# design 1

### M1 wires, design 1

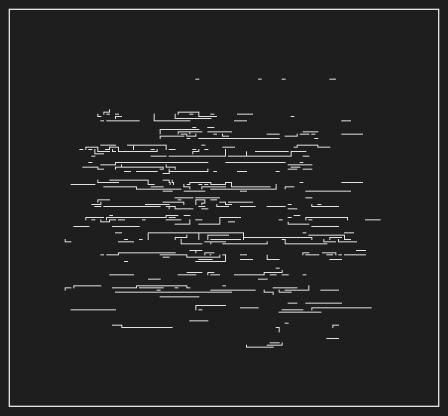

**config.mk**
```make
export PLATFORM = sky130hd
export DESIGN_NAME = ped_request_ctrl
export DESIGN_NICKNAME = d
export VERILOG_FILES = /design/src/rtl/ped_request_ctrl.sv
export SDC_FILE = /design/constraint.sdc
export NUM_CORES = 1
export LEC_CHECK = 0
export ABC_AREA = 1
export CORE_ASPECT_RATIO = 0.9
export CORE_MARGIN = 8
export CORE_UTILIZATION = 40
export DETAILED_ROUTE_END_ITERATION = 10
export MAX_ROUTING_LAYER = met4
export PLACE_DENSITY = 0.66
export SLEW_MARGIN = 15
export SYNTH_ARGS = -nofsm -noshare
export SYNTH_HDL_FRONTEND = slang
export SYNTH_SLANG_ARGS = --single-unit
```
**constraint.sdc**
```tcl
create_clock -name clk -period 1.4 [get_ports clk]
set_clock_uncertainty 0.2 [all_clocks]
set_input_delay 0.42 -clock clk [delete_from_list [all_inputs] [get_ports clk]]
set_output_delay 0.42 -clock clk [all_outputs]
set_load 0.1 [all_outputs]
```
**src/rtl/ped_request_ctrl.sv**
```systemverilog
// ped_request_ctrl: pedestrian request controller.
// Detects rising edges of the debounced button level and raises a held
// request to the phase FSM. The request is tracked through grant and
// walk completion. After each walk, a hold-off window defers any new request.
// Optional feature: define PED_PRESS_COUNT_EN to build the saturating
// press counter. Without it, press_count is tied to zero.
module ped_request_ctrl #(
    parameter int HOLDOFF_CYCLES = 100,
    parameter int CNT_W          = 8
) (
    input  logic             clk,
    input  logic             reset,
    input  logic             button_state,
    input  logic             grant,
    input  logic             walk_done,
    output logic             req,
    output logic             busy,
    output logic             press_pulse,
    output logic [CNT_W-1:0] press_count
);

    localparam int HO_W = (HOLDOFF_CYCLES > 1) ? $clog2(HOLDOFF_CYCLES) : 1;
    localparam logic [HO_W-1:0] HO_LOAD =
        (HOLDOFF_CYCLES > 0) ? HO_W'(HOLDOFF_CYCLES - 1) : '0;

    typedef enum logic [1:0] {IDLE, REQ, SERVE, HOLDOFF} state_t;

    state_t          state;
    state_t          state_nx;
    logic            prev;
    logic            rise;
    logic            early;
    logic [HO_W-1:0] ho_cnt;

    // prev resets to 1, so a button held through reset release is not a press.
    assign rise = button_state & ~prev;

    // Edge detector: remember last level and register the rise as a pulse
    always_ff @(posedge clk or negedge reset) begin
        if (!reset) begin
            prev        <= 1'b1;
            press_pulse <= 1'b0;
        end else begin
            prev        <= button_state;
            press_pulse <= rise;
        end
    end

    // Next-state decision; grant wins over walk_done because REQ only looks at grant
    always_comb begin
        state_nx = state;
        case (state)
            IDLE:    if (rise)  state_nx = REQ;
            REQ:     if (grant) state_nx = SERVE;
            SERVE:   if (walk_done) state_nx = (HOLDOFF_CYCLES == 0) ? IDLE : HOLDOFF;
            // A rise landing on the final hold-off cycle is deferred, not lost
            HOLDOFF: if (ho_cnt == '0) state_nx = (early | rise) ? REQ : IDLE;
            default: state_nx = IDLE;
        endcase
    end

    // Phase FSM with registered req/busy derived from the upcoming state
    always_ff @(posedge clk or negedge reset) begin
        if (!reset) begin
            state  <= IDLE;
            req    <= 1'b0;
            busy   <= 1'b0;
            early  <= 1'b0;
            ho_cnt <= '0;
        end else begin
            state <= state_nx;
            req   <= (state_nx == REQ);
            busy  <= (state_nx != IDLE);

            if (state == SERVE && walk_done) begin
                ho_cnt <= HO_LOAD;
            end else if (state == HOLDOFF && ho_cnt != '0) begin
                ho_cnt <= ho_cnt - HO_W'(1);
            end

            if (state == HOLDOFF) begin
                early <= (ho_cnt == '0) ? 1'b0 : (early | rise);
            end
        end
    end

`ifdef PED_PRESS_COUNT_EN
    // Saturating press counter, stepping on the same edge as press_pulse
    always_ff @(posedge clk or negedge reset) begin
        if (!reset) begin
            press_count <= '0;
        end else if (rise && press_count != '1) begin
            press_count <= press_count + CNT_W'(1);
        end
    end
`else
    assign press_count = '0;
`endif

endmodule

```
# design 2

===== src/rtl/countdown_timer.sv =====
// Loadable down-counter with pause/resume and optional auto-reload.
// Emits a single-cycle done pulse on the edge the count reaches terminal.
module countdown_timer #(
    parameter int unsigned BITSIZE = 8
) (
    input  logic               CLK,
    input  logic               RST,
    input  logic               load,
    input  logic [BITSIZE-1:0] loadValue,
    input  logic               start,
    input  logic               pause,
    input  logic               autoReload,
    output logic [BITSIZE-1:0] countReg,
    output logic               running,
    output logic               done
);

    typedef enum logic [1:0] {
        StIdle,
        StRun,
        StPaused
    } state_e;

    state_e             state_q, state_d;
    logic [BITSIZE-1:0] count_d;
    logic [BITSIZE-1:0] reload_q, reload_d;
    logic               done_d;

    always_comb begin
        state_d  = state_q;
        count_d  = countReg;
        reload_d = reload_q;
        done_d   = 1'b0;

        if (load) begin
            // A pending terminal is dropped: load wins over everything but reset.
            count_d  = loadValue;
            reload_d = loadValue;
            state_d  = StIdle;
        end else begin
            unique case (state_q)
                StIdle: begin
                    if (start && (countReg != '0)) begin
                        state_d = StRun;
                    end
                end
                StRun: begin
                    if (pause) begin
                        state_d = StPaused;
                    end else if (countReg > BITSIZE'(1)) begin
                        count_d = countReg - BITSIZE'(1);
                    end else if (countReg == BITSIZE'(1)) begin
                        done_d = 1'b1;
                        if (autoReload && (reload_q != '0)) begin
                            count_d = reload_q;
                        end else begin
                            count_d = '0;
                            state_d = StIdle;
                        end
                    end else begin
                        // Zero count in RUN is unreachable; recover to idle.
                        state_d = StIdle;
                    end
                end
                StPaused: begin
                    if (start) begin
                        state_d = StRun;
                    end
                end
                default: begin
                    state_d = StIdle;
                end
            endcase
        end
    end

    always_ff @(posedge CLK) begin
        if (RST) begin
            state_q  <= StIdle;
            countReg <= '0;
            reload_q <= '0;
            running  <= 1'b0;
            done     <= 1'b0;
        end else begin
            state_q  <= state_d;
            countReg <= count_d;
            reload_q <= reload_d;
            running  <= (state_d == StRun);
            done     <= done_d;
        end
    end

endmodule


===== config.mk =====
export PLATFORM = sky130hd
export DESIGN_NAME = countdown_timer
export DESIGN_NICKNAME = d
export VERILOG_FILES = /design/src/rtl/countdown_timer.sv
export SDC_FILE = /design/constraint.sdc
export NUM_CORES = 1
export LEC_CHECK = 0
export ABC_CLOCK_PERIOD_IN_PS = 2500
export CORE_MARGIN = 4
export CORE_UTILIZATION = 50
export CTS_BUF_LIST = sky130_fd_sc_hd__clkbuf_2 sky130_fd_sc_hd__clkbuf_4 sky130_fd_sc_hd__clkbuf_8
export DETAILED_ROUTE_END_ITERATION = 8
export PLACE_DENSITY = 0.79
export REMOVE_ABC_BUFFERS = 1
export SLEW_MARGIN = 15
export SYNTH_ARGS = -nofsm -noshare
export SYNTH_HDL_FRONTEND = slang
export SYNTH_SLANG_ARGS = --single-unit

===== constraint.sdc =====
create_clock -name CLK -period 2.5 [get_ports CLK]
set_input_delay 0.5 -clock CLK [delete_from_list [all_inputs] [get_ports CLK]]
set_output_delay 0.5 -clock CLK [all_outputs]
set_load 0.02 [all_outputs]

# design 3

## src/rtl/dm_store_buffer_if.sv

```systemverilog
// Store/load/memory bus bundle for dm_store_buffer.
// Handshake: a store transfers on a rising edge where st_req && st_ready are both high;
// ld_stall high means the load in ld_addr must be held until a cycle where it is low.
interface dm_store_buffer_if #(
  parameter int AW = 10
);
  logic          st_req;
  logic [11:0]   st_addr;
  logic [1:0]    st_size;
  logic [31:0]   st_data;
  logic          st_ready;
  logic          align_err;
  logic          ld_req;
  logic [AW-1:0] ld_addr;
  logic          ld_stall;
  logic [AW-1:0] dm_A;
  logic          dm_WE;
  logic [3:0]    dm_BE;
  logic [31:0]   dm_WD;

  modport master (
    output st_req, st_addr, st_size, st_data, ld_req, ld_addr,
    input  st_ready, align_err, ld_stall, dm_A, dm_WE, dm_BE, dm_WD
  );

  modport slave (
    input  st_req, st_addr, st_size, st_data, ld_req, ld_addr,
    output st_ready, align_err, ld_stall, dm_A, dm_WE, dm_BE, dm_WD
  );
endinterface

```

## src/rtl/dm_store_buffer.sv

```systemverilog
// Posted-store FIFO in front of the data memory write port; loads own the bus unless they hit.
// Optional store merging into the tail entry is enabled by defining STBUF_MERGE_EN.
module dm_store_buffer #(
  parameter int DEPTH = 4,
  parameter int AW    = 10
) (
  input  logic                   clk,
  input  logic                   rst,
  dm_store_buffer_if.slave       bus,
  output logic                   empty,
  output logic [$clog2(DEPTH):0] count
);
  localparam int PW = $clog2(DEPTH);

  logic [AW-1:0]  addr_q [DEPTH];
  logic [3:0]     be_q   [DEPTH];
  logic [31:0]    data_q [DEPTH];
  logic [DEPTH-1:0] valid_q;
  logic [PW-1:0]  head_q, tail_q, last_idx;
  logic [PW:0]    count_q;
  logic           align_err_q;

  logic           aligned, full, hit, load_owns, deq, merge, accept, alloc;
  logic [3:0]     be_st;
  logic [31:0]    lane_st, lane_mask;
  logic [AW-1:0]  st_word;
  logic [3:0]     head_be;
  logic [31:0]    head_data;

  assign st_word  = AW'(bus.st_addr[11:2]);
  assign last_idx = tail_q - PW'(1);
  assign empty    = (count_q == '0);
  assign full     = (count_q == (PW+1)'(DEPTH));
  assign count    = count_q;
  assign bus.align_err = align_err_q;
  assign head_be   = be_q[head_q];
  assign head_data = data_q[head_q];
  assign lane_mask = {{8{be_st[3]}}, {8{be_st[2]}}, {8{be_st[1]}}, {8{be_st[0]}}};

  // Alignment check and lane placement of the incoming store
  always_comb begin
    aligned = 1'b1;
    be_st   = 4'b0000;
    lane_st = 32'h0;
    case (bus.st_size)
      2'b00: begin
        be_st   = 4'b0001 << bus.st_addr[1:0];
        lane_st = 32'(bus.st_data[7:0]) << {bus.st_addr[1:0], 3'b000};
      end
      2'b01: begin
        aligned = !bus.st_addr[0];
        be_st   = bus.st_addr[1] ? 4'b1100 : 4'b0011;
        lane_st = bus.st_addr[1] ? {bus.st_data[15:0], 16'h0} : {16'h0, bus.st_data[15:0]};
      end
      2'b10: begin
        aligned = (bus.st_addr[1:0] == 2'b00);
        be_st   = 4'b1111;
        lane_st = bus.st_data;
      end
      default: aligned = 1'b0;
    endcase
  end

  always_comb begin
    hit = 1'b0;
    for (int i = 0; i < DEPTH; i++) begin
      if (valid_q[i] && addr_q[i] == bus.ld_addr) hit = 1'b1;
    end
    hit = hit && bus.ld_req;
  end

  // A hitting load never takes the bus, so the drain always proceeds under a stall
  assign load_owns    = bus.ld_req && !hit;
  assign deq          = !rst && !load_owns && !empty;
  assign bus.ld_stall = !rst && hit;
  assign bus.dm_WE    = deq;
  assign bus.dm_A     = load_owns ? bus.ld_addr : (deq ? addr_q[head_q] : '0);

  always_comb begin
    bus.dm_BE = 4'b0000;
    bus.dm_WD = 32'h0;
    if (deq) begin
      bus.dm_BE = head_be;
      case (head_be)
        4'b0001: bus.dm_WD = {24'h0, head_data[7:0]};
        4'b0010: bus.dm_WD = {24'h0, head_data[15:8]};
        4'b0100: bus.dm_WD = {24'h0, head_data[23:16]};
        4'b1000: bus.dm_WD = {24'h0, head_data[31:24]};
        4'b1100: bus.dm_WD = {16'h0, head_data[31:16]};
        default: bus.dm_WD = head_data;
      endcase
    end
  end

`ifdef STBUF_MERGE_EN
  logic [3:0] be_merge;
  assign be_merge = be_q[last_idx] | be_st;
  // The tail entry is only mergeable if it is not the one leaving this cycle
  assign merge = bus.st_req && aligned && !empty && (addr_q[last_idx] == st_word) &&
                 !(deq && count_q == (PW+1)'(1)) &&
                 (be_merge == 4'b0011 || be_merge == 4'b1100 || be_merge == 4'b1111);
`else
  assign merge = 1'b0;
`endif

  assign bus.st_ready = !full || merge;
  assign accept       = bus.st_req && bus.st_ready && aligned;
  assign alloc        = accept && !merge;

  always_ff @(posedge clk) begin
    if (rst) begin
      head_q      <= '0;
      tail_q      <= '0;
      count_q     <= '0;
      valid_q     <= '0;
      align_err_q <= 1'b0;
    end else begin
      align_err_q <= bus.st_req && !aligned;
      if (alloc) begin
        addr_q[tail_q]  <= st_word;
        be_q[tail_q]    <= be_st;
        data_q[tail_q]  <= lane_st;
        valid_q[tail_q] <= 1'b1;
        tail_q          <= tail_q + PW'(1);
      end
`ifdef STBUF_MERGE_EN
      if (merge) begin
        be_q[last_idx]   <= be_merge;
        data_q[last_idx] <= (data_q[last_idx] & ~lane_mask) | (lane_st & lane_mask);
      end
`endif
      if (deq) begin
        valid_q[head_q] <= 1'b0;
        head_q          <= head_q + PW'(1);
      end
      case ({alloc, deq})
        2'b10:   count_q <= count_q + (PW+1)'(1);
        2'b01:   count_q <= count_q - (PW+1)'(1);
        default: count_q <= count_q;
      endcase
    end
  end
endmodule

```

## src/flat_wrapper.sv

```systemverilog
// flat-port wrapper written by rule: the top's interface ports become plain ports
module dm_store_buffer_flat 
#(
  parameter int DEPTH = 4,
  parameter int AW    = 10
)
  (clk, rst, empty, count, bus_st_req, bus_st_addr, bus_st_size, bus_st_data, bus_ld_req, bus_ld_addr, bus_st_ready, bus_align_err, bus_ld_stall, bus_dm_A, bus_dm_WE, bus_dm_BE, bus_dm_WD);
  dm_store_buffer_if #(.AW(AW)) bus_i ();
  input  logic clk;
  input  logic rst;
  output logic empty;
  output logic [$clog2(DEPTH):0] count;
  input wire logic [$bits(bus_i.st_req)-1:0] bus_st_req;
  input wire logic [$bits(bus_i.st_addr)-1:0] bus_st_addr;
  input wire logic [$bits(bus_i.st_size)-1:0] bus_st_size;
  input wire logic [$bits(bus_i.st_data)-1:0] bus_st_data;
  input wire logic [$bits(bus_i.ld_req)-1:0] bus_ld_req;
  input wire logic [$bits(bus_i.ld_addr)-1:0] bus_ld_addr;
  output wire logic [$bits(bus_i.st_ready)-1:0] bus_st_ready;
  output wire logic [$bits(bus_i.align_err)-1:0] bus_align_err;
  output wire logic [$bits(bus_i.ld_stall)-1:0] bus_ld_stall;
  output wire logic [$bits(bus_i.dm_A)-1:0] bus_dm_A;
  output wire logic [$bits(bus_i.dm_WE)-1:0] bus_dm_WE;
  output wire logic [$bits(bus_i.dm_BE)-1:0] bus_dm_BE;
  output wire logic [$bits(bus_i.dm_WD)-1:0] bus_dm_WD;
  assign bus_i.st_req = bus_st_req;
  assign bus_i.st_addr = bus_st_addr;
  assign bus_i.st_size = bus_st_size;
  assign bus_i.st_data = bus_st_data;
  assign bus_i.ld_req = bus_ld_req;
  assign bus_i.ld_addr = bus_ld_addr;
  assign bus_st_ready = bus_i.st_ready;
  assign bus_align_err = bus_i.align_err;
  assign bus_ld_stall = bus_i.ld_stall;
  assign bus_dm_A = bus_i.dm_A;
  assign bus_dm_WE = bus_i.dm_WE;
  assign bus_dm_BE = bus_i.dm_BE;
  assign bus_dm_WD = bus_i.dm_WD;
  dm_store_buffer #(.DEPTH(DEPTH), .AW(AW)) u_core (.clk(clk), .rst(rst), .bus(bus_i), .empty(empty), .count(count));
endmodule
```

## config.mk

```make
export PLATFORM = sky130hd
export DESIGN_NAME = dm_store_buffer_flat
export DESIGN_NICKNAME = d
export VERILOG_FILES = /design/src/rtl/dm_store_buffer_if.sv /design/src/rtl/dm_store_buffer.sv /design/src/flat_wrapper.sv
export SDC_FILE = /design/constraint.sdc
export NUM_CORES = 1
export LEC_CHECK = 0
export CAP_MARGIN = 20
export CORE_ASPECT_RATIO = 1.4
export CORE_MARGIN = 5
export CORE_UTILIZATION = 50
export DETAILED_ROUTE_END_ITERATION = 6
export PLACE_DENSITY = 0.78
export SLEW_MARGIN = 25
export SYNTH_ARGS = -nofsm -noshare
export SYNTH_HDL_FRONTEND = slang
export SYNTH_SLANG_ARGS = --single-unit
```

## constraint.sdc

```tcl
create_clock -name clk -period 4.3 [get_ports clk]
set_input_delay 0.86 -clock clk [delete_from_list [all_inputs] [get_ports clk]]
set_output_delay 0.86 -clock clk [all_outputs]
set_load 0.05 [all_outputs]
```

# design 4

<file path="src/rtl/uart_tx_arb_pkg.sv">
// rtl/uart_tx_arb_pkg.sv - shared state type, channel limit and round-robin helper
package uart_tx_arb_pkg;

  typedef enum logic {
    IDLE  = 1'b0,
    GRANT = 1'b1
  } arb_state_e;

  localparam int MAX_CH = 16;

  // First set bit of req strictly after 'last', wrapping modulo num_ch; nearest candidate wins.
  function automatic int rr_next(input logic [MAX_CH-1:0] req, input int last, input int num_ch);
    int c;
    int idx;
    idx = last;
    for (int i = MAX_CH; i >= 1; i--) begin
      c = last + i;
      if (c >= num_ch) c = c - num_ch;
      if (i <= num_ch && req[c[3:0]]) idx = c;
    end
    return idx;
  endfunction

endpackage

</file>
<file path="src/rtl/uart_tx_chan_arb_rr_pick.sv">
// rtl/uart_tx_chan_arb_rr_pick.sv - combinational round-robin priority encoder
module rr_pick
  import uart_tx_arb_pkg::*;
#(
  parameter int NUM_CH = 4,
  parameter int CH_W   = 2
) (
  input  logic [NUM_CH-1:0] i_req,
  input  logic [CH_W-1:0]   i_last,
  output logic [CH_W-1:0]   o_idx,
  output logic              o_any
);

  logic [MAX_CH-1:0] w_req;

  assign w_req = MAX_CH'(i_req);
  assign o_idx = CH_W'(rr_next(w_req, int'(i_last), NUM_CH));
  assign o_any = |i_req;

endmodule

</file>
<file path="src/rtl/uart_tx_chan_arb.sv">
// rtl/uart_tx_chan_arb.sv - N-channel round-robin byte arbiter in front of uart_tx
// Optional UART_TX_ARB_SKID_EN adds a one-entry registered output stage.
module uart_tx_chan_arb
  import uart_tx_arb_pkg::*;
#(
  parameter int NUM_CH = 4,
  parameter int DATA_W = 8
) (
  input  logic                      clk,
  input  logic                      rst_n,
  input  logic [NUM_CH-1:0]         in_valid,
  input  logic [NUM_CH*DATA_W-1:0]  in_data,
  output logic [NUM_CH-1:0]         in_ready,
  output logic                      out_valid,
  output logic [DATA_W-1:0]         out_data,
  output logic [$clog2(NUM_CH)-1:0] out_ch,
  input  logic                      out_ready
);

  localparam int CH_W = $clog2(NUM_CH);
  typedef logic [CH_W-1:0] ch_idx_t;
  localparam ch_idx_t LAST_RST = ch_idx_t'(NUM_CH - 1);

  arb_state_e        r_state;
  arb_state_e        w_state_nxt;
  ch_idx_t           r_grant;
  ch_idx_t           w_grant_nxt;
  ch_idx_t           r_last;
  ch_idx_t           w_last_nxt;
  ch_idx_t           w_pick_base;
  ch_idx_t           w_pick_idx;
  logic              w_pick_any;
  logic              w_sel_valid;
  logic [DATA_W-1:0] w_sel_data;
  logic              w_sink_rdy;
  logic              w_accept;

  // While granted, the current owner is the rotation base so it drops to lowest priority on accept.
  assign w_pick_base = (r_state == GRANT) ? r_grant : r_last;

  rr_pick #(
    .NUM_CH (NUM_CH),
    .CH_W   (CH_W)
  ) u_rr_pick (
    .i_req  (in_valid),
    .i_last (w_pick_base),
    .o_idx  (w_pick_idx),
    .o_any  (w_pick_any)
  );

  assign w_sel_valid = (r_state == GRANT) && in_valid[r_grant];
  assign w_sel_data  = in_data[r_grant*DATA_W +: DATA_W];
  assign w_accept    = w_sel_valid && w_sink_rdy;

  always_ff @(posedge clk or negedge rst_n) begin
    if (!rst_n) begin
      r_state <= IDLE;
      r_grant <= '0;
      r_last  <= LAST_RST;
    end else begin
      r_state <= w_state_nxt;
      r_grant <= w_grant_nxt;
      r_last  <= w_last_nxt;
    end
  end

  always_comb begin
    w_state_nxt = r_state;
    w_grant_nxt = r_grant;
    w_last_nxt  = r_last;
    case (r_state)
      IDLE: begin
        if (w_pick_any) begin
          w_state_nxt = GRANT;
          w_grant_nxt = w_pick_idx;
        end
      end
      GRANT: begin
        if (w_accept) begin
          w_last_nxt = r_grant;
          if (w_pick_any) w_grant_nxt = w_pick_idx;
          else            w_state_nxt = IDLE;
        end else if (!w_sel_valid) begin
          // Requester withdrew before acceptance: release the grant without rotating.
          w_state_nxt = IDLE;
        end
      end
      default: w_state_nxt = IDLE;
    endcase
  end

  always_comb begin
    in_ready = '0;
    if (w_accept) in_ready[r_grant] = 1'b1;
  end

`ifdef UART_TX_ARB_SKID_EN
  logic              r_buf_full;
  logic [DATA_W-1:0] r_buf_data;
  ch_idx_t           r_buf_ch;

  assign w_sink_rdy = !r_buf_full || out_ready;

  always_ff @(posedge clk or negedge rst_n) begin
    if (!rst_n) begin
      r_buf_full <= 1'b0;
      r_buf_data <= '0;
      r_buf_ch   <= '0;
    end else if (w_accept) begin
      r_buf_full <= 1'b1;
      r_buf_data <= w_sel_data;
      r_buf_ch   <= r_grant;
    end else if (out_ready) begin
      r_buf_full <= 1'b0;
    end
  end

  assign out_valid = r_buf_full;
  assign out_data  = r_buf_data;
  assign out_ch    = r_buf_ch;
`else
  assign w_sink_rdy = out_ready;
  assign out_valid  = w_sel_valid;
  assign out_data   = w_sel_valid ? w_sel_data : '0;
  assign out_ch     = r_grant;
`endif

endmodule

</file>
<file path="config.mk">
export PLATFORM = sky130hd
export DESIGN_NAME = uart_tx_chan_arb
export DESIGN_NICKNAME = d
export VERILOG_FILES = /design/src/rtl/uart_tx_arb_pkg.sv /design/src/rtl/uart_tx_chan_arb_rr_pick.sv /design/src/rtl/uart_tx_chan_arb.sv
export SDC_FILE = /design/constraint.sdc
export NUM_CORES = 1
export LEC_CHECK = 0
export CAP_MARGIN = 15
export CORE_MARGIN = 2
export CORE_UTILIZATION = 37
export DETAILED_ROUTE_END_ITERATION = 12
export PLACE_DENSITY = 0.87
export SYNTH_ARGS = -nofsm -noshare
export SYNTH_HDL_FRONTEND = slang
export SYNTH_SLANG_ARGS = --single-unit
</file>
<file path="constraint.sdc">
create_clock -name clk -period 3.9 [get_ports clk]
set_input_delay 0.975 -clock clk [delete_from_list [all_inputs] [get_ports clk]]
set_output_delay 0.975 -clock clk [all_outputs]
set_load 0.05 [all_outputs]
</file>
### Routed metal, one color a layer, design 2

Two of the layers only.
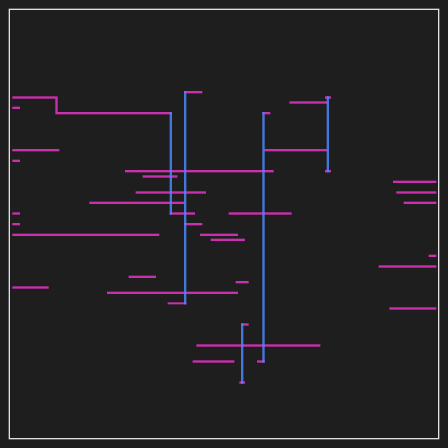
| color | layer | wire length |
|---|---|---|
| magenta | met3 | 208 um |
| blue | met4 | 89.1 um |

==> results.sh, design 2 <==
# source this file to load flow results
export IMPL_place_gp_congestion=0.879
export IMPL_synth_flops=20
export IMPL_dpl_cell_count=189
export IMPL_status="complete, no violations"
export IMPL_fin_util_pct=69.8
export IMPL_clk_path_buf_depth=2
export IMPL_rr_worst_depth=7
export IMPL_drive_gt1_share_pct=9.64
export IMPL_synth_cells=142
export IMPL_endpoint="countReg[3]"
export IMPL_clockBufferCount=3
export IMPL_tightest_slew_ns=0.450
export IMPL_slowest_delay_ns=0.44
export IMPL_logic_area_um2=648
export IMPL_n_tap_cell=27
export IMPL_powerDensity_mw_per_mm2=576
export IMPL_lay_top_count="clkdlybuf4s50_1"
export IMPL_postPlaceCellArea_mm2=0.00137
export IMPL_worstHoldStart="reload_q[7]"
export IMPL_skew_ns=0.00117
export IMPL_dr_wl_met2_mm=1.37
export IMPL_yosysUniqueCellTypes=37
export IMPL_cts_root_buf="clkbuf_4"
export IMPL_dp_hpwl_mm=2.17
export IMPL_design_area_mm2=0.00143
export IMPL_nets=184
export IMPL_wl_met3_um=207
export IMPL_min_path_type="flop to flop"
export IMPL_min_to="reload_q[7]"
export IMPL_num_vias=1149
export IMPL_non_clock_buffer_count=26
export IMPL_ant_nets=0
export IMPL_clock_area_share_pct=3.69
export IMPL_critPathKind="flop to flop"
export IMPL_ys_top_cells_by_count="20 x dfxtp_1, 17 x nand2_1, 14 x a21oi_1, 12 x nor2_1, 10 x inv_1"
export IMPL_post_cts_setup_buffers=0
design 2: registers in the layout, summed over array words and instances, names as in the netlist:
| signal | cells |
|---|---|
| running | 1 |
| done | 1 |
| countReg | 8 |
| state_q | 2 |
| reload_q | 8 |
design 2: worst reg2reg max path, cell delays in order (launching register included):
cell and delay (ns):
dfxtp_1 0.40, inv_1 0.12, ha_1 0.34, nor4b_1 0.44, a21oi_1 0.26, o21ai_0 0.28, o22ai_1 0.12, o21bai_1 0.16
design 2: report_power, final:
part           switching [uW]  internal, uW  leakage [uW]
Clock                     105           162     0.0000279
Combinational             103          89.8      0.000357
Sequential               24.4           337      0.000165
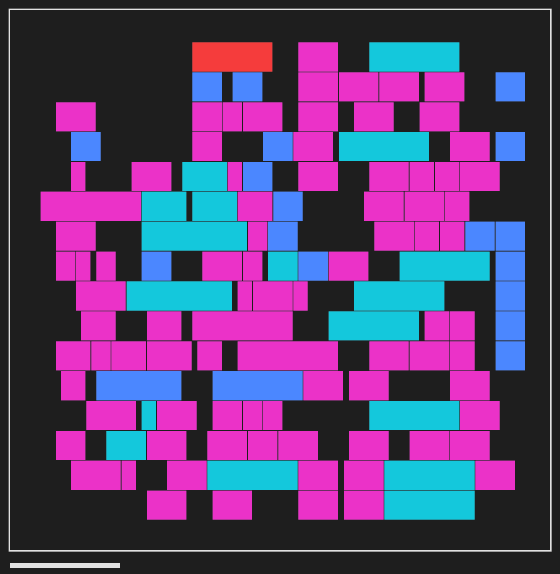
*Sizing map, design 4*
Scale bar: 10 um.
| color | size | cells |
|---|---|---|
| magenta | drive 1 or less | 85 |
| blue | drive 3 to 4 | 19 |
| cyan | drive 2 | 17 |
| red | drive 6 and up | 1 |

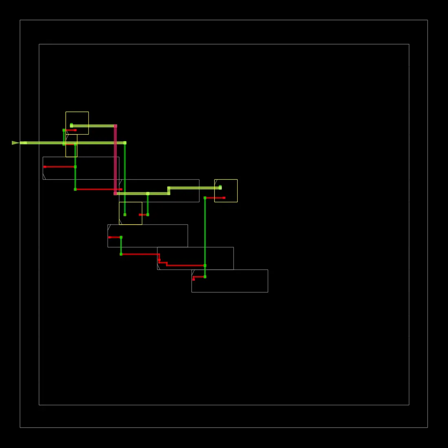
*Clock routing, design 4*
flip-flops: 5
clock buffer count: 4
Post-Route Skew: 0.00469 ns
TritonCTS Sinks: 5

==> results.sh, design 4 <==
# source this file to load flow results
export IMPL_p_sw_uw=590
export IMPL_comb_share_pct=44.5
export IMPL_cts_resized=0
export IMPL_dp_hpwl_mm=1.91
export IMPL_num_vias=791
export IMPL_clock_area_share_pct=2.01
export IMPL_min_path_type="flop to flop"
export IMPL_wirelength_mm=2.27
export IMPL_cts_tree="yes"
export IMPL_crit_cells=6
export IMPL_critPathLaunchType="input pin"
export IMPL_status="complete, no violations"
export IMPL_cp_arrival_ns=2.65
export IMPL_slowest_stage="clkdlybuf4s50_1"
export IMPL_post_route_drc_count=0
export IMPL_yosysWarnings=0
export IMPL_warnings=28
export IMPL_lay_top_count="clkdlybuf4s50_1"
export IMPL_end_kind="output port"
export IMPL_instances_no_fill=149
export IMPL_p_comb_share_pct=81.4
export IMPL_timing_rr_end="out_ch[0]"
export IMPL_design_area_mm2=0.00131
export IMPL_worstPathRequired_ns=2.92
export IMPL_ys_seq_share_pct=16.9
export IMPL_drt_iter0_markers=9
export IMPL_internal_power_uw=541
export IMPL_yosysTopAreaCellShare_pct=26.9
export IMPL_ios=54
export IMPL_largest_area_cell="mux4_2"
export IMPL_ant_nets=0
design 4: cells by family after synthesis:
family	synth area share [%]
adder cells (fa/ha/maj)	4.98
multiplexers	41.1
flip-flops	16.9
AND/OR/NAND/NOR	17.1
buffers and inverters	5.97
XOR/XNOR	1.16
AND-OR/OR-AND	12.8
design 4: layer usage:
| metal | vias to the layer above | global-route usage (%) | share of wire (%) |
|---|---|---|---|
| met5 | - | 0 | 0 |
| met4 | 0 | 5.71 | 0.97 |
| met3 | 4 | 7.06 | 7.1 |
| met2 | 29 | 39.4 | 57 |
| met1 | 377 | 20.0 | 35 |
| li1 | 381 | - | - |
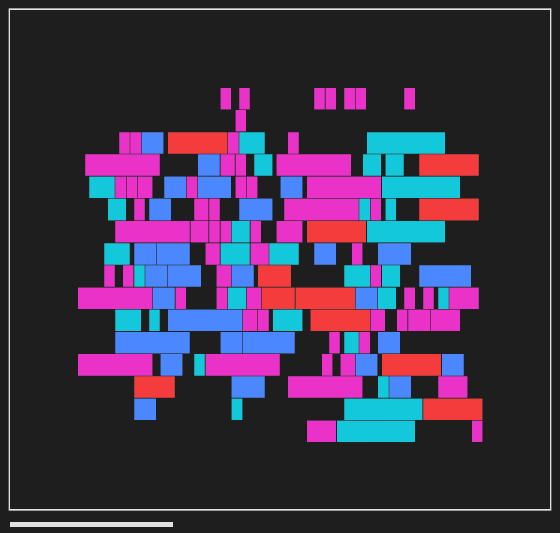
*Sizing map, design 1*
Scale bar: 20 um.
| color | size | cells |
|---|---|---|
| blue | drive 3 to 4 | 28 |
| magenta | drive 1 or less | 64 |
| cyan | drive 2 | 30 |
| red | drive 6 and up | 11 |
post-route setup slack: -0.0942 ns
Design Area, Final: 0.00129 mm^2
Area Growth Syn to Fin: 42.2%

## Picture notes: 'M1 wires' of design 1
main direction: horizontal
longest straight run: 17.9 um
nets with wire on the layer: 121

==> results.sh, design 1 <==
# source this file to load flow results
export IMPL_synthTopLogicFamily="simple AND/OR/NAND/NOR gates"
export IMPL_swShare_pct=45.3
export IMPL_r2r_slack_ns=-0.09
export IMPL_synth_compound_gate_area_share_pct=6.21
export IMPL_die_w_um=66.2
export IMPL_routedWlPerCell_um=11.9
export IMPL_die_h_um=61.2
export IMPL_status="complete, but fails checks"
export IMPL_yosysUniqueCellTypes=25
export IMPL_dp_hpwl_mm=1.41
export IMPL_report_final_setup_viol=13
export IMPL_max_freq_mhz=669
export IMPL_io_buffer_count=7
export IMPL_yosysTopAreaCellShare_pct=35.9
export IMPL_setup_ws_ns=-0.0942
export IMPL_overflow=0
export IMPL_ant_nets=0
export IMPL_post_cts_setup_buffers=3
export IMPL_violations="setup timing"
export IMPL_slowest_stage="dfrtp_2"
export IMPL_mux_share_pct=0
export IMPL_grtUsageMet2_pct=18.7
export IMPL_grt_first_pass_wirelength_mm=3.15
export IMPL_yosysWarnings=0
export IMPL_ys_top_cells_by_count="20 x nand2_1, 13 x dfrtp_1, 10 x nand3_1"
==> design 1: cell type report <==
cell class                 count  area [um^2]
fill                         191          872
multi-input combinational     76          554
timing repair buffer          25          255
clock buffer                   4         36.3
inverter                      14         53.8
tap                           27         33.8
sequential                    14          357
==> design 1: cell usage in the layout (no fill, tap or decap), drive strengths merged <==
master and instances:
nand3 13, o21ai 5, o211ai 1, inv 12, nor2 12, dfstp 1, a21oi 1, clkdlybuf4s50 4
nand2 31, nand4 2, ha 2, dfrtp 13, clkinv 2, conb 8, xor2 1, clkbuf 4
buf 21
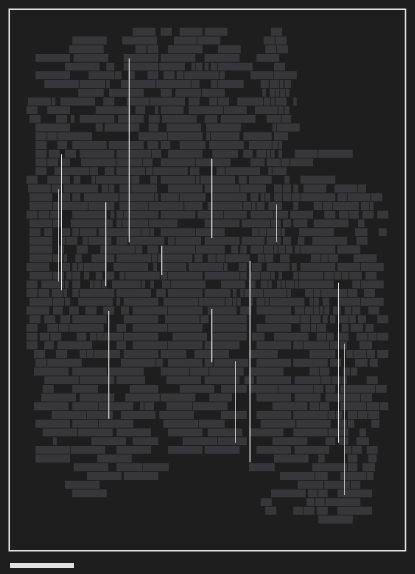
*M4 wires, design 3*
Scale bar: 20 um.
main direction: vertical
share of all routed wire: 1.9%
nets with wire on the layer: 10
longest straight run: 62.6 um
wire length on this layer: 433 um
vias: 5,698
DRT Wirelength: 22.5 mm

==> results.sh, design 3 <==
# source this file to load flow results
export IMPL_p_sw_uw=1360
export IMPL_violations="DRC"
export IMPL_top_cells_by_area="edfxtp_1 61%, mux4_2 12%, xnor2_1 3.7%"
export IMPL_wl_met1_mm=8.28
export IMPL_max_freq_mhz=238
export IMPL_synth_flops=198
export IMPL_synth_cells=562
export IMPL_cts_root_buf="clkbuf_16"
export IMPL_place_ws_ns=0.0918
export IMPL_critPathLaunch="bus_ld_addr[0]"
export IMPL_crit_top_cell="buf_4"
export IMPL_die_w_um=123
export IMPL_internal_power_uw=3440
export IMPL_top_layer_used="met4"
export IMPL_powerDensity_mw_per_mm2=418
export IMPL_async_reset_ff_share_pct=0
export IMPL_cts_resized=0
export IMPL_status="complete, but fails checks"
export IMPL_clock_sinks=198
export IMPL_post_route_drc_count=2
export IMPL_regMostFlops="u_core.data_q"
export IMPL_ys_top_cells_by_count="184 x edfxtp_1, 46 x mux4_2, 38 x xnor2_1, 23 x and3_1, 21 x nor2_1"
export IMPL_period_used_pct=97.6
export IMPL_numCtsBuffers=17
design 3: cell type report:
| class | count | area, um^2 | share of cell area [%] |
|---|---|---|---|
| Sequential cell | 198 | 5810 | 50.6 |
| Multi-Input combinational cell | 307 | 2960 | 25.8 |
| Timing Repair Buffer | 141 | 1730 | 15.1 |
| Clock buffer | 17 | 425 | 3.71 |
| Tap cell | 240 | 300 | 2.62 |
| Clock inverter | 14 | 174 | 1.52 |
| Inverter | 20 | 75.1 | 0.654 |
design 3: layer usage:
layer  GRT usage, %  up-vias
met4           7.47        0
met1           27.5     2868
met2           38.8      325
li1               -     2474
met5              0        -
met3           3.94       31

==> notes/layouts.md <==
Pictures saved along the way, in no particular order.

The metal 2 layer.
shot_01.png
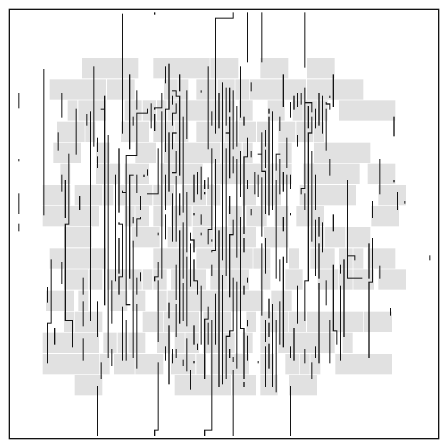
shot_02.png
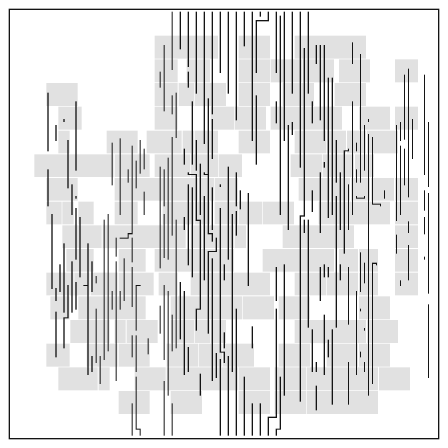
shot_03.png
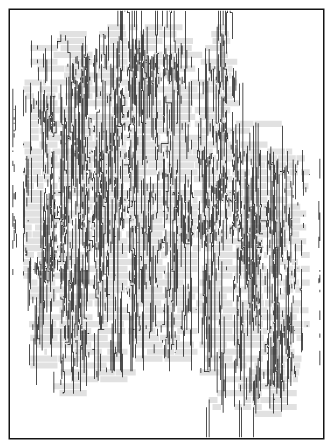
shot_04.png
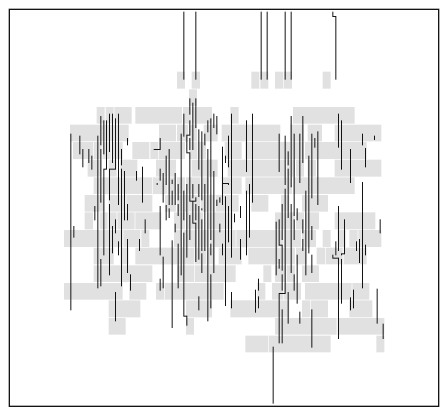
shot_01.png: design 2
shot_03.png: design 3
shot_04.png: design 1
shot_02.png: design 4

Key to shot_02.png:
main direction: vertical
longest straight run: 29.9 um


# design 5

### Clock routing, design 5

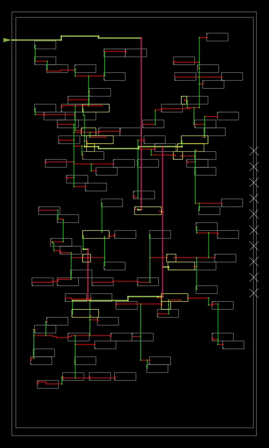

[src/rtl/mem_access_sequencer.sv]
// mem_access_sequencer
//   Initiator for the split instruction/data memory port of the multicycle core.
//   It takes one fetch/load/store request at a time over a valid/ready handshake.
//   It drives one memory access and absorbs the memory's one-cycle registered read
//   latency. It returns exactly one response per request. Out-of-range addresses
//   and illegal ops are answered with an error and no memory access.
// Ports
//   clk, rst                  clock; synchronous active-high reset
//   req_valid/ready           request handshake; req_ready is high only in IDLE
//   req_op/addr/wdata         00 fetch, 01 load, 10 store, 11 illegal; word address; store data
//   rsp_valid/ready           response handshake; response is held until accepted
//   rsp_data/err              read word (old word for a store), 0 with err=1 on error
//   mem_addr/wdata/we/iord    memory side; iord 0 = instruction memory, 1 = data memory
//   mem_rdata_im/dm           registered read data from each memory
//   err_count                 saturating count of error responses
module mem_access_sequencer #(
    parameter int INST_DEPTH = 30,
    parameter int DATA_DEPTH = 100,
    parameter int ADDR_W     = $clog2(DATA_DEPTH)
) (
    input  logic              clk,
    input  logic              rst,
    input  logic              req_valid,
    output logic              req_ready,
    input  logic [1:0]        req_op,
    input  logic [ADDR_W-1:0] req_addr,
    input  logic [31:0]       req_wdata,
    output logic              rsp_valid,
    input  logic              rsp_ready,
    output logic [31:0]       rsp_data,
    output logic              rsp_err,
    output logic [ADDR_W-1:0] mem_addr,
    output logic [31:0]       mem_wdata,
    output logic              mem_we,
    output logic              mem_iord,
    input  logic [31:0]       mem_rdata_im,
    input  logic [31:0]       mem_rdata_dm,
    output logic [7:0]        err_count
);

    localparam logic [1:0] OP_FETCH = 2'b00;
    localparam logic [1:0] OP_STORE = 2'b10;
    localparam logic [1:0] OP_ILL   = 2'b11;

    // Limits one bit wider than the address so a depth of 2**ADDR_W still compares correctly.
    localparam logic [ADDR_W:0] IM_LIM = INST_DEPTH[ADDR_W:0];
    localparam logic [ADDR_W:0] DM_LIM = DATA_DEPTH[ADDR_W:0];

    typedef enum logic [1:0] {S_IDLE, S_ISSUE, S_WAIT, S_RESP} state_t;

    state_t     state, state_next;
    logic [1:0] op_q;
    logic       req_bad;

    always_comb begin
        req_bad = 1'b0;
        if (req_op == OP_ILL)
            req_bad = 1'b1;
        else if (req_op == OP_FETCH)
            req_bad = ({1'b0, req_addr} >= IM_LIM);
        else
            req_bad = ({1'b0, req_addr} >= DM_LIM);
    end

    always_ff @(posedge clk) begin
        if (rst) state <= S_IDLE;
        else     state <= state_next;
    end

    always_comb begin
        state_next = state;
        req_ready  = 1'b0;
        mem_we     = 1'b0;
        mem_iord   = 1'b0;
        case (state)
            S_IDLE: begin
                req_ready = 1'b1;
                if (req_valid) state_next = req_bad ? S_RESP : S_ISSUE;
            end
            S_ISSUE: begin
                mem_iord   = (op_q != OP_FETCH);
                // Gated by rst so a reset landing on the ISSUE cycle also cancels the write.
                mem_we     = (op_q == OP_STORE) && !rst;
                state_next = S_WAIT;
            end
            S_WAIT: begin
                mem_iord   = (op_q != OP_FETCH);
                state_next = S_RESP;
            end
            S_RESP: begin
                if (rsp_ready) state_next = S_IDLE;
            end
            default: state_next = S_IDLE;
        endcase
    end

    // mem_addr/mem_wdata are loaded only on a good accept, so they hold across idle and error traffic.
    always_ff @(posedge clk) begin
        if (rst) begin
            op_q      <= OP_FETCH;
            mem_addr  <= '0;
            mem_wdata <= '0;
            rsp_valid <= 1'b0;
            rsp_data  <= '0;
            rsp_err   <= 1'b0;
            err_count <= '0;
        end else begin
            case (state)
                S_IDLE: begin
                    if (req_valid) begin
                        if (req_bad) begin
                            rsp_valid <= 1'b1;
                            rsp_err   <= 1'b1;
                            rsp_data  <= '0;
                            if (err_count != 8'hFF) err_count <= err_count + 8'd1;
                        end else begin
                            op_q      <= req_op;
                            mem_addr  <= req_addr;
                            mem_wdata <= req_wdata;
                        end
                    end
                end
                S_WAIT: begin
                    // Read data for the ISSUE-cycle address is valid now; for a store it is the old word.
                    rsp_valid <= 1'b1;
                    rsp_err   <= 1'b0;
                    rsp_data  <= (op_q == OP_FETCH) ? mem_rdata_im : mem_rdata_dm;
                end
                S_RESP: begin
                    if (rsp_ready) rsp_valid <= 1'b0;
                end
                default: ;
            endcase
        end
    end

endmodule

[config.mk]
export PLATFORM = sky130hd
export DESIGN_NAME = mem_access_sequencer
export DESIGN_NICKNAME = d
export VERILOG_FILES = /design/src/rtl/mem_access_sequencer.sv
export SDC_FILE = /design/constraint.sdc
export NUM_CORES = 1
export LEC_CHECK = 0
export CAP_MARGIN = 10
export CORE_ASPECT_RATIO = 1.75
export CORE_UTILIZATION = 35
export DETAILED_ROUTE_END_ITERATION = 8
export PLACE_DENSITY = 0.7
export SYNTH_ARGS = -nofsm -noshare
export SYNTH_HDL_FRONTEND = slang
export SYNTH_SLANG_ARGS = --single-unit
[constraint.sdc]
create_clock -name clk -period 5.35 [get_ports clk]
set_input_delay 1.07 -clock clk [delete_from_list [all_inputs] [get_ports clk]]
set_output_delay 1.07 -clock clk [all_outputs]
set_load 0.005 [all_outputs]
# design 6

File: src/rtl/keypad_pkg.sv
// Shared types and key codes for the keypad entry block.
package keypad_pkg;

   typedef enum logic [1:0] {
      SCAN     = 2'd0,
      DEBOUNCE = 2'd1,
      HELD     = 2'd2,
      RELEASE  = 2'd3
   } state_t;

   localparam logic [3:0] KEY_CLEAR  = 4'hE;
   localparam logic [3:0] KEY_ENTER  = 4'hF;
   localparam logic [3:0] NO_KEY_ROW = 4'hF;

   // Several rows low on one column resolve to the lowest-numbered row.
   function automatic logic [1:0] lowestLowRow(input logic [3:0] rowBits);
      logic [1:0] idx;
      if (!rowBits[0])      idx = 2'd0;
      else if (!rowBits[1]) idx = 2'd1;
      else if (!rowBits[2]) idx = 2'd2;
      else                  idx = 2'd3;
      return idx;
   endfunction

endpackage

File: src/rtl/key_debounce.sv
// Consecutive-match counter; done pulses on the DEBOUNCE_CYCLES-th matching cycle.
module key_debounce #(
   parameter int DEBOUNCE_CYCLES = 16
) (
   input  logic clock,
   input  logic clear,
   input  logic enable,
   input  logic match,
   output logic done
);

   localparam int CW = $clog2(DEBOUNCE_CYCLES + 1);

   logic [CW-1:0] count_q, count_d;

   assign done = enable && match && (count_q == CW'(DEBOUNCE_CYCLES - 1));

   // Dropping enable doubles as restart, so each new debounce window starts from zero.
   always_comb begin
      count_d = count_q;
      if (!enable || !match || done) begin
         count_d = '0;
      end else begin
         count_d = count_q + 1'b1;
      end
   end

   always_ff @(posedge clock) begin
      if (clear) begin
         count_q <= '0;
      end else begin
         count_q <= count_d;
      end
   end

endmodule

File: src/rtl/keypad_entry.sv
// 4x4 keypad scanner producing a password nibble and enter strobe.
// Optional ENTRY_TIMEOUT_EN discards a pending digit after TIMEOUT_CYCLES idle scan cycles.
module keypad_entry #(
   parameter int SCAN_HOLD       = 4,
   parameter int DEBOUNCE_CYCLES = 16
`ifdef ENTRY_TIMEOUT_EN
   ,
   parameter int TIMEOUT_CYCLES  = 1000000
`endif
) (
   input  logic       clock,
   input  logic       clear,
   input  logic [3:0] row,
   output logic [3:0] col,
   output logic [3:0] password_input,
   output logic       enter,
   output logic       key_valid,
   output logic       key_pressed
);

   import keypad_pkg::*;

   localparam int HW = $clog2(SCAN_HOLD + 1);

   state_t        state_q, state_d;
   logic [1:0]    colIdx_q, colIdx_d;
   logic [1:0]    rowIdx_q, rowIdx_d;
   logic [3:0]    rowPat_q, rowPat_d;
   logic [HW-1:0] hold_q, hold_d;
   logic [3:0]    pwd_q, pwd_d;
   logic          keyValid_q, keyValid_d;
   logic          enter_q, enter_d;

   logic          dbEnable, dbMatch, dbDone;
   logic          accept, timeoutHit;
   logic [3:0]    code;

   key_debounce #(.DEBOUNCE_CYCLES(DEBOUNCE_CYCLES)) u_debounce (
      .clock  (clock),
      .clear  (clear),
      .enable (dbEnable),
      .match  (dbMatch),
      .done   (dbDone)
   );

   assign code = {rowIdx_q, colIdx_q};

   always_comb begin
      state_d    = state_q;
      colIdx_d   = colIdx_q;
      rowIdx_d   = rowIdx_q;
      rowPat_d   = rowPat_q;
      hold_d     = hold_q;
      pwd_d      = pwd_q;
      keyValid_d = keyValid_q;
      enter_d    = 1'b0;
      dbEnable   = 1'b0;
      dbMatch    = 1'b0;
      accept     = 1'b0;

      case (state_q)
         SCAN: begin
            if (hold_q == HW'(SCAN_HOLD - 1)) begin
               hold_d = '0;
               if (row != NO_KEY_ROW) begin
                  rowIdx_d = lowestLowRow(row);
                  rowPat_d = row;
                  state_d  = DEBOUNCE;
               end else begin
                  colIdx_d = colIdx_q + 2'd1;
               end
            end else begin
               hold_d = hold_q + 1'b1;
            end
         end
         DEBOUNCE: begin
            dbEnable = 1'b1;
            dbMatch  = (row == rowPat_q);
            if (!dbMatch) begin
               colIdx_d = colIdx_q + 2'd1;
               state_d  = SCAN;
            end else if (dbDone) begin
               accept  = 1'b1;
               state_d = HELD;
            end
         end
         HELD: begin
            if (row == NO_KEY_ROW) begin
               state_d = RELEASE;
            end
         end
         RELEASE: begin
            dbEnable = 1'b1;
            dbMatch  = (row == NO_KEY_ROW);
            if (dbDone) begin
               colIdx_d = 2'd0;
               state_d  = SCAN;
            end
         end
         default: state_d = SCAN;
      endcase

      // The key action fires only on the debounce-accept cycle, so a held key never repeats.
      if (accept) begin
         if (code == KEY_CLEAR) begin
            pwd_d      = 4'h0;
            keyValid_d = 1'b0;
         end else if (code == KEY_ENTER) begin
            if (keyValid_q) begin
               enter_d    = 1'b1;
               keyValid_d = 1'b0;
            end
         end else begin
            pwd_d      = code;
            keyValid_d = 1'b1;
         end
      end

      if (timeoutHit) begin
         pwd_d      = 4'h0;
         keyValid_d = 1'b0;
      end
   end

`ifdef ENTRY_TIMEOUT_EN
   localparam int TW = $clog2(TIMEOUT_CYCLES + 1);

   logic [TW-1:0] idle_q;

   assign timeoutHit = keyValid_q && (state_q == SCAN) && (idle_q == TW'(TIMEOUT_CYCLES - 1));

   // Idle time accumulates only while a digit is pending and the scanner sees no key.
   always_ff @(posedge clock) begin
      if (clear || accept || timeoutHit) begin
         idle_q <= '0;
      end else if (keyValid_q && (state_q == SCAN)) begin
         idle_q <= idle_q + 1'b1;
      end
   end
`else
   assign timeoutHit = 1'b0;
`endif

   always_ff @(posedge clock) begin
      if (clear) begin
         state_q    <= SCAN;
         colIdx_q   <= 2'd0;
         rowIdx_q   <= 2'd0;
         rowPat_q   <= NO_KEY_ROW;
         hold_q     <= '0;
         pwd_q      <= 4'h0;
         keyValid_q <= 1'b0;
         enter_q    <= 1'b0;
      end else begin
         state_q    <= state_d;
         colIdx_q   <= colIdx_d;
         rowIdx_q   <= rowIdx_d;
         rowPat_q   <= rowPat_d;
         hold_q     <= hold_d;
         pwd_q      <= pwd_d;
         keyValid_q <= keyValid_d;
         enter_q    <= enter_d;
      end
   end

   assign col            = ~(4'b0001 << colIdx_q);
   assign password_input = pwd_q;
   assign enter          = enter_q;
   assign key_valid      = keyValid_q;
   assign key_pressed    = (state_q == HELD) || (state_q == RELEASE);

endmodule

File: config.mk
export PLATFORM = sky130hd
export DESIGN_NAME = keypad_entry
export DESIGN_NICKNAME = d
export VERILOG_FILES = /design/src/rtl/keypad_pkg.sv /design/src/rtl/key_debounce.sv /design/src/rtl/keypad_entry.sv
export SDC_FILE = /design/constraint.sdc
export NUM_CORES = 1
export LEC_CHECK = 0
export CORE_MARGIN = 2
export CORE_UTILIZATION = 39
export CTS_BUF_LIST = sky130_fd_sc_hd__clkbuf_4 sky130_fd_sc_hd__clkbuf_8
export CTS_CLUSTER_DIAMETER = 40
export CTS_CLUSTER_SIZE = 10
export DETAILED_ROUTE_END_ITERATION = 8
export DONT_BUFFER_PORTS = 1
export PLACE_DENSITY_LB_ADDON = 0.3
export SETUP_SLACK_MARGIN = 0.3
export SLEW_MARGIN = 20
export SYNTH_ARGS = -nofsm -noshare
export SYNTH_HDL_FRONTEND = slang
export SYNTH_SLANG_ARGS = --single-unit
export TNS_END_PERCENT = 30
File: constraint.sdc
create_clock -name clock -period 1.9 [get_ports clock]
set_clock_uncertainty 0.15 [all_clocks]
set_input_delay 0.38 -clock clock [delete_from_list [all_inputs] [get_ports clock]]
set_output_delay 0.38 -clock clock [all_outputs]
set_load 0.05 [all_outputs]
# design 7

[config.mk]
export PLATFORM = sky130hd
export DESIGN_NAME = fir_coeff_bank
export DESIGN_NICKNAME = d
export VERILOG_FILES = /design/src/rtl/fir_coeff_bank.sv
export SDC_FILE = /design/constraint.sdc
export NUM_CORES = 1
export LEC_CHECK = 0
export CAP_MARGIN = 20
export CORE_ASPECT_RATIO = 1.25
export CORE_UTILIZATION = 55
export CTS_BUF_LIST = sky130_fd_sc_hd__clkbuf_4
export DETAILED_ROUTE_END_ITERATION = 8
export PLACE_DENSITY = 0.83
export SETUP_SLACK_MARGIN = 0.2
export SYNTH_ARGS = -nofsm -noshare
export SYNTH_HDL_FRONTEND = slang
export SYNTH_SLANG_ARGS = --single-unit
[constraint.sdc]
create_clock -name clk -period 19.91 [get_ports clk]
set_input_delay 2.9865 -clock clk [delete_from_list [all_inputs] [get_ports clk]]
set_output_delay 2.9865 -clock clk [all_outputs]
set_load 0.02 [all_outputs]
[src/rtl/fir_coeff_bank.sv]
`default_nettype none
// ============================================================================
// fir_coeff_bank : shadow/active FIR coefficient bank with 4-phase strobe handshakes
// Optional FIR_COEFF_READBACK_EN enables tap readback. Rev 1.0
// ============================================================================
module fir_coeff_bank #(
  parameter int NTAPS   = 16,
  parameter int COEFF_W = 18,
  parameter int ADDR_W  = 8
) (
  input  logic                     clk,
  input  logic                     rst,
  input  logic [ADDR_W-1:0]        addr_i,
  input  logic [31:0]              wdata_i,
  input  logic                     wr_strobe_i,
  output logic                     wr_ack_o,
  input  logic                     rd_strobe_i,
  output logic                     rd_ack_o,
  output logic [31:0]              rdata_o,
  input  logic                     frame_start_i,
  output logic [NTAPS*COEFF_W-1:0] coeff_flat_o,
  output logic                     coeff_update_o,
  output logic                     commit_pending_o
);

  localparam int IDX_W = ADDR_W - 2;
  localparam logic [IDX_W-1:0] CTRL_IDX  = IDX_W'(63);
  localparam logic [IDX_W-1:0] NTAPS_IDX = IDX_W'(62);

  typedef enum logic {IDLE = 1'b0, ACK = 1'b1} hs_state_t;

  hs_state_t wr_state, wr_state_nxt, rd_state, rd_state_nxt;
  logic [2:0] wr_sync, rd_sync;
  logic wr_edge, rd_edge, wr_do, rd_do;
  logic rd_defer, rd_defer_nxt;
  logic pending;
  logic [IDX_W-1:0] idx;
  logic [31:0] rd_value;
  logic [COEFF_W-1:0] shadow [NTAPS];
  logic [COEFF_W-1:0] active [NTAPS];
  logic unused_bits;

  assign idx         = addr_i[ADDR_W-1:2];
  assign unused_bits = ^{wdata_i[31:COEFF_W], addr_i[1:0]};

  // bit 0 is q1, bit 2 is q3
  always_ff @(posedge clk) begin
    if (rst) begin
      wr_sync <= '0;
      rd_sync <= '0;
    end else begin
      wr_sync <= {wr_sync[1:0], wr_strobe_i};
      rd_sync <= {rd_sync[1:0], rd_strobe_i};
    end
  end

  assign wr_edge = wr_sync[1] & ~wr_sync[2];
  assign rd_edge = rd_sync[1] & ~rd_sync[2];

  always_ff @(posedge clk) begin
    if (rst) begin
      wr_state <= IDLE;
      rd_state <= IDLE;
      rd_defer <= 1'b0;
    end else begin
      wr_state <= wr_state_nxt;
      rd_state <= rd_state_nxt;
      rd_defer <= rd_defer_nxt;
    end
  end

  always_comb begin
    wr_state_nxt = wr_state;
    wr_do        = 1'b0;
    case (wr_state)
      IDLE: if (wr_edge) begin
        wr_do        = 1'b1;
        wr_state_nxt = ACK;
      end
      ACK:     if (!wr_sync[1]) wr_state_nxt = IDLE;
      default: wr_state_nxt = IDLE;
    endcase
  end

  // A read colliding with a write waits one cycle so it observes the new value
  always_comb begin
    rd_state_nxt = rd_state;
    rd_do        = 1'b0;
    rd_defer_nxt = 1'b0;
    case (rd_state)
      IDLE: if (rd_edge || rd_defer) begin
        if (wr_do) begin
          rd_defer_nxt = 1'b1;
        end else begin
          rd_do        = 1'b1;
          rd_state_nxt = ACK;
        end
      end
      ACK:     if (!rd_sync[1]) rd_state_nxt = IDLE;
      default: rd_state_nxt = IDLE;
    endcase
  end

  assign wr_ack_o = (wr_state == ACK);
  assign rd_ack_o = (rd_state == ACK);

  always_comb begin
    rd_value = '0;
`ifdef FIR_COEFF_READBACK_EN
    for (int k = 0; k < NTAPS; k++) begin
      if (idx == IDX_W'(k)) rd_value = {{(32-COEFF_W){shadow[k][COEFF_W-1]}}, shadow[k]};
    end
`endif
    if (idx == CTRL_IDX) begin
      rd_value = {31'b0, pending};
    end else if (idx == NTAPS_IDX) begin
      rd_value = 32'(NTAPS);
    end
  end

  always_ff @(posedge clk) begin
    if (rst) begin
      rdata_o <= '0;
    end else if (rd_do) begin
      rdata_o <= rd_value;
    end
  end

  // Commit copies the pre-write shadow; a same-cycle commit write re-arms pending
  always_ff @(posedge clk) begin
    if (rst) begin
      for (int k = 0; k < NTAPS; k++) begin
        shadow[k] <= '0;
        active[k] <= '0;
      end
      pending        <= 1'b0;
      coeff_update_o <= 1'b0;
    end else begin
      coeff_update_o <= frame_start_i & pending;
      if (frame_start_i && pending) begin
        for (int k = 0; k < NTAPS; k++) active[k] <= shadow[k];
        pending <= 1'b0;
      end
      if (wr_do) begin
        for (int k = 0; k < NTAPS; k++) begin
          if (idx == IDX_W'(k)) shadow[k] <= wdata_i[COEFF_W-1:0];
        end
        if (idx == CTRL_IDX && wdata_i[0]) pending <= 1'b1;
      end
    end
  end

  assign commit_pending_o = pending;

  for (genvar k = 0; k < NTAPS; k++) begin : g_flat
    assign coeff_flat_o[k*COEFF_W +: COEFF_W] = active[k];
  end

endmodule
`default_nettype wire

# design 8

==> src/rtl/decode_arbiter.sv <==
// decode_arbiter: round-robin arbiter for a shared 3-to-8 decoded resource.
// Grants are held until the owner signals Done, drops its request, or the
// hold limit expires; consecutive grants are always separated by one idle cycle.
module decode_arbiter #(
    parameter int unsigned HOLD_MAX = 15
) (
    input  logic       Clk,
    input  logic       Reset,
    input  logic [7:0] Req,
    input  logic       Done,
    output logic [2:0] Sel,
    output logic       Good,
    output logic [7:0] Grant,
    output logic       Timeout
);

    typedef enum logic [1:0] {
        IDLE = 2'd0,
        BUSY = 2'd1,
        GAP  = 2'd2
    } state_t;

    localparam logic [3:0] HOLD_LAST = 4'(HOLD_MAX - 1);

    state_t     state;
    logic [2:0] Ptr;
    logic [3:0] HoldCnt;

    logic [2:0] win;
    logic [2:0] idx;
    logic       found;
    logic       rel_normal;
    logic       rel_forced;

    // Round-robin search: first set request at or above Ptr, wrapping 7->0.
    always_comb begin
        win   = '0;
        idx   = '0;
        found = 1'b0;
        for (int unsigned i = 0; i < 8; i++) begin
            idx = Ptr + 3'(i);
            if (!found && Req[idx]) begin
                win   = idx;
                found = 1'b1;
            end
        end
    end

    // Release conditions while BUSY; a normal release masks a forced one.
    always_comb begin
        rel_normal = Done || !Req[Sel];
        rel_forced = !rel_normal && (HoldCnt == HOLD_LAST);
    end

    // Arbitration FSM with registered outputs.
    always_ff @(posedge Clk or posedge Reset) begin
        if (Reset) begin
            state   <= IDLE;
            Ptr     <= '0;
            HoldCnt <= '0;
            Sel     <= '0;
            Good    <= 1'b0;
            Grant   <= '0;
            Timeout <= 1'b0;
        end else begin
            case (state)
                IDLE, GAP: begin
                    Timeout <= 1'b0;
                    if (found) begin
                        state   <= BUSY;
                        Sel     <= win;
                        Good    <= 1'b1;
                        Grant   <= 8'd1 << win;
                        HoldCnt <= '0;
                    end else begin
                        state <= IDLE;
                        Good  <= 1'b0;
                        Grant <= '0;
                    end
                end
                BUSY: begin
                    if (rel_normal || rel_forced) begin
                        state   <= GAP;
                        Good    <= 1'b0;
                        Grant   <= '0;
                        Ptr     <= Sel + 3'd1;
                        Timeout <= rel_forced;
                    end else begin
                        HoldCnt <= HoldCnt + 4'd1;
                    end
                end
                default: begin
                    state   <= IDLE;
                    Good    <= 1'b0;
                    Grant   <= '0;
                    Timeout <= 1'b0;
                end
            endcase
        end
    end

endmodule

==> config.mk <==
export PLATFORM = sky130hd
export DESIGN_NAME = decode_arbiter
export DESIGN_NICKNAME = d
export VERILOG_FILES = /design/src/rtl/decode_arbiter.sv
export SDC_FILE = /design/constraint.sdc
export NUM_CORES = 1
export LEC_CHECK = 0
export CORE_MARGIN = 2
export CORE_UTILIZATION = 40
export DETAILED_ROUTE_END_ITERATION = 12
export GPL_ROUTABILITY_DRIVEN = 0
export HOLD_SLACK_MARGIN = 0.06
export PLACE_DENSITY_LB_ADDON = 0.25
export SETUP_SLACK_MARGIN = 0.2
export SLEW_MARGIN = 25
export SYNTH_ARGS = -nofsm -noshare
export SYNTH_HDL_FRONTEND = slang
export SYNTH_SLANG_ARGS = --single-unit
==> constraint.sdc <==
create_clock -name Clk -period 3.09 [get_ports Clk]
set_input_delay 0.618 -clock Clk [delete_from_list [all_inputs] [get_ports Clk]]
set_output_delay 0.618 -clock Clk [all_outputs]
set_load 0.01 [all_outputs]
# design 9

`config.mk`:
```
export PLATFORM = sky130hd
export DESIGN_NAME = word_buffer
export DESIGN_NICKNAME = d
export VERILOG_FILES = /design/src/rtl/word_buffer_pkg.sv /design/src/rtl/word_buffer_pos_is_letter.sv /design/src/rtl/word_buffer.sv
export SDC_FILE = /design/constraint.sdc
export NUM_CORES = 1
export LEC_CHECK = 0
export ABC_CLOCK_PERIOD_IN_PS = 2200
export CAP_MARGIN = 10
export CORE_MARGIN = 5
export CORE_UTILIZATION = 35
export CTS_CLUSTER_DIAMETER = 150
export DETAILED_ROUTE_END_ITERATION = 16
export HOLD_SLACK_MARGIN = 0.05
export SYNTH_ARGS = -nofsm -noshare
export SYNTH_HDL_FRONTEND = slang
export SYNTH_SLANG_ARGS = --single-unit
```
`constraint.sdc`:
```
create_clock -name clk -period 2.2 [get_ports clk]
set_input_delay 0.33 -clock clk [delete_from_list [all_inputs] [get_ports clk]]
set_output_delay 0.33 -clock clk [all_outputs]
set_load 0.05 [all_outputs]
```
`src/rtl/word_buffer_pkg.sv`:
```
// Shared constants and state encoding for the letter-packing word buffer
// and its neighbouring position-code stages.
package word_buffer_pkg;

  localparam int POS_W          = 5;
  localparam int POS_DELIM      = 0;
  localparam int POS_LETTER_MIN = 1;
  localparam int POS_LETTER_MAX = 26;
  localparam int MAXLEN_DEFAULT = 8;

  typedef enum logic [1:0] {
    ST_IDLE    = 2'd0,
    ST_COLLECT = 2'd1,
    ST_EMIT    = 2'd2
  } state_t;

endpackage

```
`src/rtl/word_buffer_pos_is_letter.sv`:
```
// Classifies a letter position code: 1 for a..z (1..26), 0 for any delimiter.
module pos_is_letter #(
  parameter int POS_W = word_buffer_pkg::POS_W
) (
  input  logic [POS_W-1:0] pos,
  output logic             is_letter
);
  import word_buffer_pkg::*;

  assign is_letter = (pos >= POS_W'(POS_LETTER_MIN)) && (pos <= POS_W'(POS_LETTER_MAX));

endmodule

```
`src/rtl/word_buffer.sv`:
```
// Packs consecutive letter positions into a word and hands the finished word,
// its length and an overflow flag to the consumer over valid/ready.
module word_buffer #(
  parameter int MAXLEN = word_buffer_pkg::MAXLEN_DEFAULT,
  parameter int POS_W  = word_buffer_pkg::POS_W,
  parameter int LEN_W  = 4
) (
  input  logic                    clk,
  input  logic                    rst_n,
  input  logic                    in_valid,
  input  logic [POS_W-1:0]        in_pos,
  output logic                    in_ready,
  output logic                    out_valid,
  input  logic                    out_ready,
  output logic [MAXLEN*POS_W-1:0] out_word,
  output logic [LEN_W-1:0]        out_len,
  output logic                    out_ovf
);
  import word_buffer_pkg::*;

  state_t                  state_q, state_d;
  logic [MAXLEN*POS_W-1:0] word_q, word_d;
  logic [LEN_W-1:0]        len_q, len_d;
  logic                    ovf_q, ovf_d;
  logic                    in_letter;
  logic                    in_fire;

  pos_is_letter #(.POS_W(POS_W)) u_is_letter (
    .pos       (in_pos),
    .is_letter (in_letter)
  );

  assign in_ready  = (state_q != ST_EMIT);
  assign out_valid = (state_q == ST_EMIT);
  assign in_fire   = in_valid && in_ready;

  assign out_word  = word_q;
  assign out_len   = out_valid ? len_q : '0;
  assign out_ovf   = out_valid ? ovf_q : 1'b0;

  always_comb begin
    // NOTE: every signal gets a default before the case so no path leaves it unassigned (no latch).
    state_d = state_q;
    word_d  = word_q;
    len_d   = len_q;
    ovf_d   = ovf_q;
    case (state_q)
      ST_IDLE, ST_COLLECT: begin
        if (in_fire) begin
          if (in_letter) begin
            if (len_q < LEN_W'(MAXLEN)) begin
              for (int k = 0; k < MAXLEN; k++) begin
                if (len_q == LEN_W'(k)) word_d[k*POS_W +: POS_W] = in_pos;
              end
              len_d = len_q + LEN_W'(1);
            end else begin
              ovf_d = 1'b1;
            end
            state_d = ST_COLLECT;
          end else if (state_q == ST_COLLECT) begin
            state_d = ST_EMIT;
          end
        end
      end
      ST_EMIT: begin
        if (out_ready) begin
          state_d = ST_IDLE;
          word_d  = '0;
          len_d   = '0;
          ovf_d   = 1'b0;
        end
      end
      default: state_d = ST_IDLE;
    endcase
  end

  // NOTE: state uses non-blocking assignments; the word register is plain flops, so clearing it on reset is cheap.
  always_ff @(posedge clk) begin
    if (!rst_n) begin
      state_q <= ST_IDLE;
      word_q  <= '0;
      len_q   <= '0;
      ovf_q   <= 1'b0;
    end else begin
      state_q <= state_d;
      word_q  <= word_d;
      len_q   <= len_d;
      ovf_q   <= ovf_d;
    end
  end

endmodule

```
### M1 wires, design 6

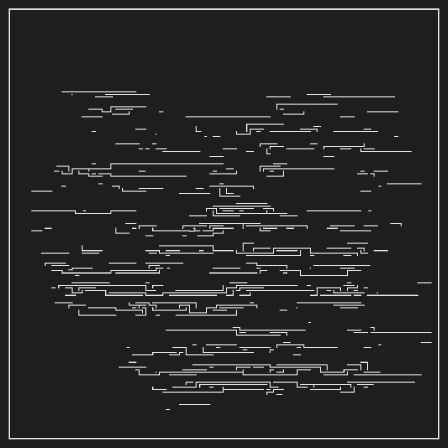
longest straight run: 15.4 um
wire length on this layer: 1,040 um
nets with wire on the layer: 142
DRT Wirelength: 2.25 mm
met1 Resource Use GR: 15.9%
vias: 885

==> results.sh, design 6 <==
# source this file to load flow results
export IMPL_status="complete, but fails checks"
export IMPL_violations="DRC"
export IMPL_critPathKind="flop to flop"
export IMPL_crit_path_max_fanout=3
export IMPL_drive_gt1_share_pct=38.1
export IMPL_drt_iter0_markers=27
export IMPL_yosysWarnings=0
export IMPL_postPlaceCellArea_mm2=0.00126
export IMPL_overflow=0
export IMPL_n_fill_cell=263
export IMPL_clockBufferCount=4
export IMPL_design_area_mm2=0.00146
export IMPL_globalRouteMet3Util_pct=4.62
export IMPL_place_ws_ns=0.121
export IMPL_ff_latch_area_um2=494
export IMPL_comb_share_pct=50.6
export IMPL_yosysMostFrequentCell="dfxtp_1"
export IMPL_ys_seq_share_pct=41.2
export IMPL_post_route_drc_count=4
export IMPL_max_slew_margin_pct=64.0
export IMPL_inverters=10
export IMPL_ys_sh_xor_pct=4.51
export IMPL_ys_sh_adder_pct=7.52
export IMPL_yosysUniqueCellTypes=38
export IMPL_syn_nets=140
export IMPL_worstPathRequired_ns=2.01
export IMPL_rows=19
export IMPL_non_clock_buffer_count=12
export IMPL_place_gp_congestion=0.816
export IMPL_chipArea_mm2=0.00344
export IMPL_die_h_um=58.7
export IMPL_routedWlPerCell_um=13.2
export IMPL_setup_ws_ns=0.142
export IMPL_yosysChipArea_mm2=0.00116
export IMPL_dominant_cell_class="logic gates"
export IMPL_worst_path_buf_inv=0
export IMPL_clock_sinks=24
export IMPL_cts_tree="yes"
export IMPL_netlist_area_mm2=0.00116
design 6: worst register-to-register path: stages, from the launching register on:
cell	delay [ns]
dfxtp_2	0.35
ha_2	0.18
or3b_1	0.37
a21oi_2	0.17
o22ai_2	0.12
mux2_4	0.31
nor2_2	0.07
design 6: timing repair:
action / in CTS / in global routing
buffers inserted: 5 / 3
gates resized: 19 / 6
setup endpoints to repair: 19 / 21
hold endpoints to repair: 8 / 8
pin swaps: 8 / 4
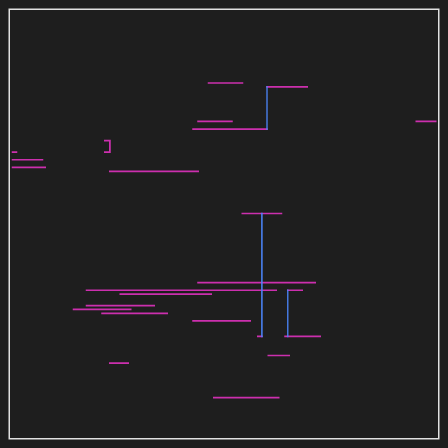
*Routed metal, one color a layer, design 8*
Two of the layers only.
| color | layer | wire length |
|---|---|---|
| blue | met4 | 37.4 um |
| magenta | met3 | 216 um |

==> results.sh, design 8 <==
# source this file to load flow results
export IMPL_routedWlPerCell_um=16.3
export IMPL_syn_mean_instance_area_um2=10.6
export IMPL_fp_util_pct=40.9
export IMPL_ios=24
export IMPL_yosysUniqueCellTypes=51
export IMPL_overflow=0
export IMPL_grt_pass1_vias=1735
export IMPL_grtUsageMet2_pct=32.2
export IMPL_die_w_um=75.8
export IMPL_globalRouteMet3Util_pct=2.38
export IMPL_status="complete, no violations"
export IMPL_cp_arrival_ns=3.15
export IMPL_yosysTopAreaCellShare_pct=25.5
export IMPL_dr_wl_met2_mm=2.63
export IMPL_n_tap_cell=70
export IMPL_post_route_drc_count=0
export IMPL_flop_count=21
export IMPL_ant_nets=0
export IMPL_synth_cells=194
export IMPL_ys_top_cells_by_count="21 x dfrtp_1, 18 x nand2_1, 15 x mux2_2, 14 x mux2i_1"
export IMPL_drt_iter0_markers=200
export IMPL_wirelength_mm=5.40
export IMPL_r2r_slack_ns=0.1
export IMPL_seq_share_pct=18.1
export IMPL_track_usage_pct=20.2
export IMPL_simple_gate_area_share_pct=12.2
export IMPL_yosysChipArea_mm2=0.00206
export IMPL_grt_first_pass_wirelength_mm=8.91
export IMPL_n_fill_cell=416
export IMPL_slew_violations=0
export IMPL_clk_path_buf_depth=2
export IMPL_logic_gate_count=154
export IMPL_slowest_stage="mux4_2"
export IMPL_top_cells_by_area="dfrtp_1 25%, mux4_2 11%, mux2_2 8.2%"
export IMPL_mux_share_pct=34.1
export IMPL_slowest_delay_ns=0.58
export IMPL_dominant_cell_class="logic gates"
export IMPL_via_per_inst=5.58
export IMPL_skew_ns=0.00282
export IMPL_htreeDepth=1
export IMPL_yosysMostFrequentCell="dfrtp_1"
export IMPL_instances_no_fill=331
export IMPL_antenna_found_initial=0
export IMPL_rows=26
export IMPL_comb_share_pct=54.5
export IMPL_synthTopLogicFamily="multiplexers"
[design 8: state kept, by name (all words and copies together) (netlist names)]
name     flops
Grant        8
HoldCnt      4
Ptr          3
Sel          3
Timeout      1
state        2
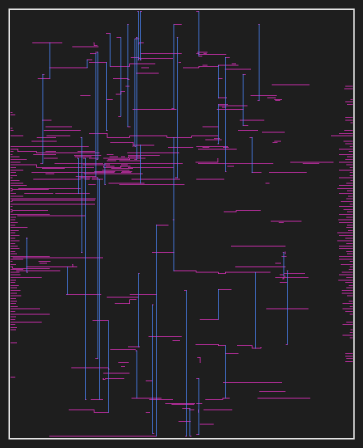
*Routed metal, one color a layer, design 7*
Two of the layers only.
| color | layer | wire length |
|---|---|---|
| blue | met4 | 1,910 um |
| magenta | met3 | 3,270 um |

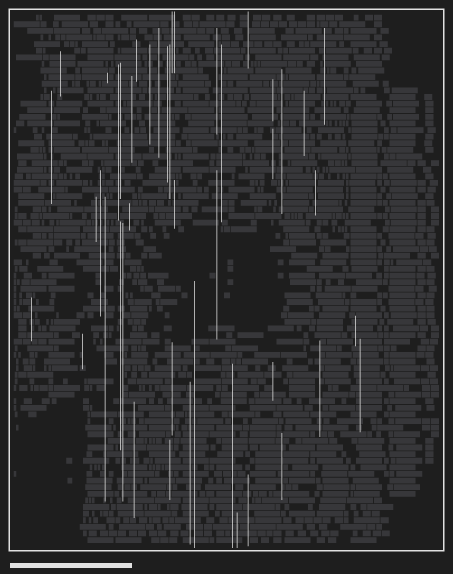
*M4 wires, design 7*
Scale bar: 50 um.
nets with wire on the layer: 38
wire length on this layer: 1,910 um
main direction: vertical
share of all routed wire: 4.1%
longest straight run: 125 um
DRT Wirelength: 46.9 mm
vias: 11,702

==> results.sh, design 7 <==
# source this file to load flow results
export IMPL_status="complete, no violations"
export IMPL_slew_violations=0
export IMPL_ant_nets=0
export IMPL_fin_crit_ns=5.22
export IMPL_dpl_cell_count=2045
export IMPL_setup_tns_final_ns=0
export IMPL_worstPathRequired_ns=20.31
export IMPL_grt_first_pass_wirelength_mm=67.4
export IMPL_postPlaceCellArea_mm2=0.0249
export IMPL_cts_root_buf="clkbuf_4"
export IMPL_syn_mean_instance_area_um2=16.7
export IMPL_core_mm2=0.0381
export IMPL_yosysWarnings=0
export IMPL_max_slew_margin_pct=30.4
export IMPL_crit_path_max_fanout=19
export IMPL_antenna_cells=3
export IMPL_edf_count=576
export IMPL_synth_cells=1280
export IMPL_logic_gate_count=612
export IMPL_n_tap_cell=492
export IMPL_antenna_found_initial=4
export IMPL_instances_no_fill=2285
export IMPL_cap_violations=0
export IMPL_mux_share_pct=0.0998
export IMPL_top_layer_used="met4"
export IMPL_end_kind="flop"
export IMPL_inverters=21
export IMPL_cts_tree="yes"
export IMPL_wl_met3_mm=3.27
export IMPL_finalHoldViolations=0
export IMPL_drive_gt1_share_pct=13.6
export IMPL_slowest_delay_ns=0.90
design 7: state kept, by name, summed over array words and instances (netlist names):
register and count:
rd_defer 1, rd_ack_o 1, rd_sync 3, coeff_update_o 1, rdata_o 2, shadow 288
commit_pending_o 1, wr_sync 3, active 288, wr_ack_o 1
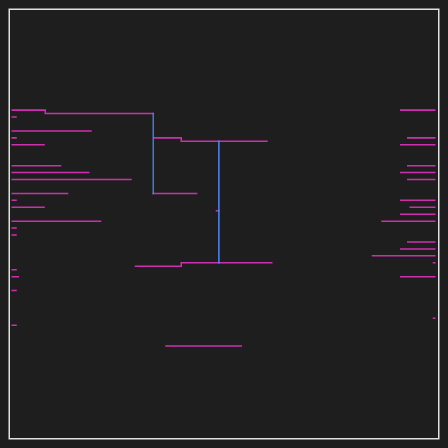
*Routed metal, one color a layer, design 9*
Two of the layers only.
| color | layer | wire length |
|---|---|---|
| magenta | met3 | 308 um |
| blue | met4 | 39.4 um |

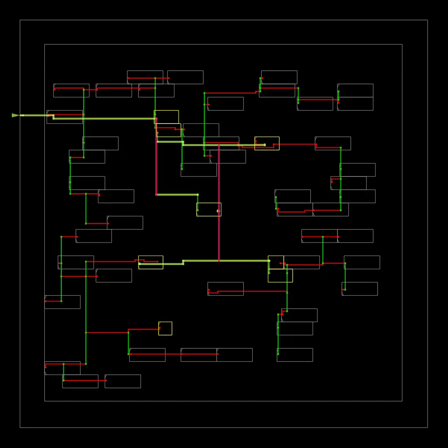
*Clock routing, design 9*
clock buffer count: 6
flip-flops: 47
clk ins delay skew pair: 0.30 ns
TritonCTS Sinks: 47

==> results.sh, design 9 <==
# source this file to load flow results
export IMPL_status="complete, no violations"
export IMPL_wl_met3_um=307
export IMPL_synth_flops=47
export IMPL_top_layer_used="met4"
export IMPL_postPlaceCellArea_mm2=0.00278
export IMPL_grt_pass1_vias=1744
export IMPL_instances_no_fill=342
export IMPL_worst_path_buf_inv=3
export IMPL_dr_wl_met2_mm=2.24
export IMPL_yosysUniqueCellTypes=39
export IMPL_place_ws_ns=-0.0579
export IMPL_clock_area_share_pct=3.44
export IMPL_die_h_um=83.9
export IMPL_reg2reg_from="state_q[1]"
export IMPL_crit_path_max_fanout=5
export IMPL_ys_sh_adder_pct=2.62
export IMPL_globalRouteMet3Util_pct=4.84
export IMPL_dominant_cell_class="flip-flops and latches"
export IMPL_via_per_inst=5.04
export IMPL_rows=27
export IMPL_wirelength_mm=5.06
export IMPL_setup_tns_final_ns=0
export IMPL_wl_met1_mm=2.47
## design 9: synth_stat cells (all sizes together) (2+ instances only)
cell	number	area share, %
dfxtp	47	49
a22o	20	9.2
a32o	16	8.4
nand2	15	2.9
nor2	10	2.1
and3	7	2.3
clkbuf	6	1.2
mux2i	6	3.1
nor3	6	2.2
nand3	5	1.3
and2	4	1.3
buf	4	0.98
ha	4	2.6
inv	4	0.79
nor4	4	1.6
o21ai	4	1.2
nor3b	3	2.0
a21oi	2	0.52
a31oi	2	0.65
o22ai	2	0.65
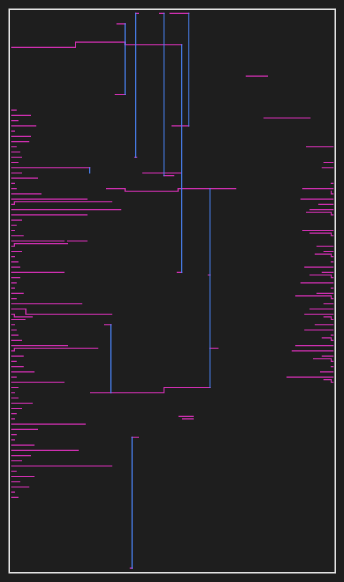
*Routed metal, one color a layer, design 5*
Two of the layers only.
| color | layer | wire length |
|---|---|---|
| magenta | met3 | 840 um |
| blue | met4 | 291 um |
Avg WL per Cell: 16.1 um
GRT Util Overall: 20.1%
DRT Wirelength: 12.3 mm
vias: 4,053

## Picture notes: 'Clock routing' of design 5
clock buffer count: 10
flip-flops: 85
TritonCTS Sinks: 85

==> results.sh, design 5 <==
# source this file to load flow results
export IMPL_status="complete, but fails checks"
export IMPL_violations="DRC"
export IMPL_syn_nets=574
export IMPL_top_cells_by_area="dfxtp_1 41%, o21ai_0 8.7%, mux2_2 8.7%"
export IMPL_top_layer_used="met5"
export IMPL_ios=193
export IMPL_critPathLaunch="req_op[0]"
export IMPL_io_buffer_count=192
export IMPL_post_route_drc_count=10
export IMPL_holdWs_ns=0.458
export IMPL_dr_wl_met2_mm=6.59
export IMPL_yosys_cells=460
export IMPL_yosysTopAreaCellShare_pct=41.0
export IMPL_instances_no_fill=765
export IMPL_reg2reg_from="state[0]"
export IMPL_cts_tree="yes"
export IMPL_dominant_cell_class="logic gates"
export IMPL_n_fill_cell=1055
export IMPL_insertion_delay_ns=0.33
export IMPL_syn_mean_instance_area_um2=9.02
export IMPL_period_used_pct=63.0
export IMPL_grt_max_degree=90
export IMPL_grt_pass1_vias=4054
export IMPL_cts_root_buf="clkbuf_16"
export IMPL_chipArea_mm2=0.0123
export IMPL_timing_rr_end="rsp_data[15]"
export IMPL_skew_ns=0.00651
export IMPL_endpoint="rsp_data[15]"
export IMPL_dp_hpwl_mm=8.70
## design 5: worst max-delay path, cell delays in order
cell,delay (ns)
clkdlybuf4s50_1,0.53
a211oi_2,0.43
a221oi_4,0.11
buf_4,0.26
nor2_2,0.87
o21ai_0,0.24
## design 5: registers in the layout, indices dropped and copies added (netlist names)
signal / flops
rsp_valid: 1
state: 2
op_q: 2
rsp_err: 1
err_count: 8
mem_addr: 7
rsp_data: 32
mem_wdata: 32

==> gallery <==
The metal 2 layer.
image #1
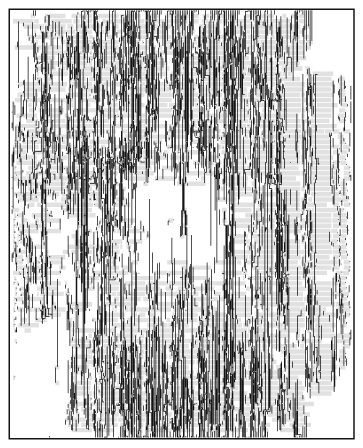
image #2
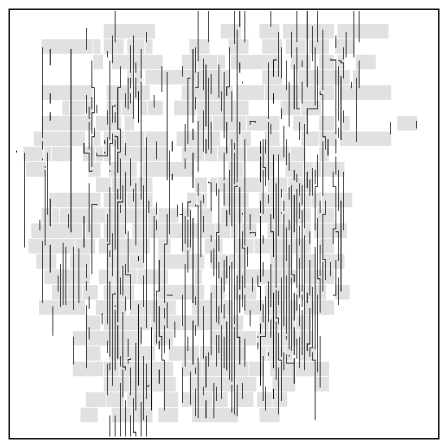
image #3
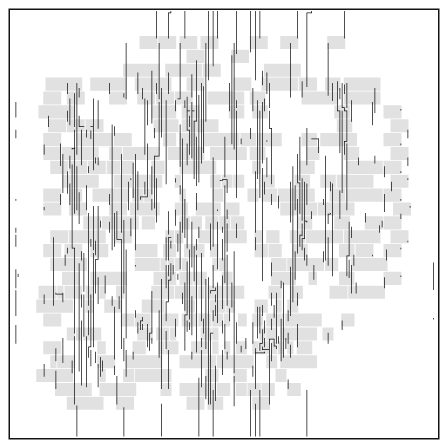
image #4
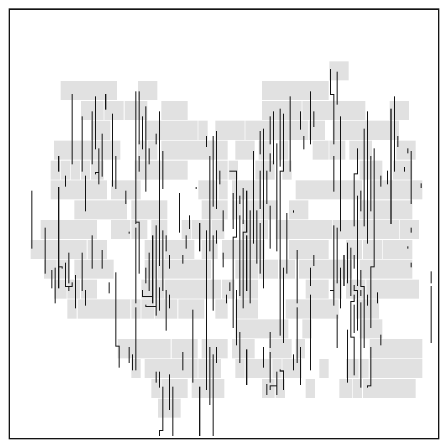
image #5
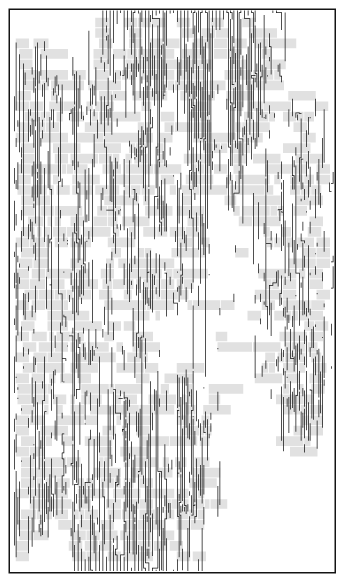
- design 5 = image #5
- design 8 = image #2
- design 7 = image #1
- design 6 = image #4
- design 9 = image #3

Key to image #3:
main direction: vertical
share of all routed wire: 44%
longest straight run: 26.5 um
wire length on this layer: 2,240 um


# design 10

## src/rtl/bin_sweep_sequencer_pkg.sv

```systemverilog
// Shared widths, default parameters and state encoding for the bin sweep
// sequencer and its capture pipe.
package bin_sweep_sequencer_pkg;

    localparam int LANES    = 16;
    localparam int LANE_W   = 18;
    localparam int ORIENT_W = 9;
    localparam int MAG_W    = 9;
    localparam int BIN_W    = 13;

    localparam int NUM_BINS_DEF    = 8;
    localparam int BIN_WIDTH_DEF   = 45;
    localparam int BIN_LATENCY_DEF = 3;

    typedef enum logic [1:0] {
        FILL  = 2'd0,
        SWEEP = 2'd1,
        DRAIN = 2'd2,
        DONE  = 2'd3
    } state_e;

    // Edge of bin k in degrees, truncated to the 9-bit limit bus. The top
    // edge of the last default bin is 360, which still fits.
    function automatic logic [ORIENT_W-1:0] bin_edge(
        input logic [7:0]          k,
        input logic [ORIENT_W-1:0] width
    );
        logic [16:0] prod;
        prod = 17'(k) * 17'(width);
        return prod[ORIENT_W-1:0];
    endfunction

endpackage

```

## src/rtl/bin_sweep_sequencer_capture_pipe.sv

```systemverilog
// Tag shift register that follows each loaded bin window through the
// summation latency, plus the histogram slots the returned sums land in.
module bin_capture_pipe
    import bin_sweep_sequencer_pkg::*;
#(
    parameter int NUM_BINS    = NUM_BINS_DEF,
    parameter int BIN_LATENCY = BIN_LATENCY_DEF,
    localparam int TAG_W      = (NUM_BINS > 1) ? $clog2(NUM_BINS) : 1,
    localparam int DEPTH      = BIN_LATENCY + 1,
    localparam int CNT_W      = $clog2(NUM_BINS + 1)
) (
    input  logic                      iclk,
    input  logic                      ireset,
    input  logic                      clear_i,
    input  logic                      tag_valid_i,
    input  logic [TAG_W-1:0]          tag_idx_i,
    input  logic [BIN_W-1:0]          bin_value_i,
    output logic [BIN_W*NUM_BINS-1:0] hist_o,
    output logic                      all_captured_o
);

    logic [DEPTH-1:0]                  tag_vld_q;
    logic [DEPTH-1:0][TAG_W-1:0]       tag_idx_q;
    logic [NUM_BINS-1:0][BIN_W-1:0]    hist_q;
    logic [CNT_W-1:0]                  cap_cnt_q;

    // Each stage is one clock edge; a tag leaving the last stage marks the
    // edge on which that bin's sum is present on bin_value_i.
    always_ff @(posedge iclk or negedge ireset) begin
        if (!ireset) begin
            tag_vld_q <= '0;
            tag_idx_q <= '0;
        end else begin
            tag_vld_q[0] <= tag_valid_i;
            tag_idx_q[0] <= tag_idx_i;
            for (int i = 1; i < DEPTH; i++) begin
                tag_vld_q[i] <= tag_vld_q[i-1];
                tag_idx_q[i] <= tag_idx_q[i-1];
            end
        end
    end

    // Capture the returned sum into its slot and count bins for the frame.
    always_ff @(posedge iclk or negedge ireset) begin
        if (!ireset) begin
            hist_q    <= '0;
            cap_cnt_q <= '0;
        end else if (clear_i) begin
            cap_cnt_q <= '0;
        end else if (tag_vld_q[DEPTH-1]) begin
            hist_q[tag_idx_q[DEPTH-1]] <= bin_value_i;
            cap_cnt_q                  <= cap_cnt_q + 1'b1;
        end
    end

    assign hist_o         = hist_q;
    assign all_captured_o = (cap_cnt_q == CNT_W'(NUM_BINS));

endmodule

```

## src/rtl/bin_sweep_sequencer.sv

```systemverilog
// Initiator side of the 16-lane orientation-bin summation interface: packs
// serial gradient samples into lanes, sweeps bin windows over the limit
// ports, and hands the captured histogram to the descriptor stage.
//
// state | meaning
// ------+-----------------------------------------------------------------
// FILL  | accepting samples into lanes; oready high
// SWEEP | loading one bin window per cycle onto the limit ports
// DRAIN | limits parked at 0/0, waiting for the last bin sums to return
// DONE  | histogram valid, held until the consumer accepts it
module bin_sweep_sequencer
    import bin_sweep_sequencer_pkg::*;
#(
    parameter int NUM_BINS    = NUM_BINS_DEF,
    parameter int BIN_WIDTH   = BIN_WIDTH_DEF,
    parameter int BIN_LATENCY = BIN_LATENCY_DEF
) (
    input  logic                      iclk,
    input  logic                      ireset,
    input  logic                      ivalid,
    input  logic [ORIENT_W-1:0]       iorient,
    input  logic [MAG_W-1:0]          imag,
    input  logic                      iflush,
    output logic                      oready,
    output logic [LANES*LANE_W-1:0]   olines,
    output logic [ORIENT_W-1:0]       olower_limit,
    output logic [ORIENT_W-1:0]       oupper_limit,
    input  logic [BIN_W-1:0]          ibin_value,
    output logic [BIN_W*NUM_BINS-1:0] ohist,
    output logic                      ohist_valid,
    input  logic                      ihist_ready
);

    localparam logic [1:0] S_FILL  = FILL;
    localparam logic [1:0] S_SWEEP = SWEEP;
    localparam logic [1:0] S_DRAIN = DRAIN;
    localparam logic [1:0] S_DONE  = DONE;

    localparam int WR_W   = $clog2(LANES);
    localparam int BIDX_W = $clog2(NUM_BINS + 1);
    localparam int TAG_W  = (NUM_BINS > 1) ? $clog2(NUM_BINS) : 1;

    logic [1:0]                     state_q, state_d;
    logic [WR_W-1:0]                wr_idx_q, wr_idx_d;
    logic [LANES-1:0][LANE_W-1:0]   lanes_q, lanes_d;
    logic [BIDX_W-1:0]              bin_idx_q, bin_idx_d;
    logic [ORIENT_W-1:0]            lower_q, lower_d;
    logic [ORIENT_W-1:0]            upper_q, upper_d;
    logic                           hist_valid_q, hist_valid_d;

    logic                           xfer;
    logic                           load_vld;
    logic [TAG_W-1:0]               load_idx;
    logic                           cap_clear;
    logic                           all_captured;
    logic [ORIENT_W-1:0]            width_9;

    assign width_9 = ORIENT_W'(BIN_WIDTH);
    assign oready  = (state_q == S_FILL);
    assign xfer    = ivalid && oready;

    // Next-state logic. Loading a bin window always uses bin_idx_q, which is
    // 0 in FILL, so the SWEEP entry edge loads bin 0 through the same path.
    always_comb begin
        state_d      = state_q;
        wr_idx_d     = wr_idx_q;
        lanes_d      = lanes_q;
        bin_idx_d    = bin_idx_q;
        lower_d      = lower_q;
        upper_d      = upper_q;
        hist_valid_d = hist_valid_q;
        load_vld     = 1'b0;
        load_idx     = '0;
        cap_clear    = 1'b0;

        case (state_q)
            S_FILL: begin
                if (xfer) begin
                    lanes_d[wr_idx_q] = {iorient, imag};
                    wr_idx_d          = wr_idx_q + 1'b1;
                end
                if ((xfer && (wr_idx_q == WR_W'(LANES - 1))) ||
                    (iflush && (xfer || (wr_idx_q != '0)))) begin
                    state_d   = S_SWEEP;
                    lower_d   = bin_edge(8'(bin_idx_q), width_9);
                    upper_d   = bin_edge(8'(bin_idx_q + 1'b1), width_9);
                    bin_idx_d = bin_idx_q + 1'b1;
                    load_vld  = 1'b1;
                    load_idx  = bin_idx_q[TAG_W-1:0];
                end
            end

            S_SWEEP: begin
                if (bin_idx_q == BIDX_W'(NUM_BINS)) begin
                    state_d = S_DRAIN;
                    lower_d = '0;
                    upper_d = '0;
                end else begin
                    lower_d   = bin_edge(8'(bin_idx_q), width_9);
                    upper_d   = bin_edge(8'(bin_idx_q + 1'b1), width_9);
                    bin_idx_d = bin_idx_q + 1'b1;
                    load_vld  = 1'b1;
                    load_idx  = bin_idx_q[TAG_W-1:0];
                end
            end

            S_DRAIN: begin
                if (all_captured) begin
                    state_d      = S_DONE;
                    hist_valid_d = 1'b1;
                end
            end

            S_DONE: begin
                if (ihist_ready) begin
                    state_d      = S_FILL;
                    hist_valid_d = 1'b0;
                    lanes_d      = '0;
                    wr_idx_d     = '0;
                    bin_idx_d    = '0;
                    cap_clear    = 1'b1;
                end
            end

            default: begin
                state_d = S_FILL;
            end
        endcase
    end

    // State, lane buffer and limit registers; reset aborts any frame.
    always_ff @(posedge iclk or negedge ireset) begin
        if (!ireset) begin
            state_q      <= S_FILL;
            wr_idx_q     <= '0;
            lanes_q      <= '0;
            bin_idx_q    <= '0;
            lower_q      <= '0;
            upper_q      <= '0;
            hist_valid_q <= 1'b0;
        end else begin
            state_q      <= state_d;
            wr_idx_q     <= wr_idx_d;
            lanes_q      <= lanes_d;
            bin_idx_q    <= bin_idx_d;
            lower_q      <= lower_d;
            upper_q      <= upper_d;
            hist_valid_q <= hist_valid_d;
        end
    end

    bin_capture_pipe #(
        .NUM_BINS    (NUM_BINS),
        .BIN_LATENCY (BIN_LATENCY)
    ) u_capture (
        .iclk           (iclk),
        .ireset         (ireset),
        .clear_i        (cap_clear),
        .tag_valid_i    (load_vld),
        .tag_idx_i      (load_idx),
        .bin_value_i    (ibin_value),
        .hist_o         (ohist),
        .all_captured_o (all_captured)
    );

    assign olines       = lanes_q;
    assign olower_limit = lower_q;
    assign oupper_limit = upper_q;
    assign ohist_valid  = hist_valid_q;

endmodule

```

## config.mk

```make
export PLATFORM = sky130hd
export DESIGN_NAME = bin_sweep_sequencer
export DESIGN_NICKNAME = d
export VERILOG_FILES = /design/src/rtl/bin_sweep_sequencer_pkg.sv /design/src/rtl/bin_sweep_sequencer_capture_pipe.sv /design/src/rtl/bin_sweep_sequencer.sv
export SDC_FILE = /design/constraint.sdc
export NUM_CORES = 1
export LEC_CHECK = 0
export CAP_MARGIN = 5
export CELL_PAD_IN_SITES_DETAIL_PLACEMENT = 2
export CELL_PAD_IN_SITES_GLOBAL_PLACEMENT = 2
export CORE_AREA = 2 2 241 243
export DETAILED_ROUTE_END_ITERATION = 8
export DIE_AREA = 0 0 243 245
export PLACE_DENSITY_LB_ADDON = 0.1
export SYNTH_ARGS = -nofsm -noshare
export SYNTH_HDL_FRONTEND = slang
export SYNTH_SLANG_ARGS = --single-unit
```

## constraint.sdc

```tcl
create_clock -name iclk -period 3.8 [get_ports iclk]
set_clock_uncertainty 0.1 [all_clocks]
set_input_delay 0.57 -clock iclk [delete_from_list [all_inputs] [get_ports iclk]]
set_output_delay 0.57 -clock iclk [all_outputs]
set_load 0.05 [all_outputs]
```

# design 11

[config.mk]
export PLATFORM = sky130hd
export DESIGN_NAME = sr_bank_arbiter_flat
export DESIGN_NICKNAME = d
export VERILOG_FILES = /design/src/rtl/sr_bank_arbiter_if.sv /design/src/rtl/sr_bank_arbiter.sv /design/src/flat_wrapper.sv
export SDC_FILE = /design/constraint.sdc
export NUM_CORES = 1
export LEC_CHECK = 0
export CAP_MARGIN = 20
export CORE_AREA = 2 2 66 68
export CTS_BUF_LIST = sky130_fd_sc_hd__clkbuf_4 sky130_fd_sc_hd__clkbuf_8
export DETAILED_ROUTE_END_ITERATION = 16
export DIE_AREA = 0 0 68 70
export GPL_ROUTABILITY_DRIVEN = 0
export GPL_TIMING_DRIVEN = 1
export PLACE_DENSITY = 0.76
export SYNTH_ARGS = -nofsm -noshare
export SYNTH_HDL_FRONTEND = slang
export SYNTH_SLANG_ARGS = --single-unit
[constraint.sdc]
create_clock -name clk -period 2.16 [get_ports clk]
set_input_delay 0.324 -clock clk [delete_from_list [all_inputs] [get_ports clk]]
set_output_delay 0.324 -clock clk [all_outputs]
set_load 0.02 [all_outputs]
[src/rtl/sr_bank_arbiter_if.sv]
// Request/strobe bundle between requesters and the SR flip-flop bank arbiter.
// The err signal exists only when SR_IDX_CHECK_EN is defined.
interface sr_bank_arbiter_if #(
    parameter int unsigned N_REQ  = 4,
    parameter int unsigned N_BITS = 8
);
    localparam int unsigned IW = $clog2(N_BITS);

    logic [N_REQ-1:0]    req;
    logic [N_REQ-1:0]    op;
    logic [N_REQ*IW-1:0] idx;
    logic [N_BITS-1:0]   s_vec;
    logic [N_BITS-1:0]   r_vec;
    logic [N_REQ-1:0]    grant;
    logic                busy;
`ifdef SR_IDX_CHECK_EN
    logic                err;

    modport master (output req, op, idx, input s_vec, r_vec, grant, busy, err);
    modport slave  (input req, op, idx, output s_vec, r_vec, grant, busy, err);
`else
    modport master (output req, op, idx, input s_vec, r_vec, grant, busy);
    modport slave  (input req, op, idx, output s_vec, r_vec, grant, busy);
`endif
endinterface

[src/rtl/sr_bank_arbiter.sv]
// Round-robin arbiter giving N_REQ requesters one-cycle set/reset strobes into an SR bank.
// Define SR_IDX_CHECK_EN to add the err output flagging out-of-range bit indices.
module sr_bank_arbiter #(
    parameter int unsigned N_REQ  = 4,
    parameter int unsigned N_BITS = 8
) (
    input logic              clk,
    input logic              rst_n,
    sr_bank_arbiter_if.slave bus
);
    localparam int unsigned IW = $clog2(N_BITS);
    localparam int unsigned PW = $clog2(N_REQ);

    typedef enum logic [1:0] {
        StIdle  = 2'b00,
        StDrive = 2'b01,
        StAck   = 2'b10
    } state_e;

    state_e            state;
    logic [PW-1:0]     ptr;
    logic [PW-1:0]     win;
    logic [N_BITS-1:0] s_q;
    logic [N_BITS-1:0] r_q;
    logic [N_REQ-1:0]  grant_q;

    logic [PW-1:0]     pick;
    logic [IW-1:0]     pick_idx;
    logic [N_BITS-1:0] pick_dec;

    // First requester at or above ptr, wrapping around.
    function automatic logic [PW-1:0] rr_pick(input logic [N_REQ-1:0] r,
                                              input logic [PW-1:0]    p);
        logic [PW-1:0] sel;
        logic [PW-1:0] cand;
        logic          found;
        sel   = p;
        found = 1'b0;
        for (int unsigned off = 0; off < N_REQ; off++) begin
            cand = PW'((32'(p) + off) % N_REQ);
            if (!found && r[cand]) begin
                sel   = cand;
                found = 1'b1;
            end
        end
        return sel;
    endfunction

    // Indices at or beyond N_BITS decode to no strobe at all.
    function automatic logic [N_BITS-1:0] decode(input logic [IW-1:0] ix);
        logic [N_BITS-1:0] v;
        for (int unsigned b = 0; b < N_BITS; b++) begin
            v[b] = (ix == IW'(b));
        end
        return v;
    endfunction

    always_comb begin
        pick     = rr_pick(bus.req, ptr);
        pick_idx = bus.idx[pick*IW +: IW];
        pick_dec = decode(pick_idx);
    end

`ifdef SR_IDX_CHECK_EN
    logic [IW-1:0] idx_l;
    logic          err_q;
    assign bus.err = err_q;
`endif

    always_ff @(posedge clk or negedge rst_n) begin
        if (!rst_n) begin
            state   <= StIdle;
            ptr     <= '0;
            win     <= '0;
            s_q     <= '0;
            r_q     <= '0;
            grant_q <= '0;
`ifdef SR_IDX_CHECK_EN
            idx_l   <= '0;
            err_q   <= 1'b0;
`endif
        end else begin
            case (state)
                StIdle: begin
                    s_q     <= '0;
                    r_q     <= '0;
                    grant_q <= '0;
                    if (|bus.req) begin
                        state <= StDrive;
                        win   <= pick;
                        // Strobe registers double as the latched op/idx of the winner.
                        if (bus.op[pick]) begin
                            s_q <= pick_dec;
                        end else begin
                            r_q <= pick_dec;
                        end
`ifdef SR_IDX_CHECK_EN
                        idx_l <= pick_idx;
`endif
                    end
                end
                StDrive: begin
                    s_q     <= '0;
                    r_q     <= '0;
                    grant_q <= N_REQ'(1) << win;
`ifdef SR_IDX_CHECK_EN
                    err_q   <= (32'(idx_l) >= N_BITS);
`endif
                    state   <= StAck;
                end
                StAck: begin
                    grant_q <= '0;
`ifdef SR_IDX_CHECK_EN
                    err_q   <= 1'b0;
`endif
                    ptr     <= (32'(win) == N_REQ - 1) ? '0 : win + 1'b1;
                    state   <= StIdle;
                end
                default: begin
                    s_q     <= '0;
                    r_q     <= '0;
                    grant_q <= '0;
`ifdef SR_IDX_CHECK_EN
                    err_q   <= 1'b0;
`endif
                    state   <= StIdle;
                end
            endcase
        end
    end

    assign bus.s_vec = s_q;
    assign bus.r_vec = r_q;
    assign bus.grant = grant_q;
    assign bus.busy  = (state != StIdle);

endmodule

[src/flat_wrapper.sv]
// flat-port wrapper written by rule: the top's interface ports become plain ports
module sr_bank_arbiter_flat 
#(
    parameter int unsigned N_REQ  = 4,
    parameter int unsigned N_BITS = 8
)
  (clk, rst_n, bus_req, bus_op, bus_idx, bus_s_vec, bus_r_vec, bus_grant, bus_busy);
  sr_bank_arbiter_if #(.N_REQ(N_REQ), .N_BITS(N_BITS)) bus_i ();
  input logic clk;
  input logic rst_n;
  input wire logic [$bits(bus_i.req)-1:0] bus_req;
  input wire logic [$bits(bus_i.op)-1:0] bus_op;
  input wire logic [$bits(bus_i.idx)-1:0] bus_idx;
  output wire logic [$bits(bus_i.s_vec)-1:0] bus_s_vec;
  output wire logic [$bits(bus_i.r_vec)-1:0] bus_r_vec;
  output wire logic [$bits(bus_i.grant)-1:0] bus_grant;
  output wire logic [$bits(bus_i.busy)-1:0] bus_busy;
  assign bus_i.req = bus_req;
  assign bus_i.op = bus_op;
  assign bus_i.idx = bus_idx;
  assign bus_s_vec = bus_i.s_vec;
  assign bus_r_vec = bus_i.r_vec;
  assign bus_grant = bus_i.grant;
  assign bus_busy = bus_i.busy;
  sr_bank_arbiter #(.N_REQ(N_REQ), .N_BITS(N_BITS)) u_core (.clk(clk), .rst_n(rst_n), .bus(bus_i));
endmodule
### Clock routing, design 11

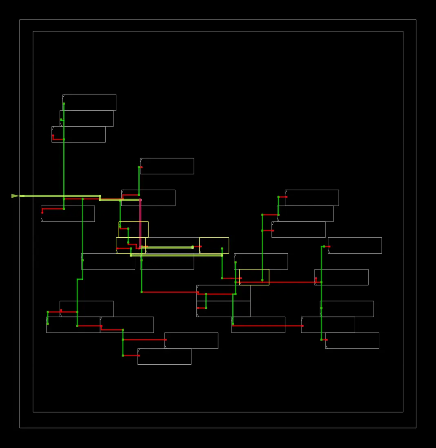
Clk power: 305 uW
clk ins delay skew pair: 0.26 ns
Post-Route Skew: 0.00275 ns
clock buffer count: 4

==> results.sh, design 11 <==
# source this file to load flow results
export IMPL_wl_met3_um=205
export IMPL_die_h_um=70
export IMPL_endpoint="u_core.bus.s_vec[0]"
export IMPL_instances_no_fill=247
export IMPL_yosysChipArea_mm2=0.00155
export IMPL_max_slew_margin_pct=72.4
export IMPL_post_cts_setup_buffers=0
export IMPL_dpl_cell_count=240
export IMPL_status="complete, no violations"
export IMPL_non_clock_buffer_count=60
export IMPL_powerDensity_mw_per_mm2=1130
export IMPL_internal_power_uw=1540
export IMPL_antenna_cells=0
export IMPL_dominantRegCellSynth="dfrtp_1"
export IMPL_synth_flops=26
export IMPL_slowest_delay_ns=0.47
export IMPL_ys_sh_xor_pct=0
export IMPL_ios=43
export IMPL_timing_rr_end="u_core.bus.s_vec[0]"
export IMPL_overflow=0
export IMPL_cts_root_buf="clkbuf_8"
export IMPL_io_buffer_count=42
export IMPL_n_tap_cell=52
export IMPL_ant_nets=0
export IMPL_dr_wl_met2_mm=1.85
export IMPL_finalHoldViolations=0
export IMPL_vdd_drop_max_mv=0.696
export IMPL_p_comb_share_pct=60.6
export IMPL_track_usage_pct=16.2
export IMPL_clkPwrFrac_pct=11.6
export IMPL_buf_share_pct=24.6
export IMPL_drt_iter0_markers=61
export IMPL_pg_comb_uw=1590
export IMPL_fp_util_pct=37.4
export IMPL_grtUsageMet2_pct=25.7
export IMPL_power_leader="combinational cells"
==> design 11: critical path: cells and delay by family, from the launching register on <==
| kind | cells | cell delay [ns] |
|---|---|---|
| and+or+nand+nor | 4 | 0.78 |
| buffers and inverters | 1 | 0.15 |
| AOI/OAI and AO/OA | 2 | 0.54 |
| DFF | 1 | 0.47 |
==> design 11: stage by stage <==
stage                     power [uW]  util, %  TNS [ns]
final                           2620     56.1         0
after global routing            2800     56.1         0
after CTS                       2460     53.1         0
after detailed placement        2110     51.2     -4.99
after global placement          2080     51.2     -3.94
after floorplan                 1610        -         0
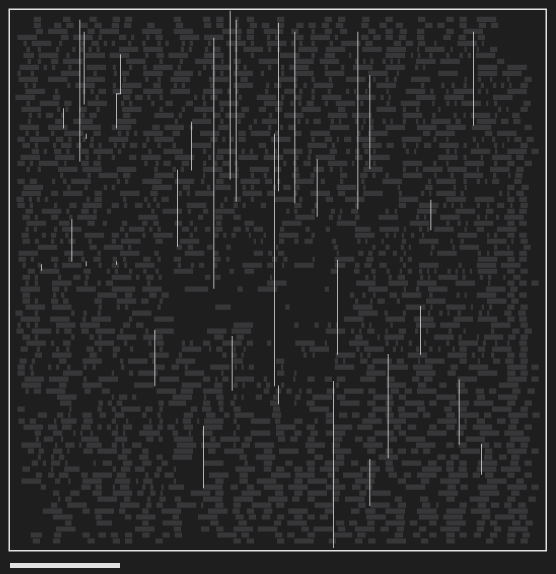
*M4 wires, design 10*
Scale bar: 50 um.
share of all routed wire: 1.9%
nets with wire on the layer: 17
wire length on this layer: 1,300 um
main direction: vertical

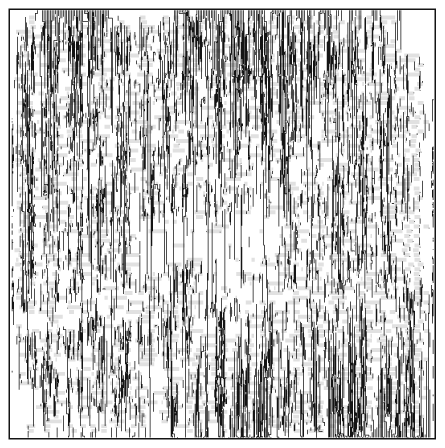
*The metal 2 layer, design 10*
nets with wire on the layer: 1,879
main direction: vertical
share of all routed wire: 48%

==> results.sh, design 10 <==
# source this file to load flow results
export IMPL_postPlaceCellArea_mm2=0.0229
export IMPL_cts_hold_buffers=1
export IMPL_internal_power_uw=7860
export IMPL_rows=88
export IMPL_slowest_delay_ns=0.51
export IMPL_design_area_mm2=0.0246
export IMPL_slowest_stage="fa_1"
export IMPL_dominantRegCellSynth="dfrtp_1"
export IMPL_via_per_inst=4.94
export IMPL_post_route_drc_count=0
export IMPL_status="complete, no violations"
export IMPL_setup_ws_ns=0.224
export IMPL_rr_worst_depth=14
export IMPL_pg_comb_uw=542
export IMPL_cts_tree="yes"
export IMPL_holdWs_ns=0.249
export IMPL_setup_tns_final_ns=0
export IMPL_flop_count=441
export IMPL_fin_crit_ns=3.58
[design 10: cell families after synthesis]
kind of cell    synth area share (%)
compound gates                  10.6
xor+xnor                       0.979
fa+ha+maj                       3.57
buf+inv                         3.41
flops                           63.0
mux                             7.27
simple gates                    11.2
[design 10: layer usage]
layer | routed length, um | track usage (%) | vias up
li1 | - | - | 6054
met2 | 32800 | 38.0 | 311
met4 | 1300 | 5.18 | 4
met1 | 30200 | 30.1 | 7106
met5 | 24 | 0 | -
met3 | 3910 | 5.81 | 74

# design 12

### Clock routing, design 12

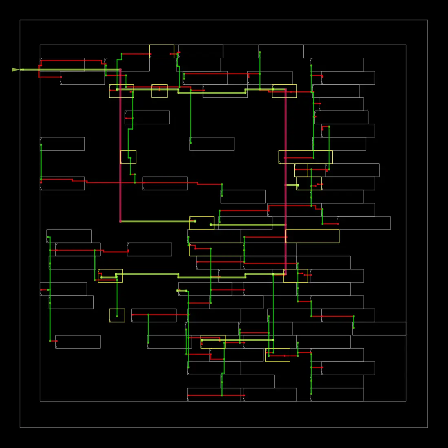

File: config.mk
export PLATFORM = sky130hd
export DESIGN_NAME = uart_rx_stream
export DESIGN_NICKNAME = d
export VERILOG_FILES = /design/src/rtl/uart_rx_pkg.sv /design/src/rtl/uart_rx_fifo.sv /design/src/rtl/uart_rx_stream.sv
export SDC_FILE = /design/constraint.sdc
export NUM_CORES = 1
export LEC_CHECK = 0
export CORE_MARGIN = 4
export CORE_UTILIZATION = 54
export DETAILED_ROUTE_END_ITERATION = 10
export GPL_TIMING_DRIVEN = 0
export PLACE_DENSITY = 0.75
export SYNTH_ARGS = -nofsm -noshare
export SYNTH_HDL_FRONTEND = slang
export SYNTH_SLANG_ARGS = --single-unit
File: constraint.sdc
create_clock -name clk -period 2.8 [get_ports clk]
set_clock_uncertainty 0.05 [all_clocks]
set_input_delay 0.42 -clock clk [delete_from_list [all_inputs] [get_ports clk]]
set_output_delay 0.42 -clock clk [all_outputs]
set_load 0.005 [all_outputs]
File: src/rtl/uart_rx_pkg.sv
// Shared types for the UART receive stream front end.
package uart_rx_pkg;
  localparam int DATA_BITS = 8;

  typedef enum logic [2:0] {IDLE, START, DATA, PARITY, STOP, BREAK} rx_state_t;
endpackage

File: src/rtl/uart_rx_fifo.sv
// First-word-fall-through byte FIFO holding received UART characters.
module uart_rx_fifo
  import uart_rx_pkg::*;
#(
  parameter int DEPTH = 4
) (
  input  logic                 clk,
  input  logic                 rst,
  input  logic                 push,
  input  logic                 pop,
  input  logic [DATA_BITS-1:0] din,
  output logic [DATA_BITS-1:0] dout,
  output logic                 full,
  output logic                 empty
);
  localparam int AW = $clog2(DEPTH);

  logic [DATA_BITS-1:0] mem [DEPTH];
  logic [AW-1:0]        wr_ptr, rd_ptr;
  logic [AW:0]          count;
  logic                 wr_en, rd_en;

  assign empty = (count == '0);
  assign full  = (count == (AW+1)'(DEPTH));
  assign rd_en = pop && !empty;
  // A full FIFO still takes a push when the head leaves in the same cycle.
  assign wr_en = push && (!full || rd_en);
  assign dout  = empty ? '0 : mem[rd_ptr];

  always_ff @(posedge clk or posedge rst) begin
    if (rst) begin
      wr_ptr <= '0;
      rd_ptr <= '0;
      count  <= '0;
    end else begin
      if (wr_en) wr_ptr <= wr_ptr + 1'b1;
      if (rd_en) rd_ptr <= rd_ptr + 1'b1;
      case ({wr_en, rd_en})
        2'b10:   count <= count + 1'b1;
        2'b01:   count <= count - 1'b1;
        default: count <= count;
      endcase
    end
  end

  always_ff @(posedge clk) begin
    if (wr_en) mem[wr_ptr] <= din;
  end
endmodule

File: src/rtl/uart_rx_stream.sv
// UART receiver: synchronizes uart_rxd, deframes 8N1 characters, buffers them in a FWFT FIFO.
// Define UART_RX_PARITY_EN to receive 8E1 frames with even-parity checking.
module uart_rx_stream
  import uart_rx_pkg::*;
#(
  parameter int CYCLES_PER_BIT = 868,
  parameter int FIFO_DEPTH     = 4
) (
  input  logic       clk,
  input  logic       m_areset,
  input  logic       uart_rxd,
  output logic       rx_valid,
  output logic [7:0] rx_data,
  input  logic       rx_ready,
  output logic       frame_error,
  output logic       overrun
);
  localparam int CW = $clog2(CYCLES_PER_BIT);
  localparam logic [CW-1:0] HALF_BIT = CW'(CYCLES_PER_BIT / 2 - 1);
  localparam logic [CW-1:0] FULL_BIT = CW'(CYCLES_PER_BIT - 1);

  rx_state_t            state, state_n;
  logic [CW-1:0]        cnt, cnt_n;
  logic [2:0]           idx, idx_n;
  logic [DATA_BITS-1:0] shift, shift_n;
  logic [1:0]           sync;
  logic                 rxd_s, push, ferr_n, full, empty, pop;
  logic                 bad;
`ifdef UART_RX_PARITY_EN
  logic                 bad_n;
`else
  assign bad = 1'b0;
`endif

  assign rxd_s    = sync[1];
  assign rx_valid = !empty;
  assign pop      = rx_valid && rx_ready;

  always_comb begin
    state_n = state;
    cnt_n   = cnt;
    idx_n   = idx;
    shift_n = shift;
    push    = 1'b0;
    ferr_n  = 1'b0;
`ifdef UART_RX_PARITY_EN
    bad_n   = bad;
`endif
    case (state)
      IDLE: begin
        if (!rxd_s) begin
          state_n = START;
          cnt_n   = HALF_BIT;
        end
      end
      START: begin
        if (cnt != '0) cnt_n = cnt - 1'b1;
        else if (rxd_s) state_n = IDLE;
        else begin
          state_n = DATA;
          cnt_n   = FULL_BIT;
          idx_n   = '0;
`ifdef UART_RX_PARITY_EN
          bad_n   = 1'b0;
`endif
        end
      end
      DATA: begin
        if (cnt != '0) cnt_n = cnt - 1'b1;
        else begin
          shift_n = {rxd_s, shift[DATA_BITS-1:1]};
          cnt_n   = FULL_BIT;
          idx_n   = idx + 1'b1;
          if (idx == 3'd7) begin
`ifdef UART_RX_PARITY_EN
            state_n = PARITY;
`else
            state_n = STOP;
`endif
          end
        end
      end
`ifdef UART_RX_PARITY_EN
      PARITY: begin
        if (cnt != '0) cnt_n = cnt - 1'b1;
        else begin
          cnt_n   = FULL_BIT;
          state_n = STOP;
          bad_n   = ^shift ^ rxd_s;
          ferr_n  = ^shift ^ rxd_s;
        end
      end
`endif
      STOP: begin
        if (cnt != '0) cnt_n = cnt - 1'b1;
        else if (rxd_s) begin
          push    = !bad;
          state_n = IDLE;
        end else begin
          // A parity failure already reported this frame; stay silent on the stop bit.
          ferr_n  = !bad;
          state_n = BREAK;
        end
      end
      BREAK: begin
        if (rxd_s) state_n = IDLE;
      end
      default: state_n = IDLE;
    endcase
  end

  always_ff @(posedge clk or posedge m_areset) begin
    if (m_areset) begin
      sync        <= 2'b11;
      state       <= IDLE;
      cnt         <= '0;
      idx         <= '0;
      frame_error <= 1'b0;
      overrun     <= 1'b0;
`ifdef UART_RX_PARITY_EN
      bad         <= 1'b0;
`endif
    end else begin
      sync        <= {sync[0], uart_rxd};
      state       <= state_n;
      cnt         <= cnt_n;
      idx         <= idx_n;
      frame_error <= ferr_n;
      overrun     <= push && full && !pop;
`ifdef UART_RX_PARITY_EN
      bad         <= bad_n;
`endif
    end
  end

  always_ff @(posedge clk) begin
    shift <= shift_n;
  end

  uart_rx_fifo #(
    .DEPTH(FIFO_DEPTH)
  ) u_fifo (
    .clk  (clk),
    .rst  (m_areset),
    .push (push),
    .pop  (pop),
    .din  (shift),
    .dout (rx_data),
    .full (full),
    .empty(empty)
  );
endmodule

# design 13

## config.mk

```make
export PLATFORM = sky130hd
export DESIGN_NAME = ssd_display_driver
export DESIGN_NICKNAME = d
export VERILOG_FILES = /design/src/rtl/ssd_display_driver.sv
export SDC_FILE = /design/constraint.sdc
export NUM_CORES = 1
export LEC_CHECK = 0
export CAP_MARGIN = 15
export CORE_MARGIN = 1
export CORE_UTILIZATION = 58
export CTS_CLUSTER_SIZE = 40
export DETAILED_ROUTE_END_ITERATION = 16
export GPL_ROUTABILITY_DRIVEN = 0
export PLACE_DENSITY = 0.79
export SETUP_SLACK_MARGIN = 0.5
export SYNTH_ARGS = -nofsm -noshare
export SYNTH_HDL_FRONTEND = slang
export SYNTH_SLANG_ARGS = --single-unit
```

## constraint.sdc

```tcl
create_clock -name clk -period 1.9 [get_ports clk]
set_input_delay 0.285 -clock clk [delete_from_list [all_inputs] [get_ports clk]]
set_output_delay 0.285 -clock clk [all_outputs]
set_load 0.05 [all_outputs]
```

## src/rtl/ssd_display_driver.sv

```systemverilog
// ssd_display_driver: converts a 13-bit binary value to four BCD digits with an
// iterative shift-add-3 engine and multiplexes them onto a common-anode 4-digit
// seven-segment display (active-low anodes and segments).
// Optional feature macro: SSD_LEADING_ZERO_BLANK_EN (blank leading zero digits).
module ssd_display_driver #(
    parameter int REFRESH_BITS = 18
) (
    input  logic        clk,
    input  logic        rst,
    input  logic [12:0] value,
    output logic [3:0]  anode,
    output logic [6:0]  segments,
    output logic        busy
);

    localparam logic [1:0] IDLE  = 2'd0;
    localparam logic [1:0] SHIFT = 2'd1;
    localparam logic [1:0] LOAD  = 2'd2;

    // Nibble correction applied before each shift so the nibble stays decimal.
    function automatic logic [3:0] add3(input logic [3:0] nib);
        if (nib >= 4'd5) begin
            add3 = nib + 4'd3;
        end else begin
            add3 = nib;
        end
    endfunction

    // BCD digit to active-low {g,f,e,d,c,b,a}; non-decimal codes are blank.
    function automatic logic [6:0] seg_decode(input logic [3:0] digit);
        case (digit)
            4'd0:    seg_decode = 7'b1000000;
            4'd1:    seg_decode = 7'b1111001;
            4'd2:    seg_decode = 7'b0100100;
            4'd3:    seg_decode = 7'b0110000;
            4'd4:    seg_decode = 7'b0011001;
            4'd5:    seg_decode = 7'b0010010;
            4'd6:    seg_decode = 7'b0000010;
            4'd7:    seg_decode = 7'b1111000;
            4'd8:    seg_decode = 7'b0000000;
            4'd9:    seg_decode = 7'b0010000;
            default: seg_decode = 7'b1111111;
        endcase
    endfunction

    logic [1:0]              state_q,    state_d;
    logic [12:0]             bin_q,      bin_d;
    logic [15:0]             bcd_q,      bcd_d;
    logic [3:0]              count_q,    count_d;
    logic [15:0]             digits_q,   digits_d;
    logic                    busy_q,     busy_d;
    logic [REFRESH_BITS-1:0] refresh_q,  refresh_d;
    logic [3:0]              anode_q,    anode_d;
    logic [6:0]              segments_q, segments_d;

    logic [15:0] bcd_adj_s;
    logic [1:0]  digit_idx_s;
    logic [3:0]  cur_digit_s;
    logic        blank_s;

    // Conversion FSM: capture, 13 adjust-and-shift steps, atomic digit load.
    always_comb begin
        state_d   = state_q;
        bin_d     = bin_q;
        bcd_d     = bcd_q;
        count_d   = count_q;
        digits_d  = digits_q;
        bcd_adj_s = {add3(bcd_q[15:12]), add3(bcd_q[11:8]),
                     add3(bcd_q[7:4]),   add3(bcd_q[3:0])};
        case (state_q)
            IDLE: begin
                bin_d   = value;
                bcd_d   = 16'd0;
                count_d = 4'd0;
                state_d = SHIFT;
            end
            SHIFT: begin
                bcd_d   = (bcd_adj_s << 1) | {15'd0, bin_q[12]};
                bin_d   = bin_q << 1;
                count_d = count_q + 4'd1;
                if (count_q == 4'd12) begin
                    state_d = LOAD;
                end else begin
                    state_d = SHIFT;
                end
            end
            LOAD: begin
                digits_d = bcd_q;
                state_d  = IDLE;
            end
            default: begin
                state_d = IDLE;
            end
        endcase
        busy_d = (state_d != IDLE);
    end

    // Display scan: free-running refresh counter selects the digit slot.
    always_comb begin
        refresh_d   = refresh_q + {{(REFRESH_BITS-1){1'b0}}, 1'b1};
        digit_idx_s = refresh_q[REFRESH_BITS-1 -: 2];
        case (digit_idx_s)
            2'd0: begin
                anode_d     = 4'b1110;
                cur_digit_s = digits_q[3:0];
            end
            2'd1: begin
                anode_d     = 4'b1101;
                cur_digit_s = digits_q[7:4];
            end
            2'd2: begin
                anode_d     = 4'b1011;
                cur_digit_s = digits_q[11:8];
            end
            2'd3: begin
                anode_d     = 4'b0111;
                cur_digit_s = digits_q[15:12];
            end
            default: begin
                anode_d     = 4'b1111;
                cur_digit_s = 4'd0;
            end
        endcase
`ifdef SSD_LEADING_ZERO_BLANK_EN
        // A slot is blank when it and every higher digit is zero; ones never blanks.
        case (digit_idx_s)
            2'd1:    blank_s = (digits_q[15:4] == 12'd0);
            2'd2:    blank_s = (digits_q[15:8] == 8'd0);
            2'd3:    blank_s = (digits_q[15:12] == 4'd0);
            default: blank_s = 1'b0;
        endcase
`else
        blank_s = 1'b0;
`endif
        if (blank_s) begin
            anode_d    = 4'b1111;
            segments_d = 7'b1111111;
        end else begin
            segments_d = seg_decode(cur_digit_s);
        end
    end

    // State and output registers with synchronous active-high reset.
    always_ff @(posedge clk) begin
        if (rst) begin
            state_q    <= IDLE;
            bin_q      <= 13'd0;
            bcd_q      <= 16'd0;
            count_q    <= 4'd0;
            digits_q   <= 16'd0;
            busy_q     <= 1'b0;
            refresh_q  <= {REFRESH_BITS{1'b0}};
            anode_q    <= 4'b1111;
            segments_q <= 7'b1111111;
        end else begin
            state_q    <= state_d;
            bin_q      <= bin_d;
            bcd_q      <= bcd_d;
            count_q    <= count_d;
            digits_q   <= digits_d;
            busy_q     <= busy_d;
            refresh_q  <= refresh_d;
            anode_q    <= anode_d;
            segments_q <= segments_d;
        end
    end

    assign anode    = anode_q;
    assign segments = segments_q;
    assign busy     = busy_q;

endmodule

```

### Routed metal, one color a layer, design 13

Two of the layers only.
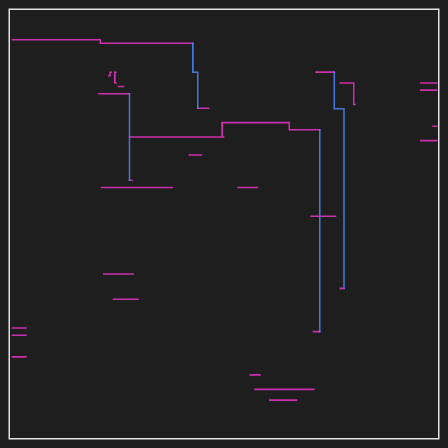
| color | layer | wire length |
|---|---|---|
| magenta | met3 | 169 um |
| blue | met4 | 110 um |

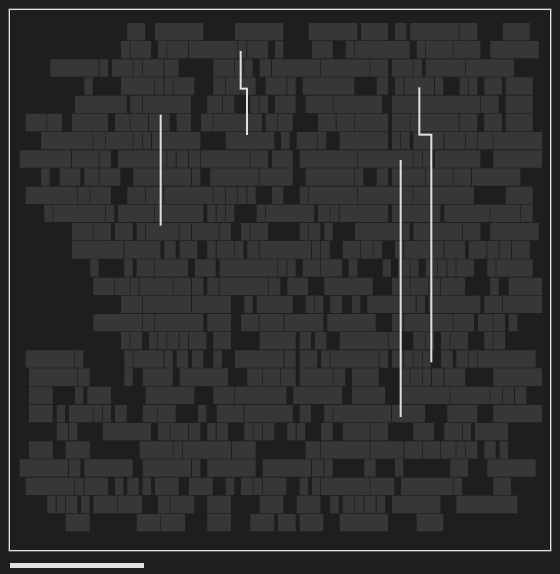
*M4 wires, design 13*
Scale bar: 20 um.
longest straight run: 38.1 um
main direction: vertical

==> results.sh, design 13 <==
# source this file to load flow results
export IMPL_status="complete, no violations"
export IMPL_dominant_cell_class="logic gates"
export IMPL_critPathTopFamily="multiplexers"
export IMPL_worstPathCellList="mux4_2, ha_4, nor2b_2, o21bai_1"
export IMPL_clock_sinks=81
export IMPL_clk_pin_slew_ns=0.09
export IMPL_largest_area_cell="dfxtp_1"
export IMPL_cp_arrival_ns=1.99
export IMPL_num_vias=2898
export IMPL_globalRouteMet3Util_pct=4.38
export IMPL_top_layer_used="met4"
export IMPL_numCtsBuffers=9
export IMPL_period_used_pct=89.9
export IMPL_n_tap_cell=75
export IMPL_yosysWarnings=0
export IMPL_dr_wl_met2_mm=3.53
export IMPL_logic_gate_count=298
export IMPL_timing_rr_end="segments[1]"
export IMPL_ff_latch_area_mm2=0.00165
export IMPL_crit_path_max_fanout=6
export IMPL_cap_violations=0
export IMPL_regMostFlops="refresh_q"
export IMPL_cts_resized=53
export IMPL_finalHoldViolations=0
export IMPL_seq_share_pct=37.2
export IMPL_end_kind="flop"
export IMPL_antenna_found_initial=0
export IMPL_dominantRegCellSynth="dfxtp_1"
export IMPL_reg2reg_from="refresh_q[16]"
export IMPL_yosysTopAreaCellShare_pct=45.1
export IMPL_fin_util_pct=74.6
export IMPL_buf_share_pct=11.0
export IMPL_critPathLaunch="refresh_q[16]"
export IMPL_rsz0062_at_grt="yes"
export IMPL_largest_register_ffs=18
export IMPL_chipArea_mm2=0.00652
export IMPL_rr_worst_depth=4
export IMPL_grt_first_pass_wirelength_mm=11.4
export IMPL_wl_met1_mm=3.63
==> design 13: through the flow <==
step	instances	setup slack [ns]	cell area, um^2
global placement	502	0.190	3890
floorplan	419	0.270	3600
finish	538	0.193	4440
detailed placement	502	0.150	3890
global route	538	0.140	4440
CTS	532	0.256	4210
==> design 13: where the power goes <==
| part | switching, uW | internal (uW) | leakage, uW | total, uW |
|---|---|---|---|---|
| sequential | 21.0 | 1730 | 0.000669 | 1750 |
| clock | 620 | 466 | 0.0000818 | 1090 |
| combinational | 117 | 92.0 | 0.000969 | 209 |
| total | 759 | 2280 | 0.00172 | 3040 |
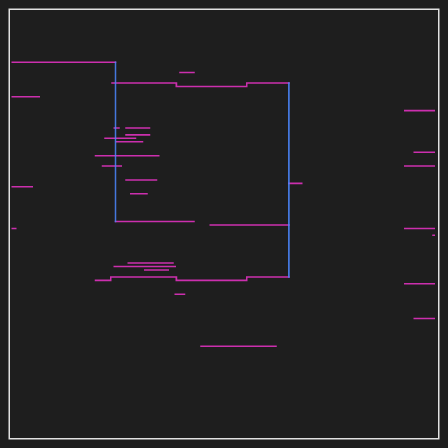
*Routed metal, one color a layer, design 12*
Two of the layers only.
| color | layer | wire length |
|---|---|---|
| blue | met4 | 69.4 um |
| magenta | met3 | 262 um |
Avg WL per Cell: 17.0 um
GRT Util Overall: 18.0%
DRT Wirelength: 5.68 mm

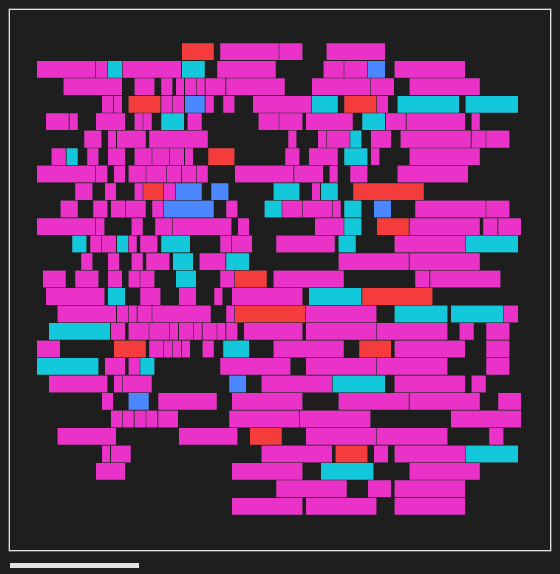
*Sizing map, design 12*
Scale bar: 20 um.
| color | size | cells |
|---|---|---|
| cyan | drive 2 | 34 |
| magenta | drive 1 or less | 207 |
| blue | drive 3 to 4 | 8 |
| red | drive 6 and up | 14 |

Notes on 'Clock routing' of design 12 above:
flip-flops: 67
TritonCTS Sinks: 67
clock buffer count: 9
clk ins delay skew pair: 0.35 ns
Num CTS Buffers: 9

==> results.sh, design 12 <==
# source this file to load flow results
export IMPL_status="complete, no violations"
export IMPL_netlist_area_mm2=0.00312
export IMPL_ys_top_cells_by_count="40 x edfxtp_1, 25 x dfrtp_1, 11 x inv_1, 11 x nor2_1, 10 x o21ai_0"
export IMPL_setup_ws_ns=0.204
export IMPL_lay_top_count="edfxtp_1"
export IMPL_ant_nets=0
export IMPL_worst_path_buf_inv=2
export IMPL_pg_comb_uw=17.3
export IMPL_finalHoldViolations=0
export IMPL_tightest_slew_ns=1.06
export IMPL_max_slew_margin_pct=29.2
export IMPL_timing_rr_end="u_fifo.count[2]"
export IMPL_chipArea_mm2=0.00706
export IMPL_ff_latch_area_mm2=0.00188
export IMPL_yosysMostFrequentCell="edfxtp_1"
export IMPL_yosysTopAreaCellShare_pct=38.5
export IMPL_slowest_stage="clkdlybuf4s50_1"
export IMPL_worstPathCellList="clkbuf_1, mux4_2, nor2b_1, clkdlybuf4s50_1"
export IMPL_top_layer_used="met4"
export IMPL_swShare_pct=19.4
export IMPL_design_area_mm2=0.00363
export IMPL_grtUsageMet2_pct=29.1
export IMPL_reg2reg_from="cnt[0]"
==> design 12: logic make-up (layout without fill, tap and decap cells) <==
group	after synthesis	in the layout	synth area share, %
xor+xnor	7	7	1.96
buf+inv	22	53	3.13
flops	67	67	60.2
compound gates	46	46	10.1
simple gates	69	69	13.6
mux	12	12	7.14
fa+ha+maj	9	9	3.85
==> design 12: state kept, by name (all words and copies together) (netlist names) <==
register / count
cnt: 10
u_fifo.rd_ptr: 2
u_fifo.mem: 32
shift: 8
state: 3
idx: 3
u_fifo.count: 3
overrun: 1
u_fifo.wr_ptr: 2
frame_error: 1
sync: 2


==> screenshots <==
M1 wires.
picture 1
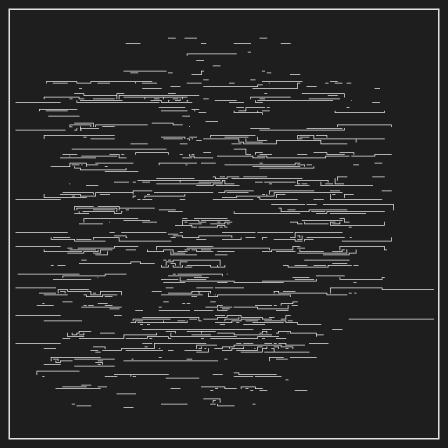
picture 2
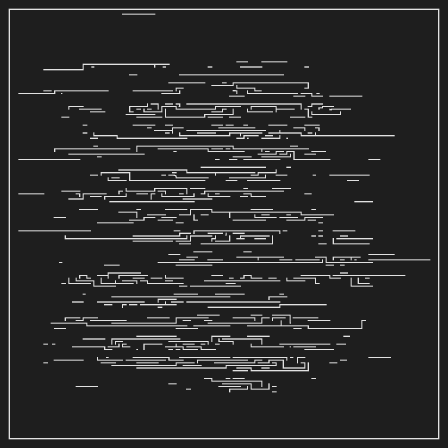
picture 3
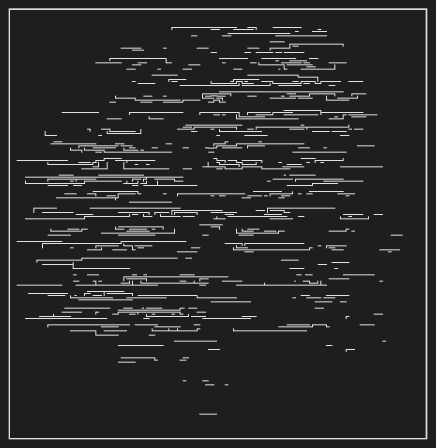
picture 4
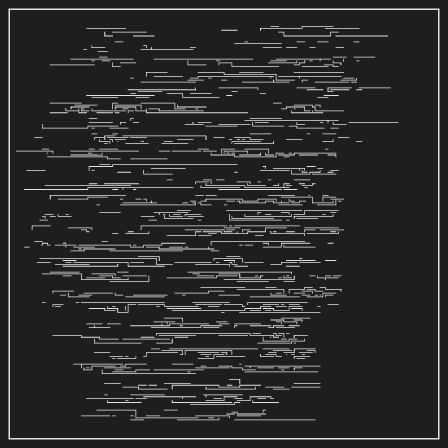
picture 5
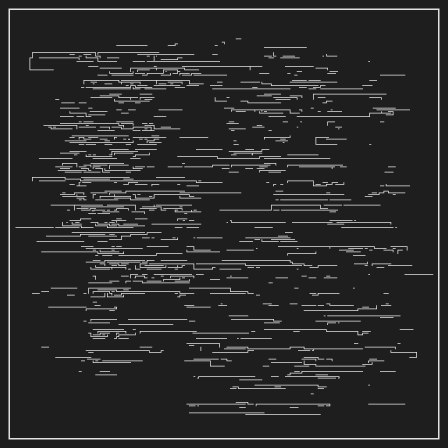
picture 6
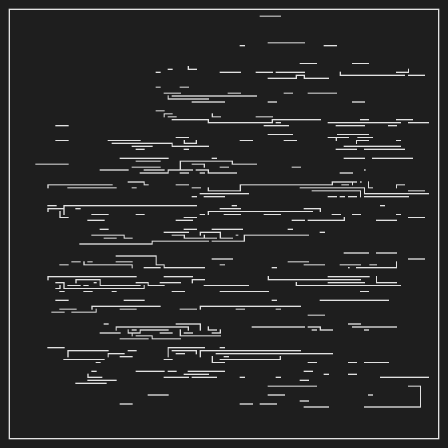
- picture 5 = design 12
- picture 3 = design 11
- picture 6 = design 4
- picture 2 = design 2
- picture 1 = design 9
- picture 4 = design 8

Key to picture 4:
longest straight run: 22.1 um
nets with wire on the layer: 260


==> layout pictures side by side <==
Clock routing.
Plate I
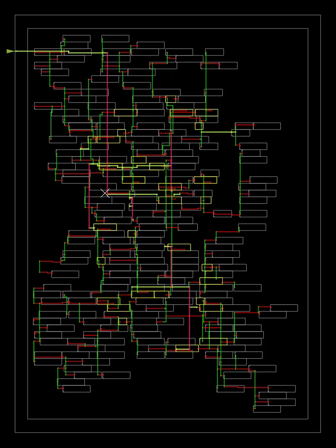
Plate II
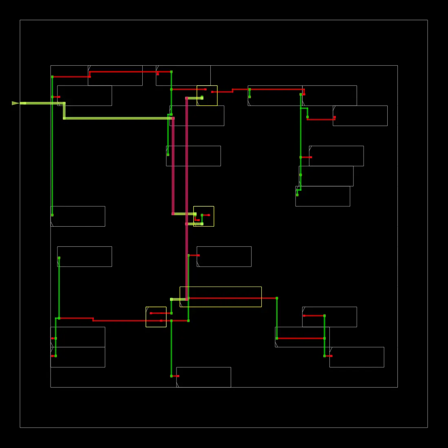
Plate III
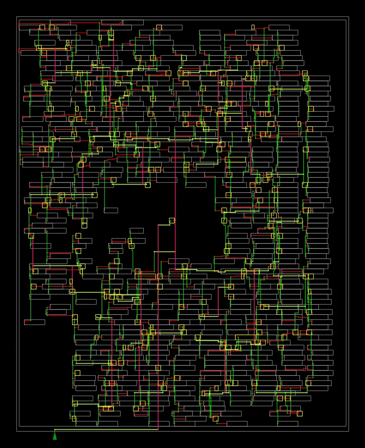
Plate IV
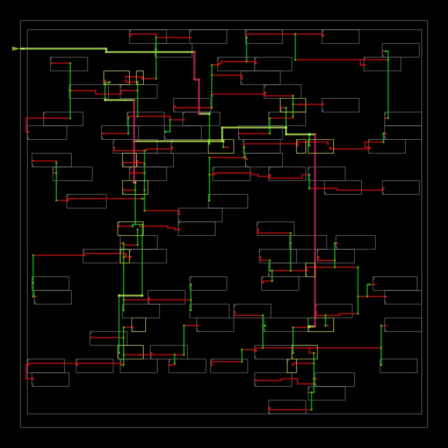
Plate V
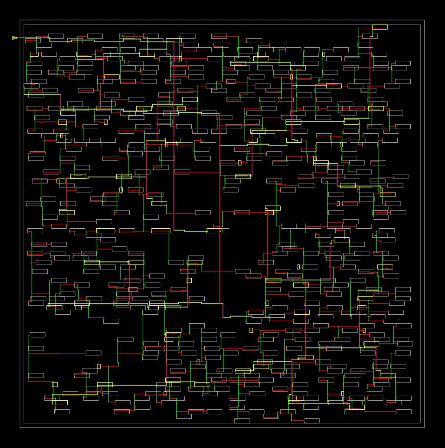
Plate VI
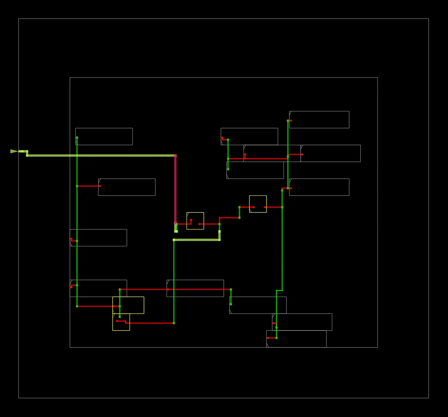
| from | picture |
|---|---|
| design 2 | Plate II |
| design 3 | Plate I |
| design 7 | Plate III |
| design 10 | Plate V |
| design 13 | Plate IV |
| design 1 | Plate VI |
Of these, most clock buffers: Plate III
Of these, fewest sequential cells: Plate VI

No activity file was given, so power comes from the tool's default toggle rates.
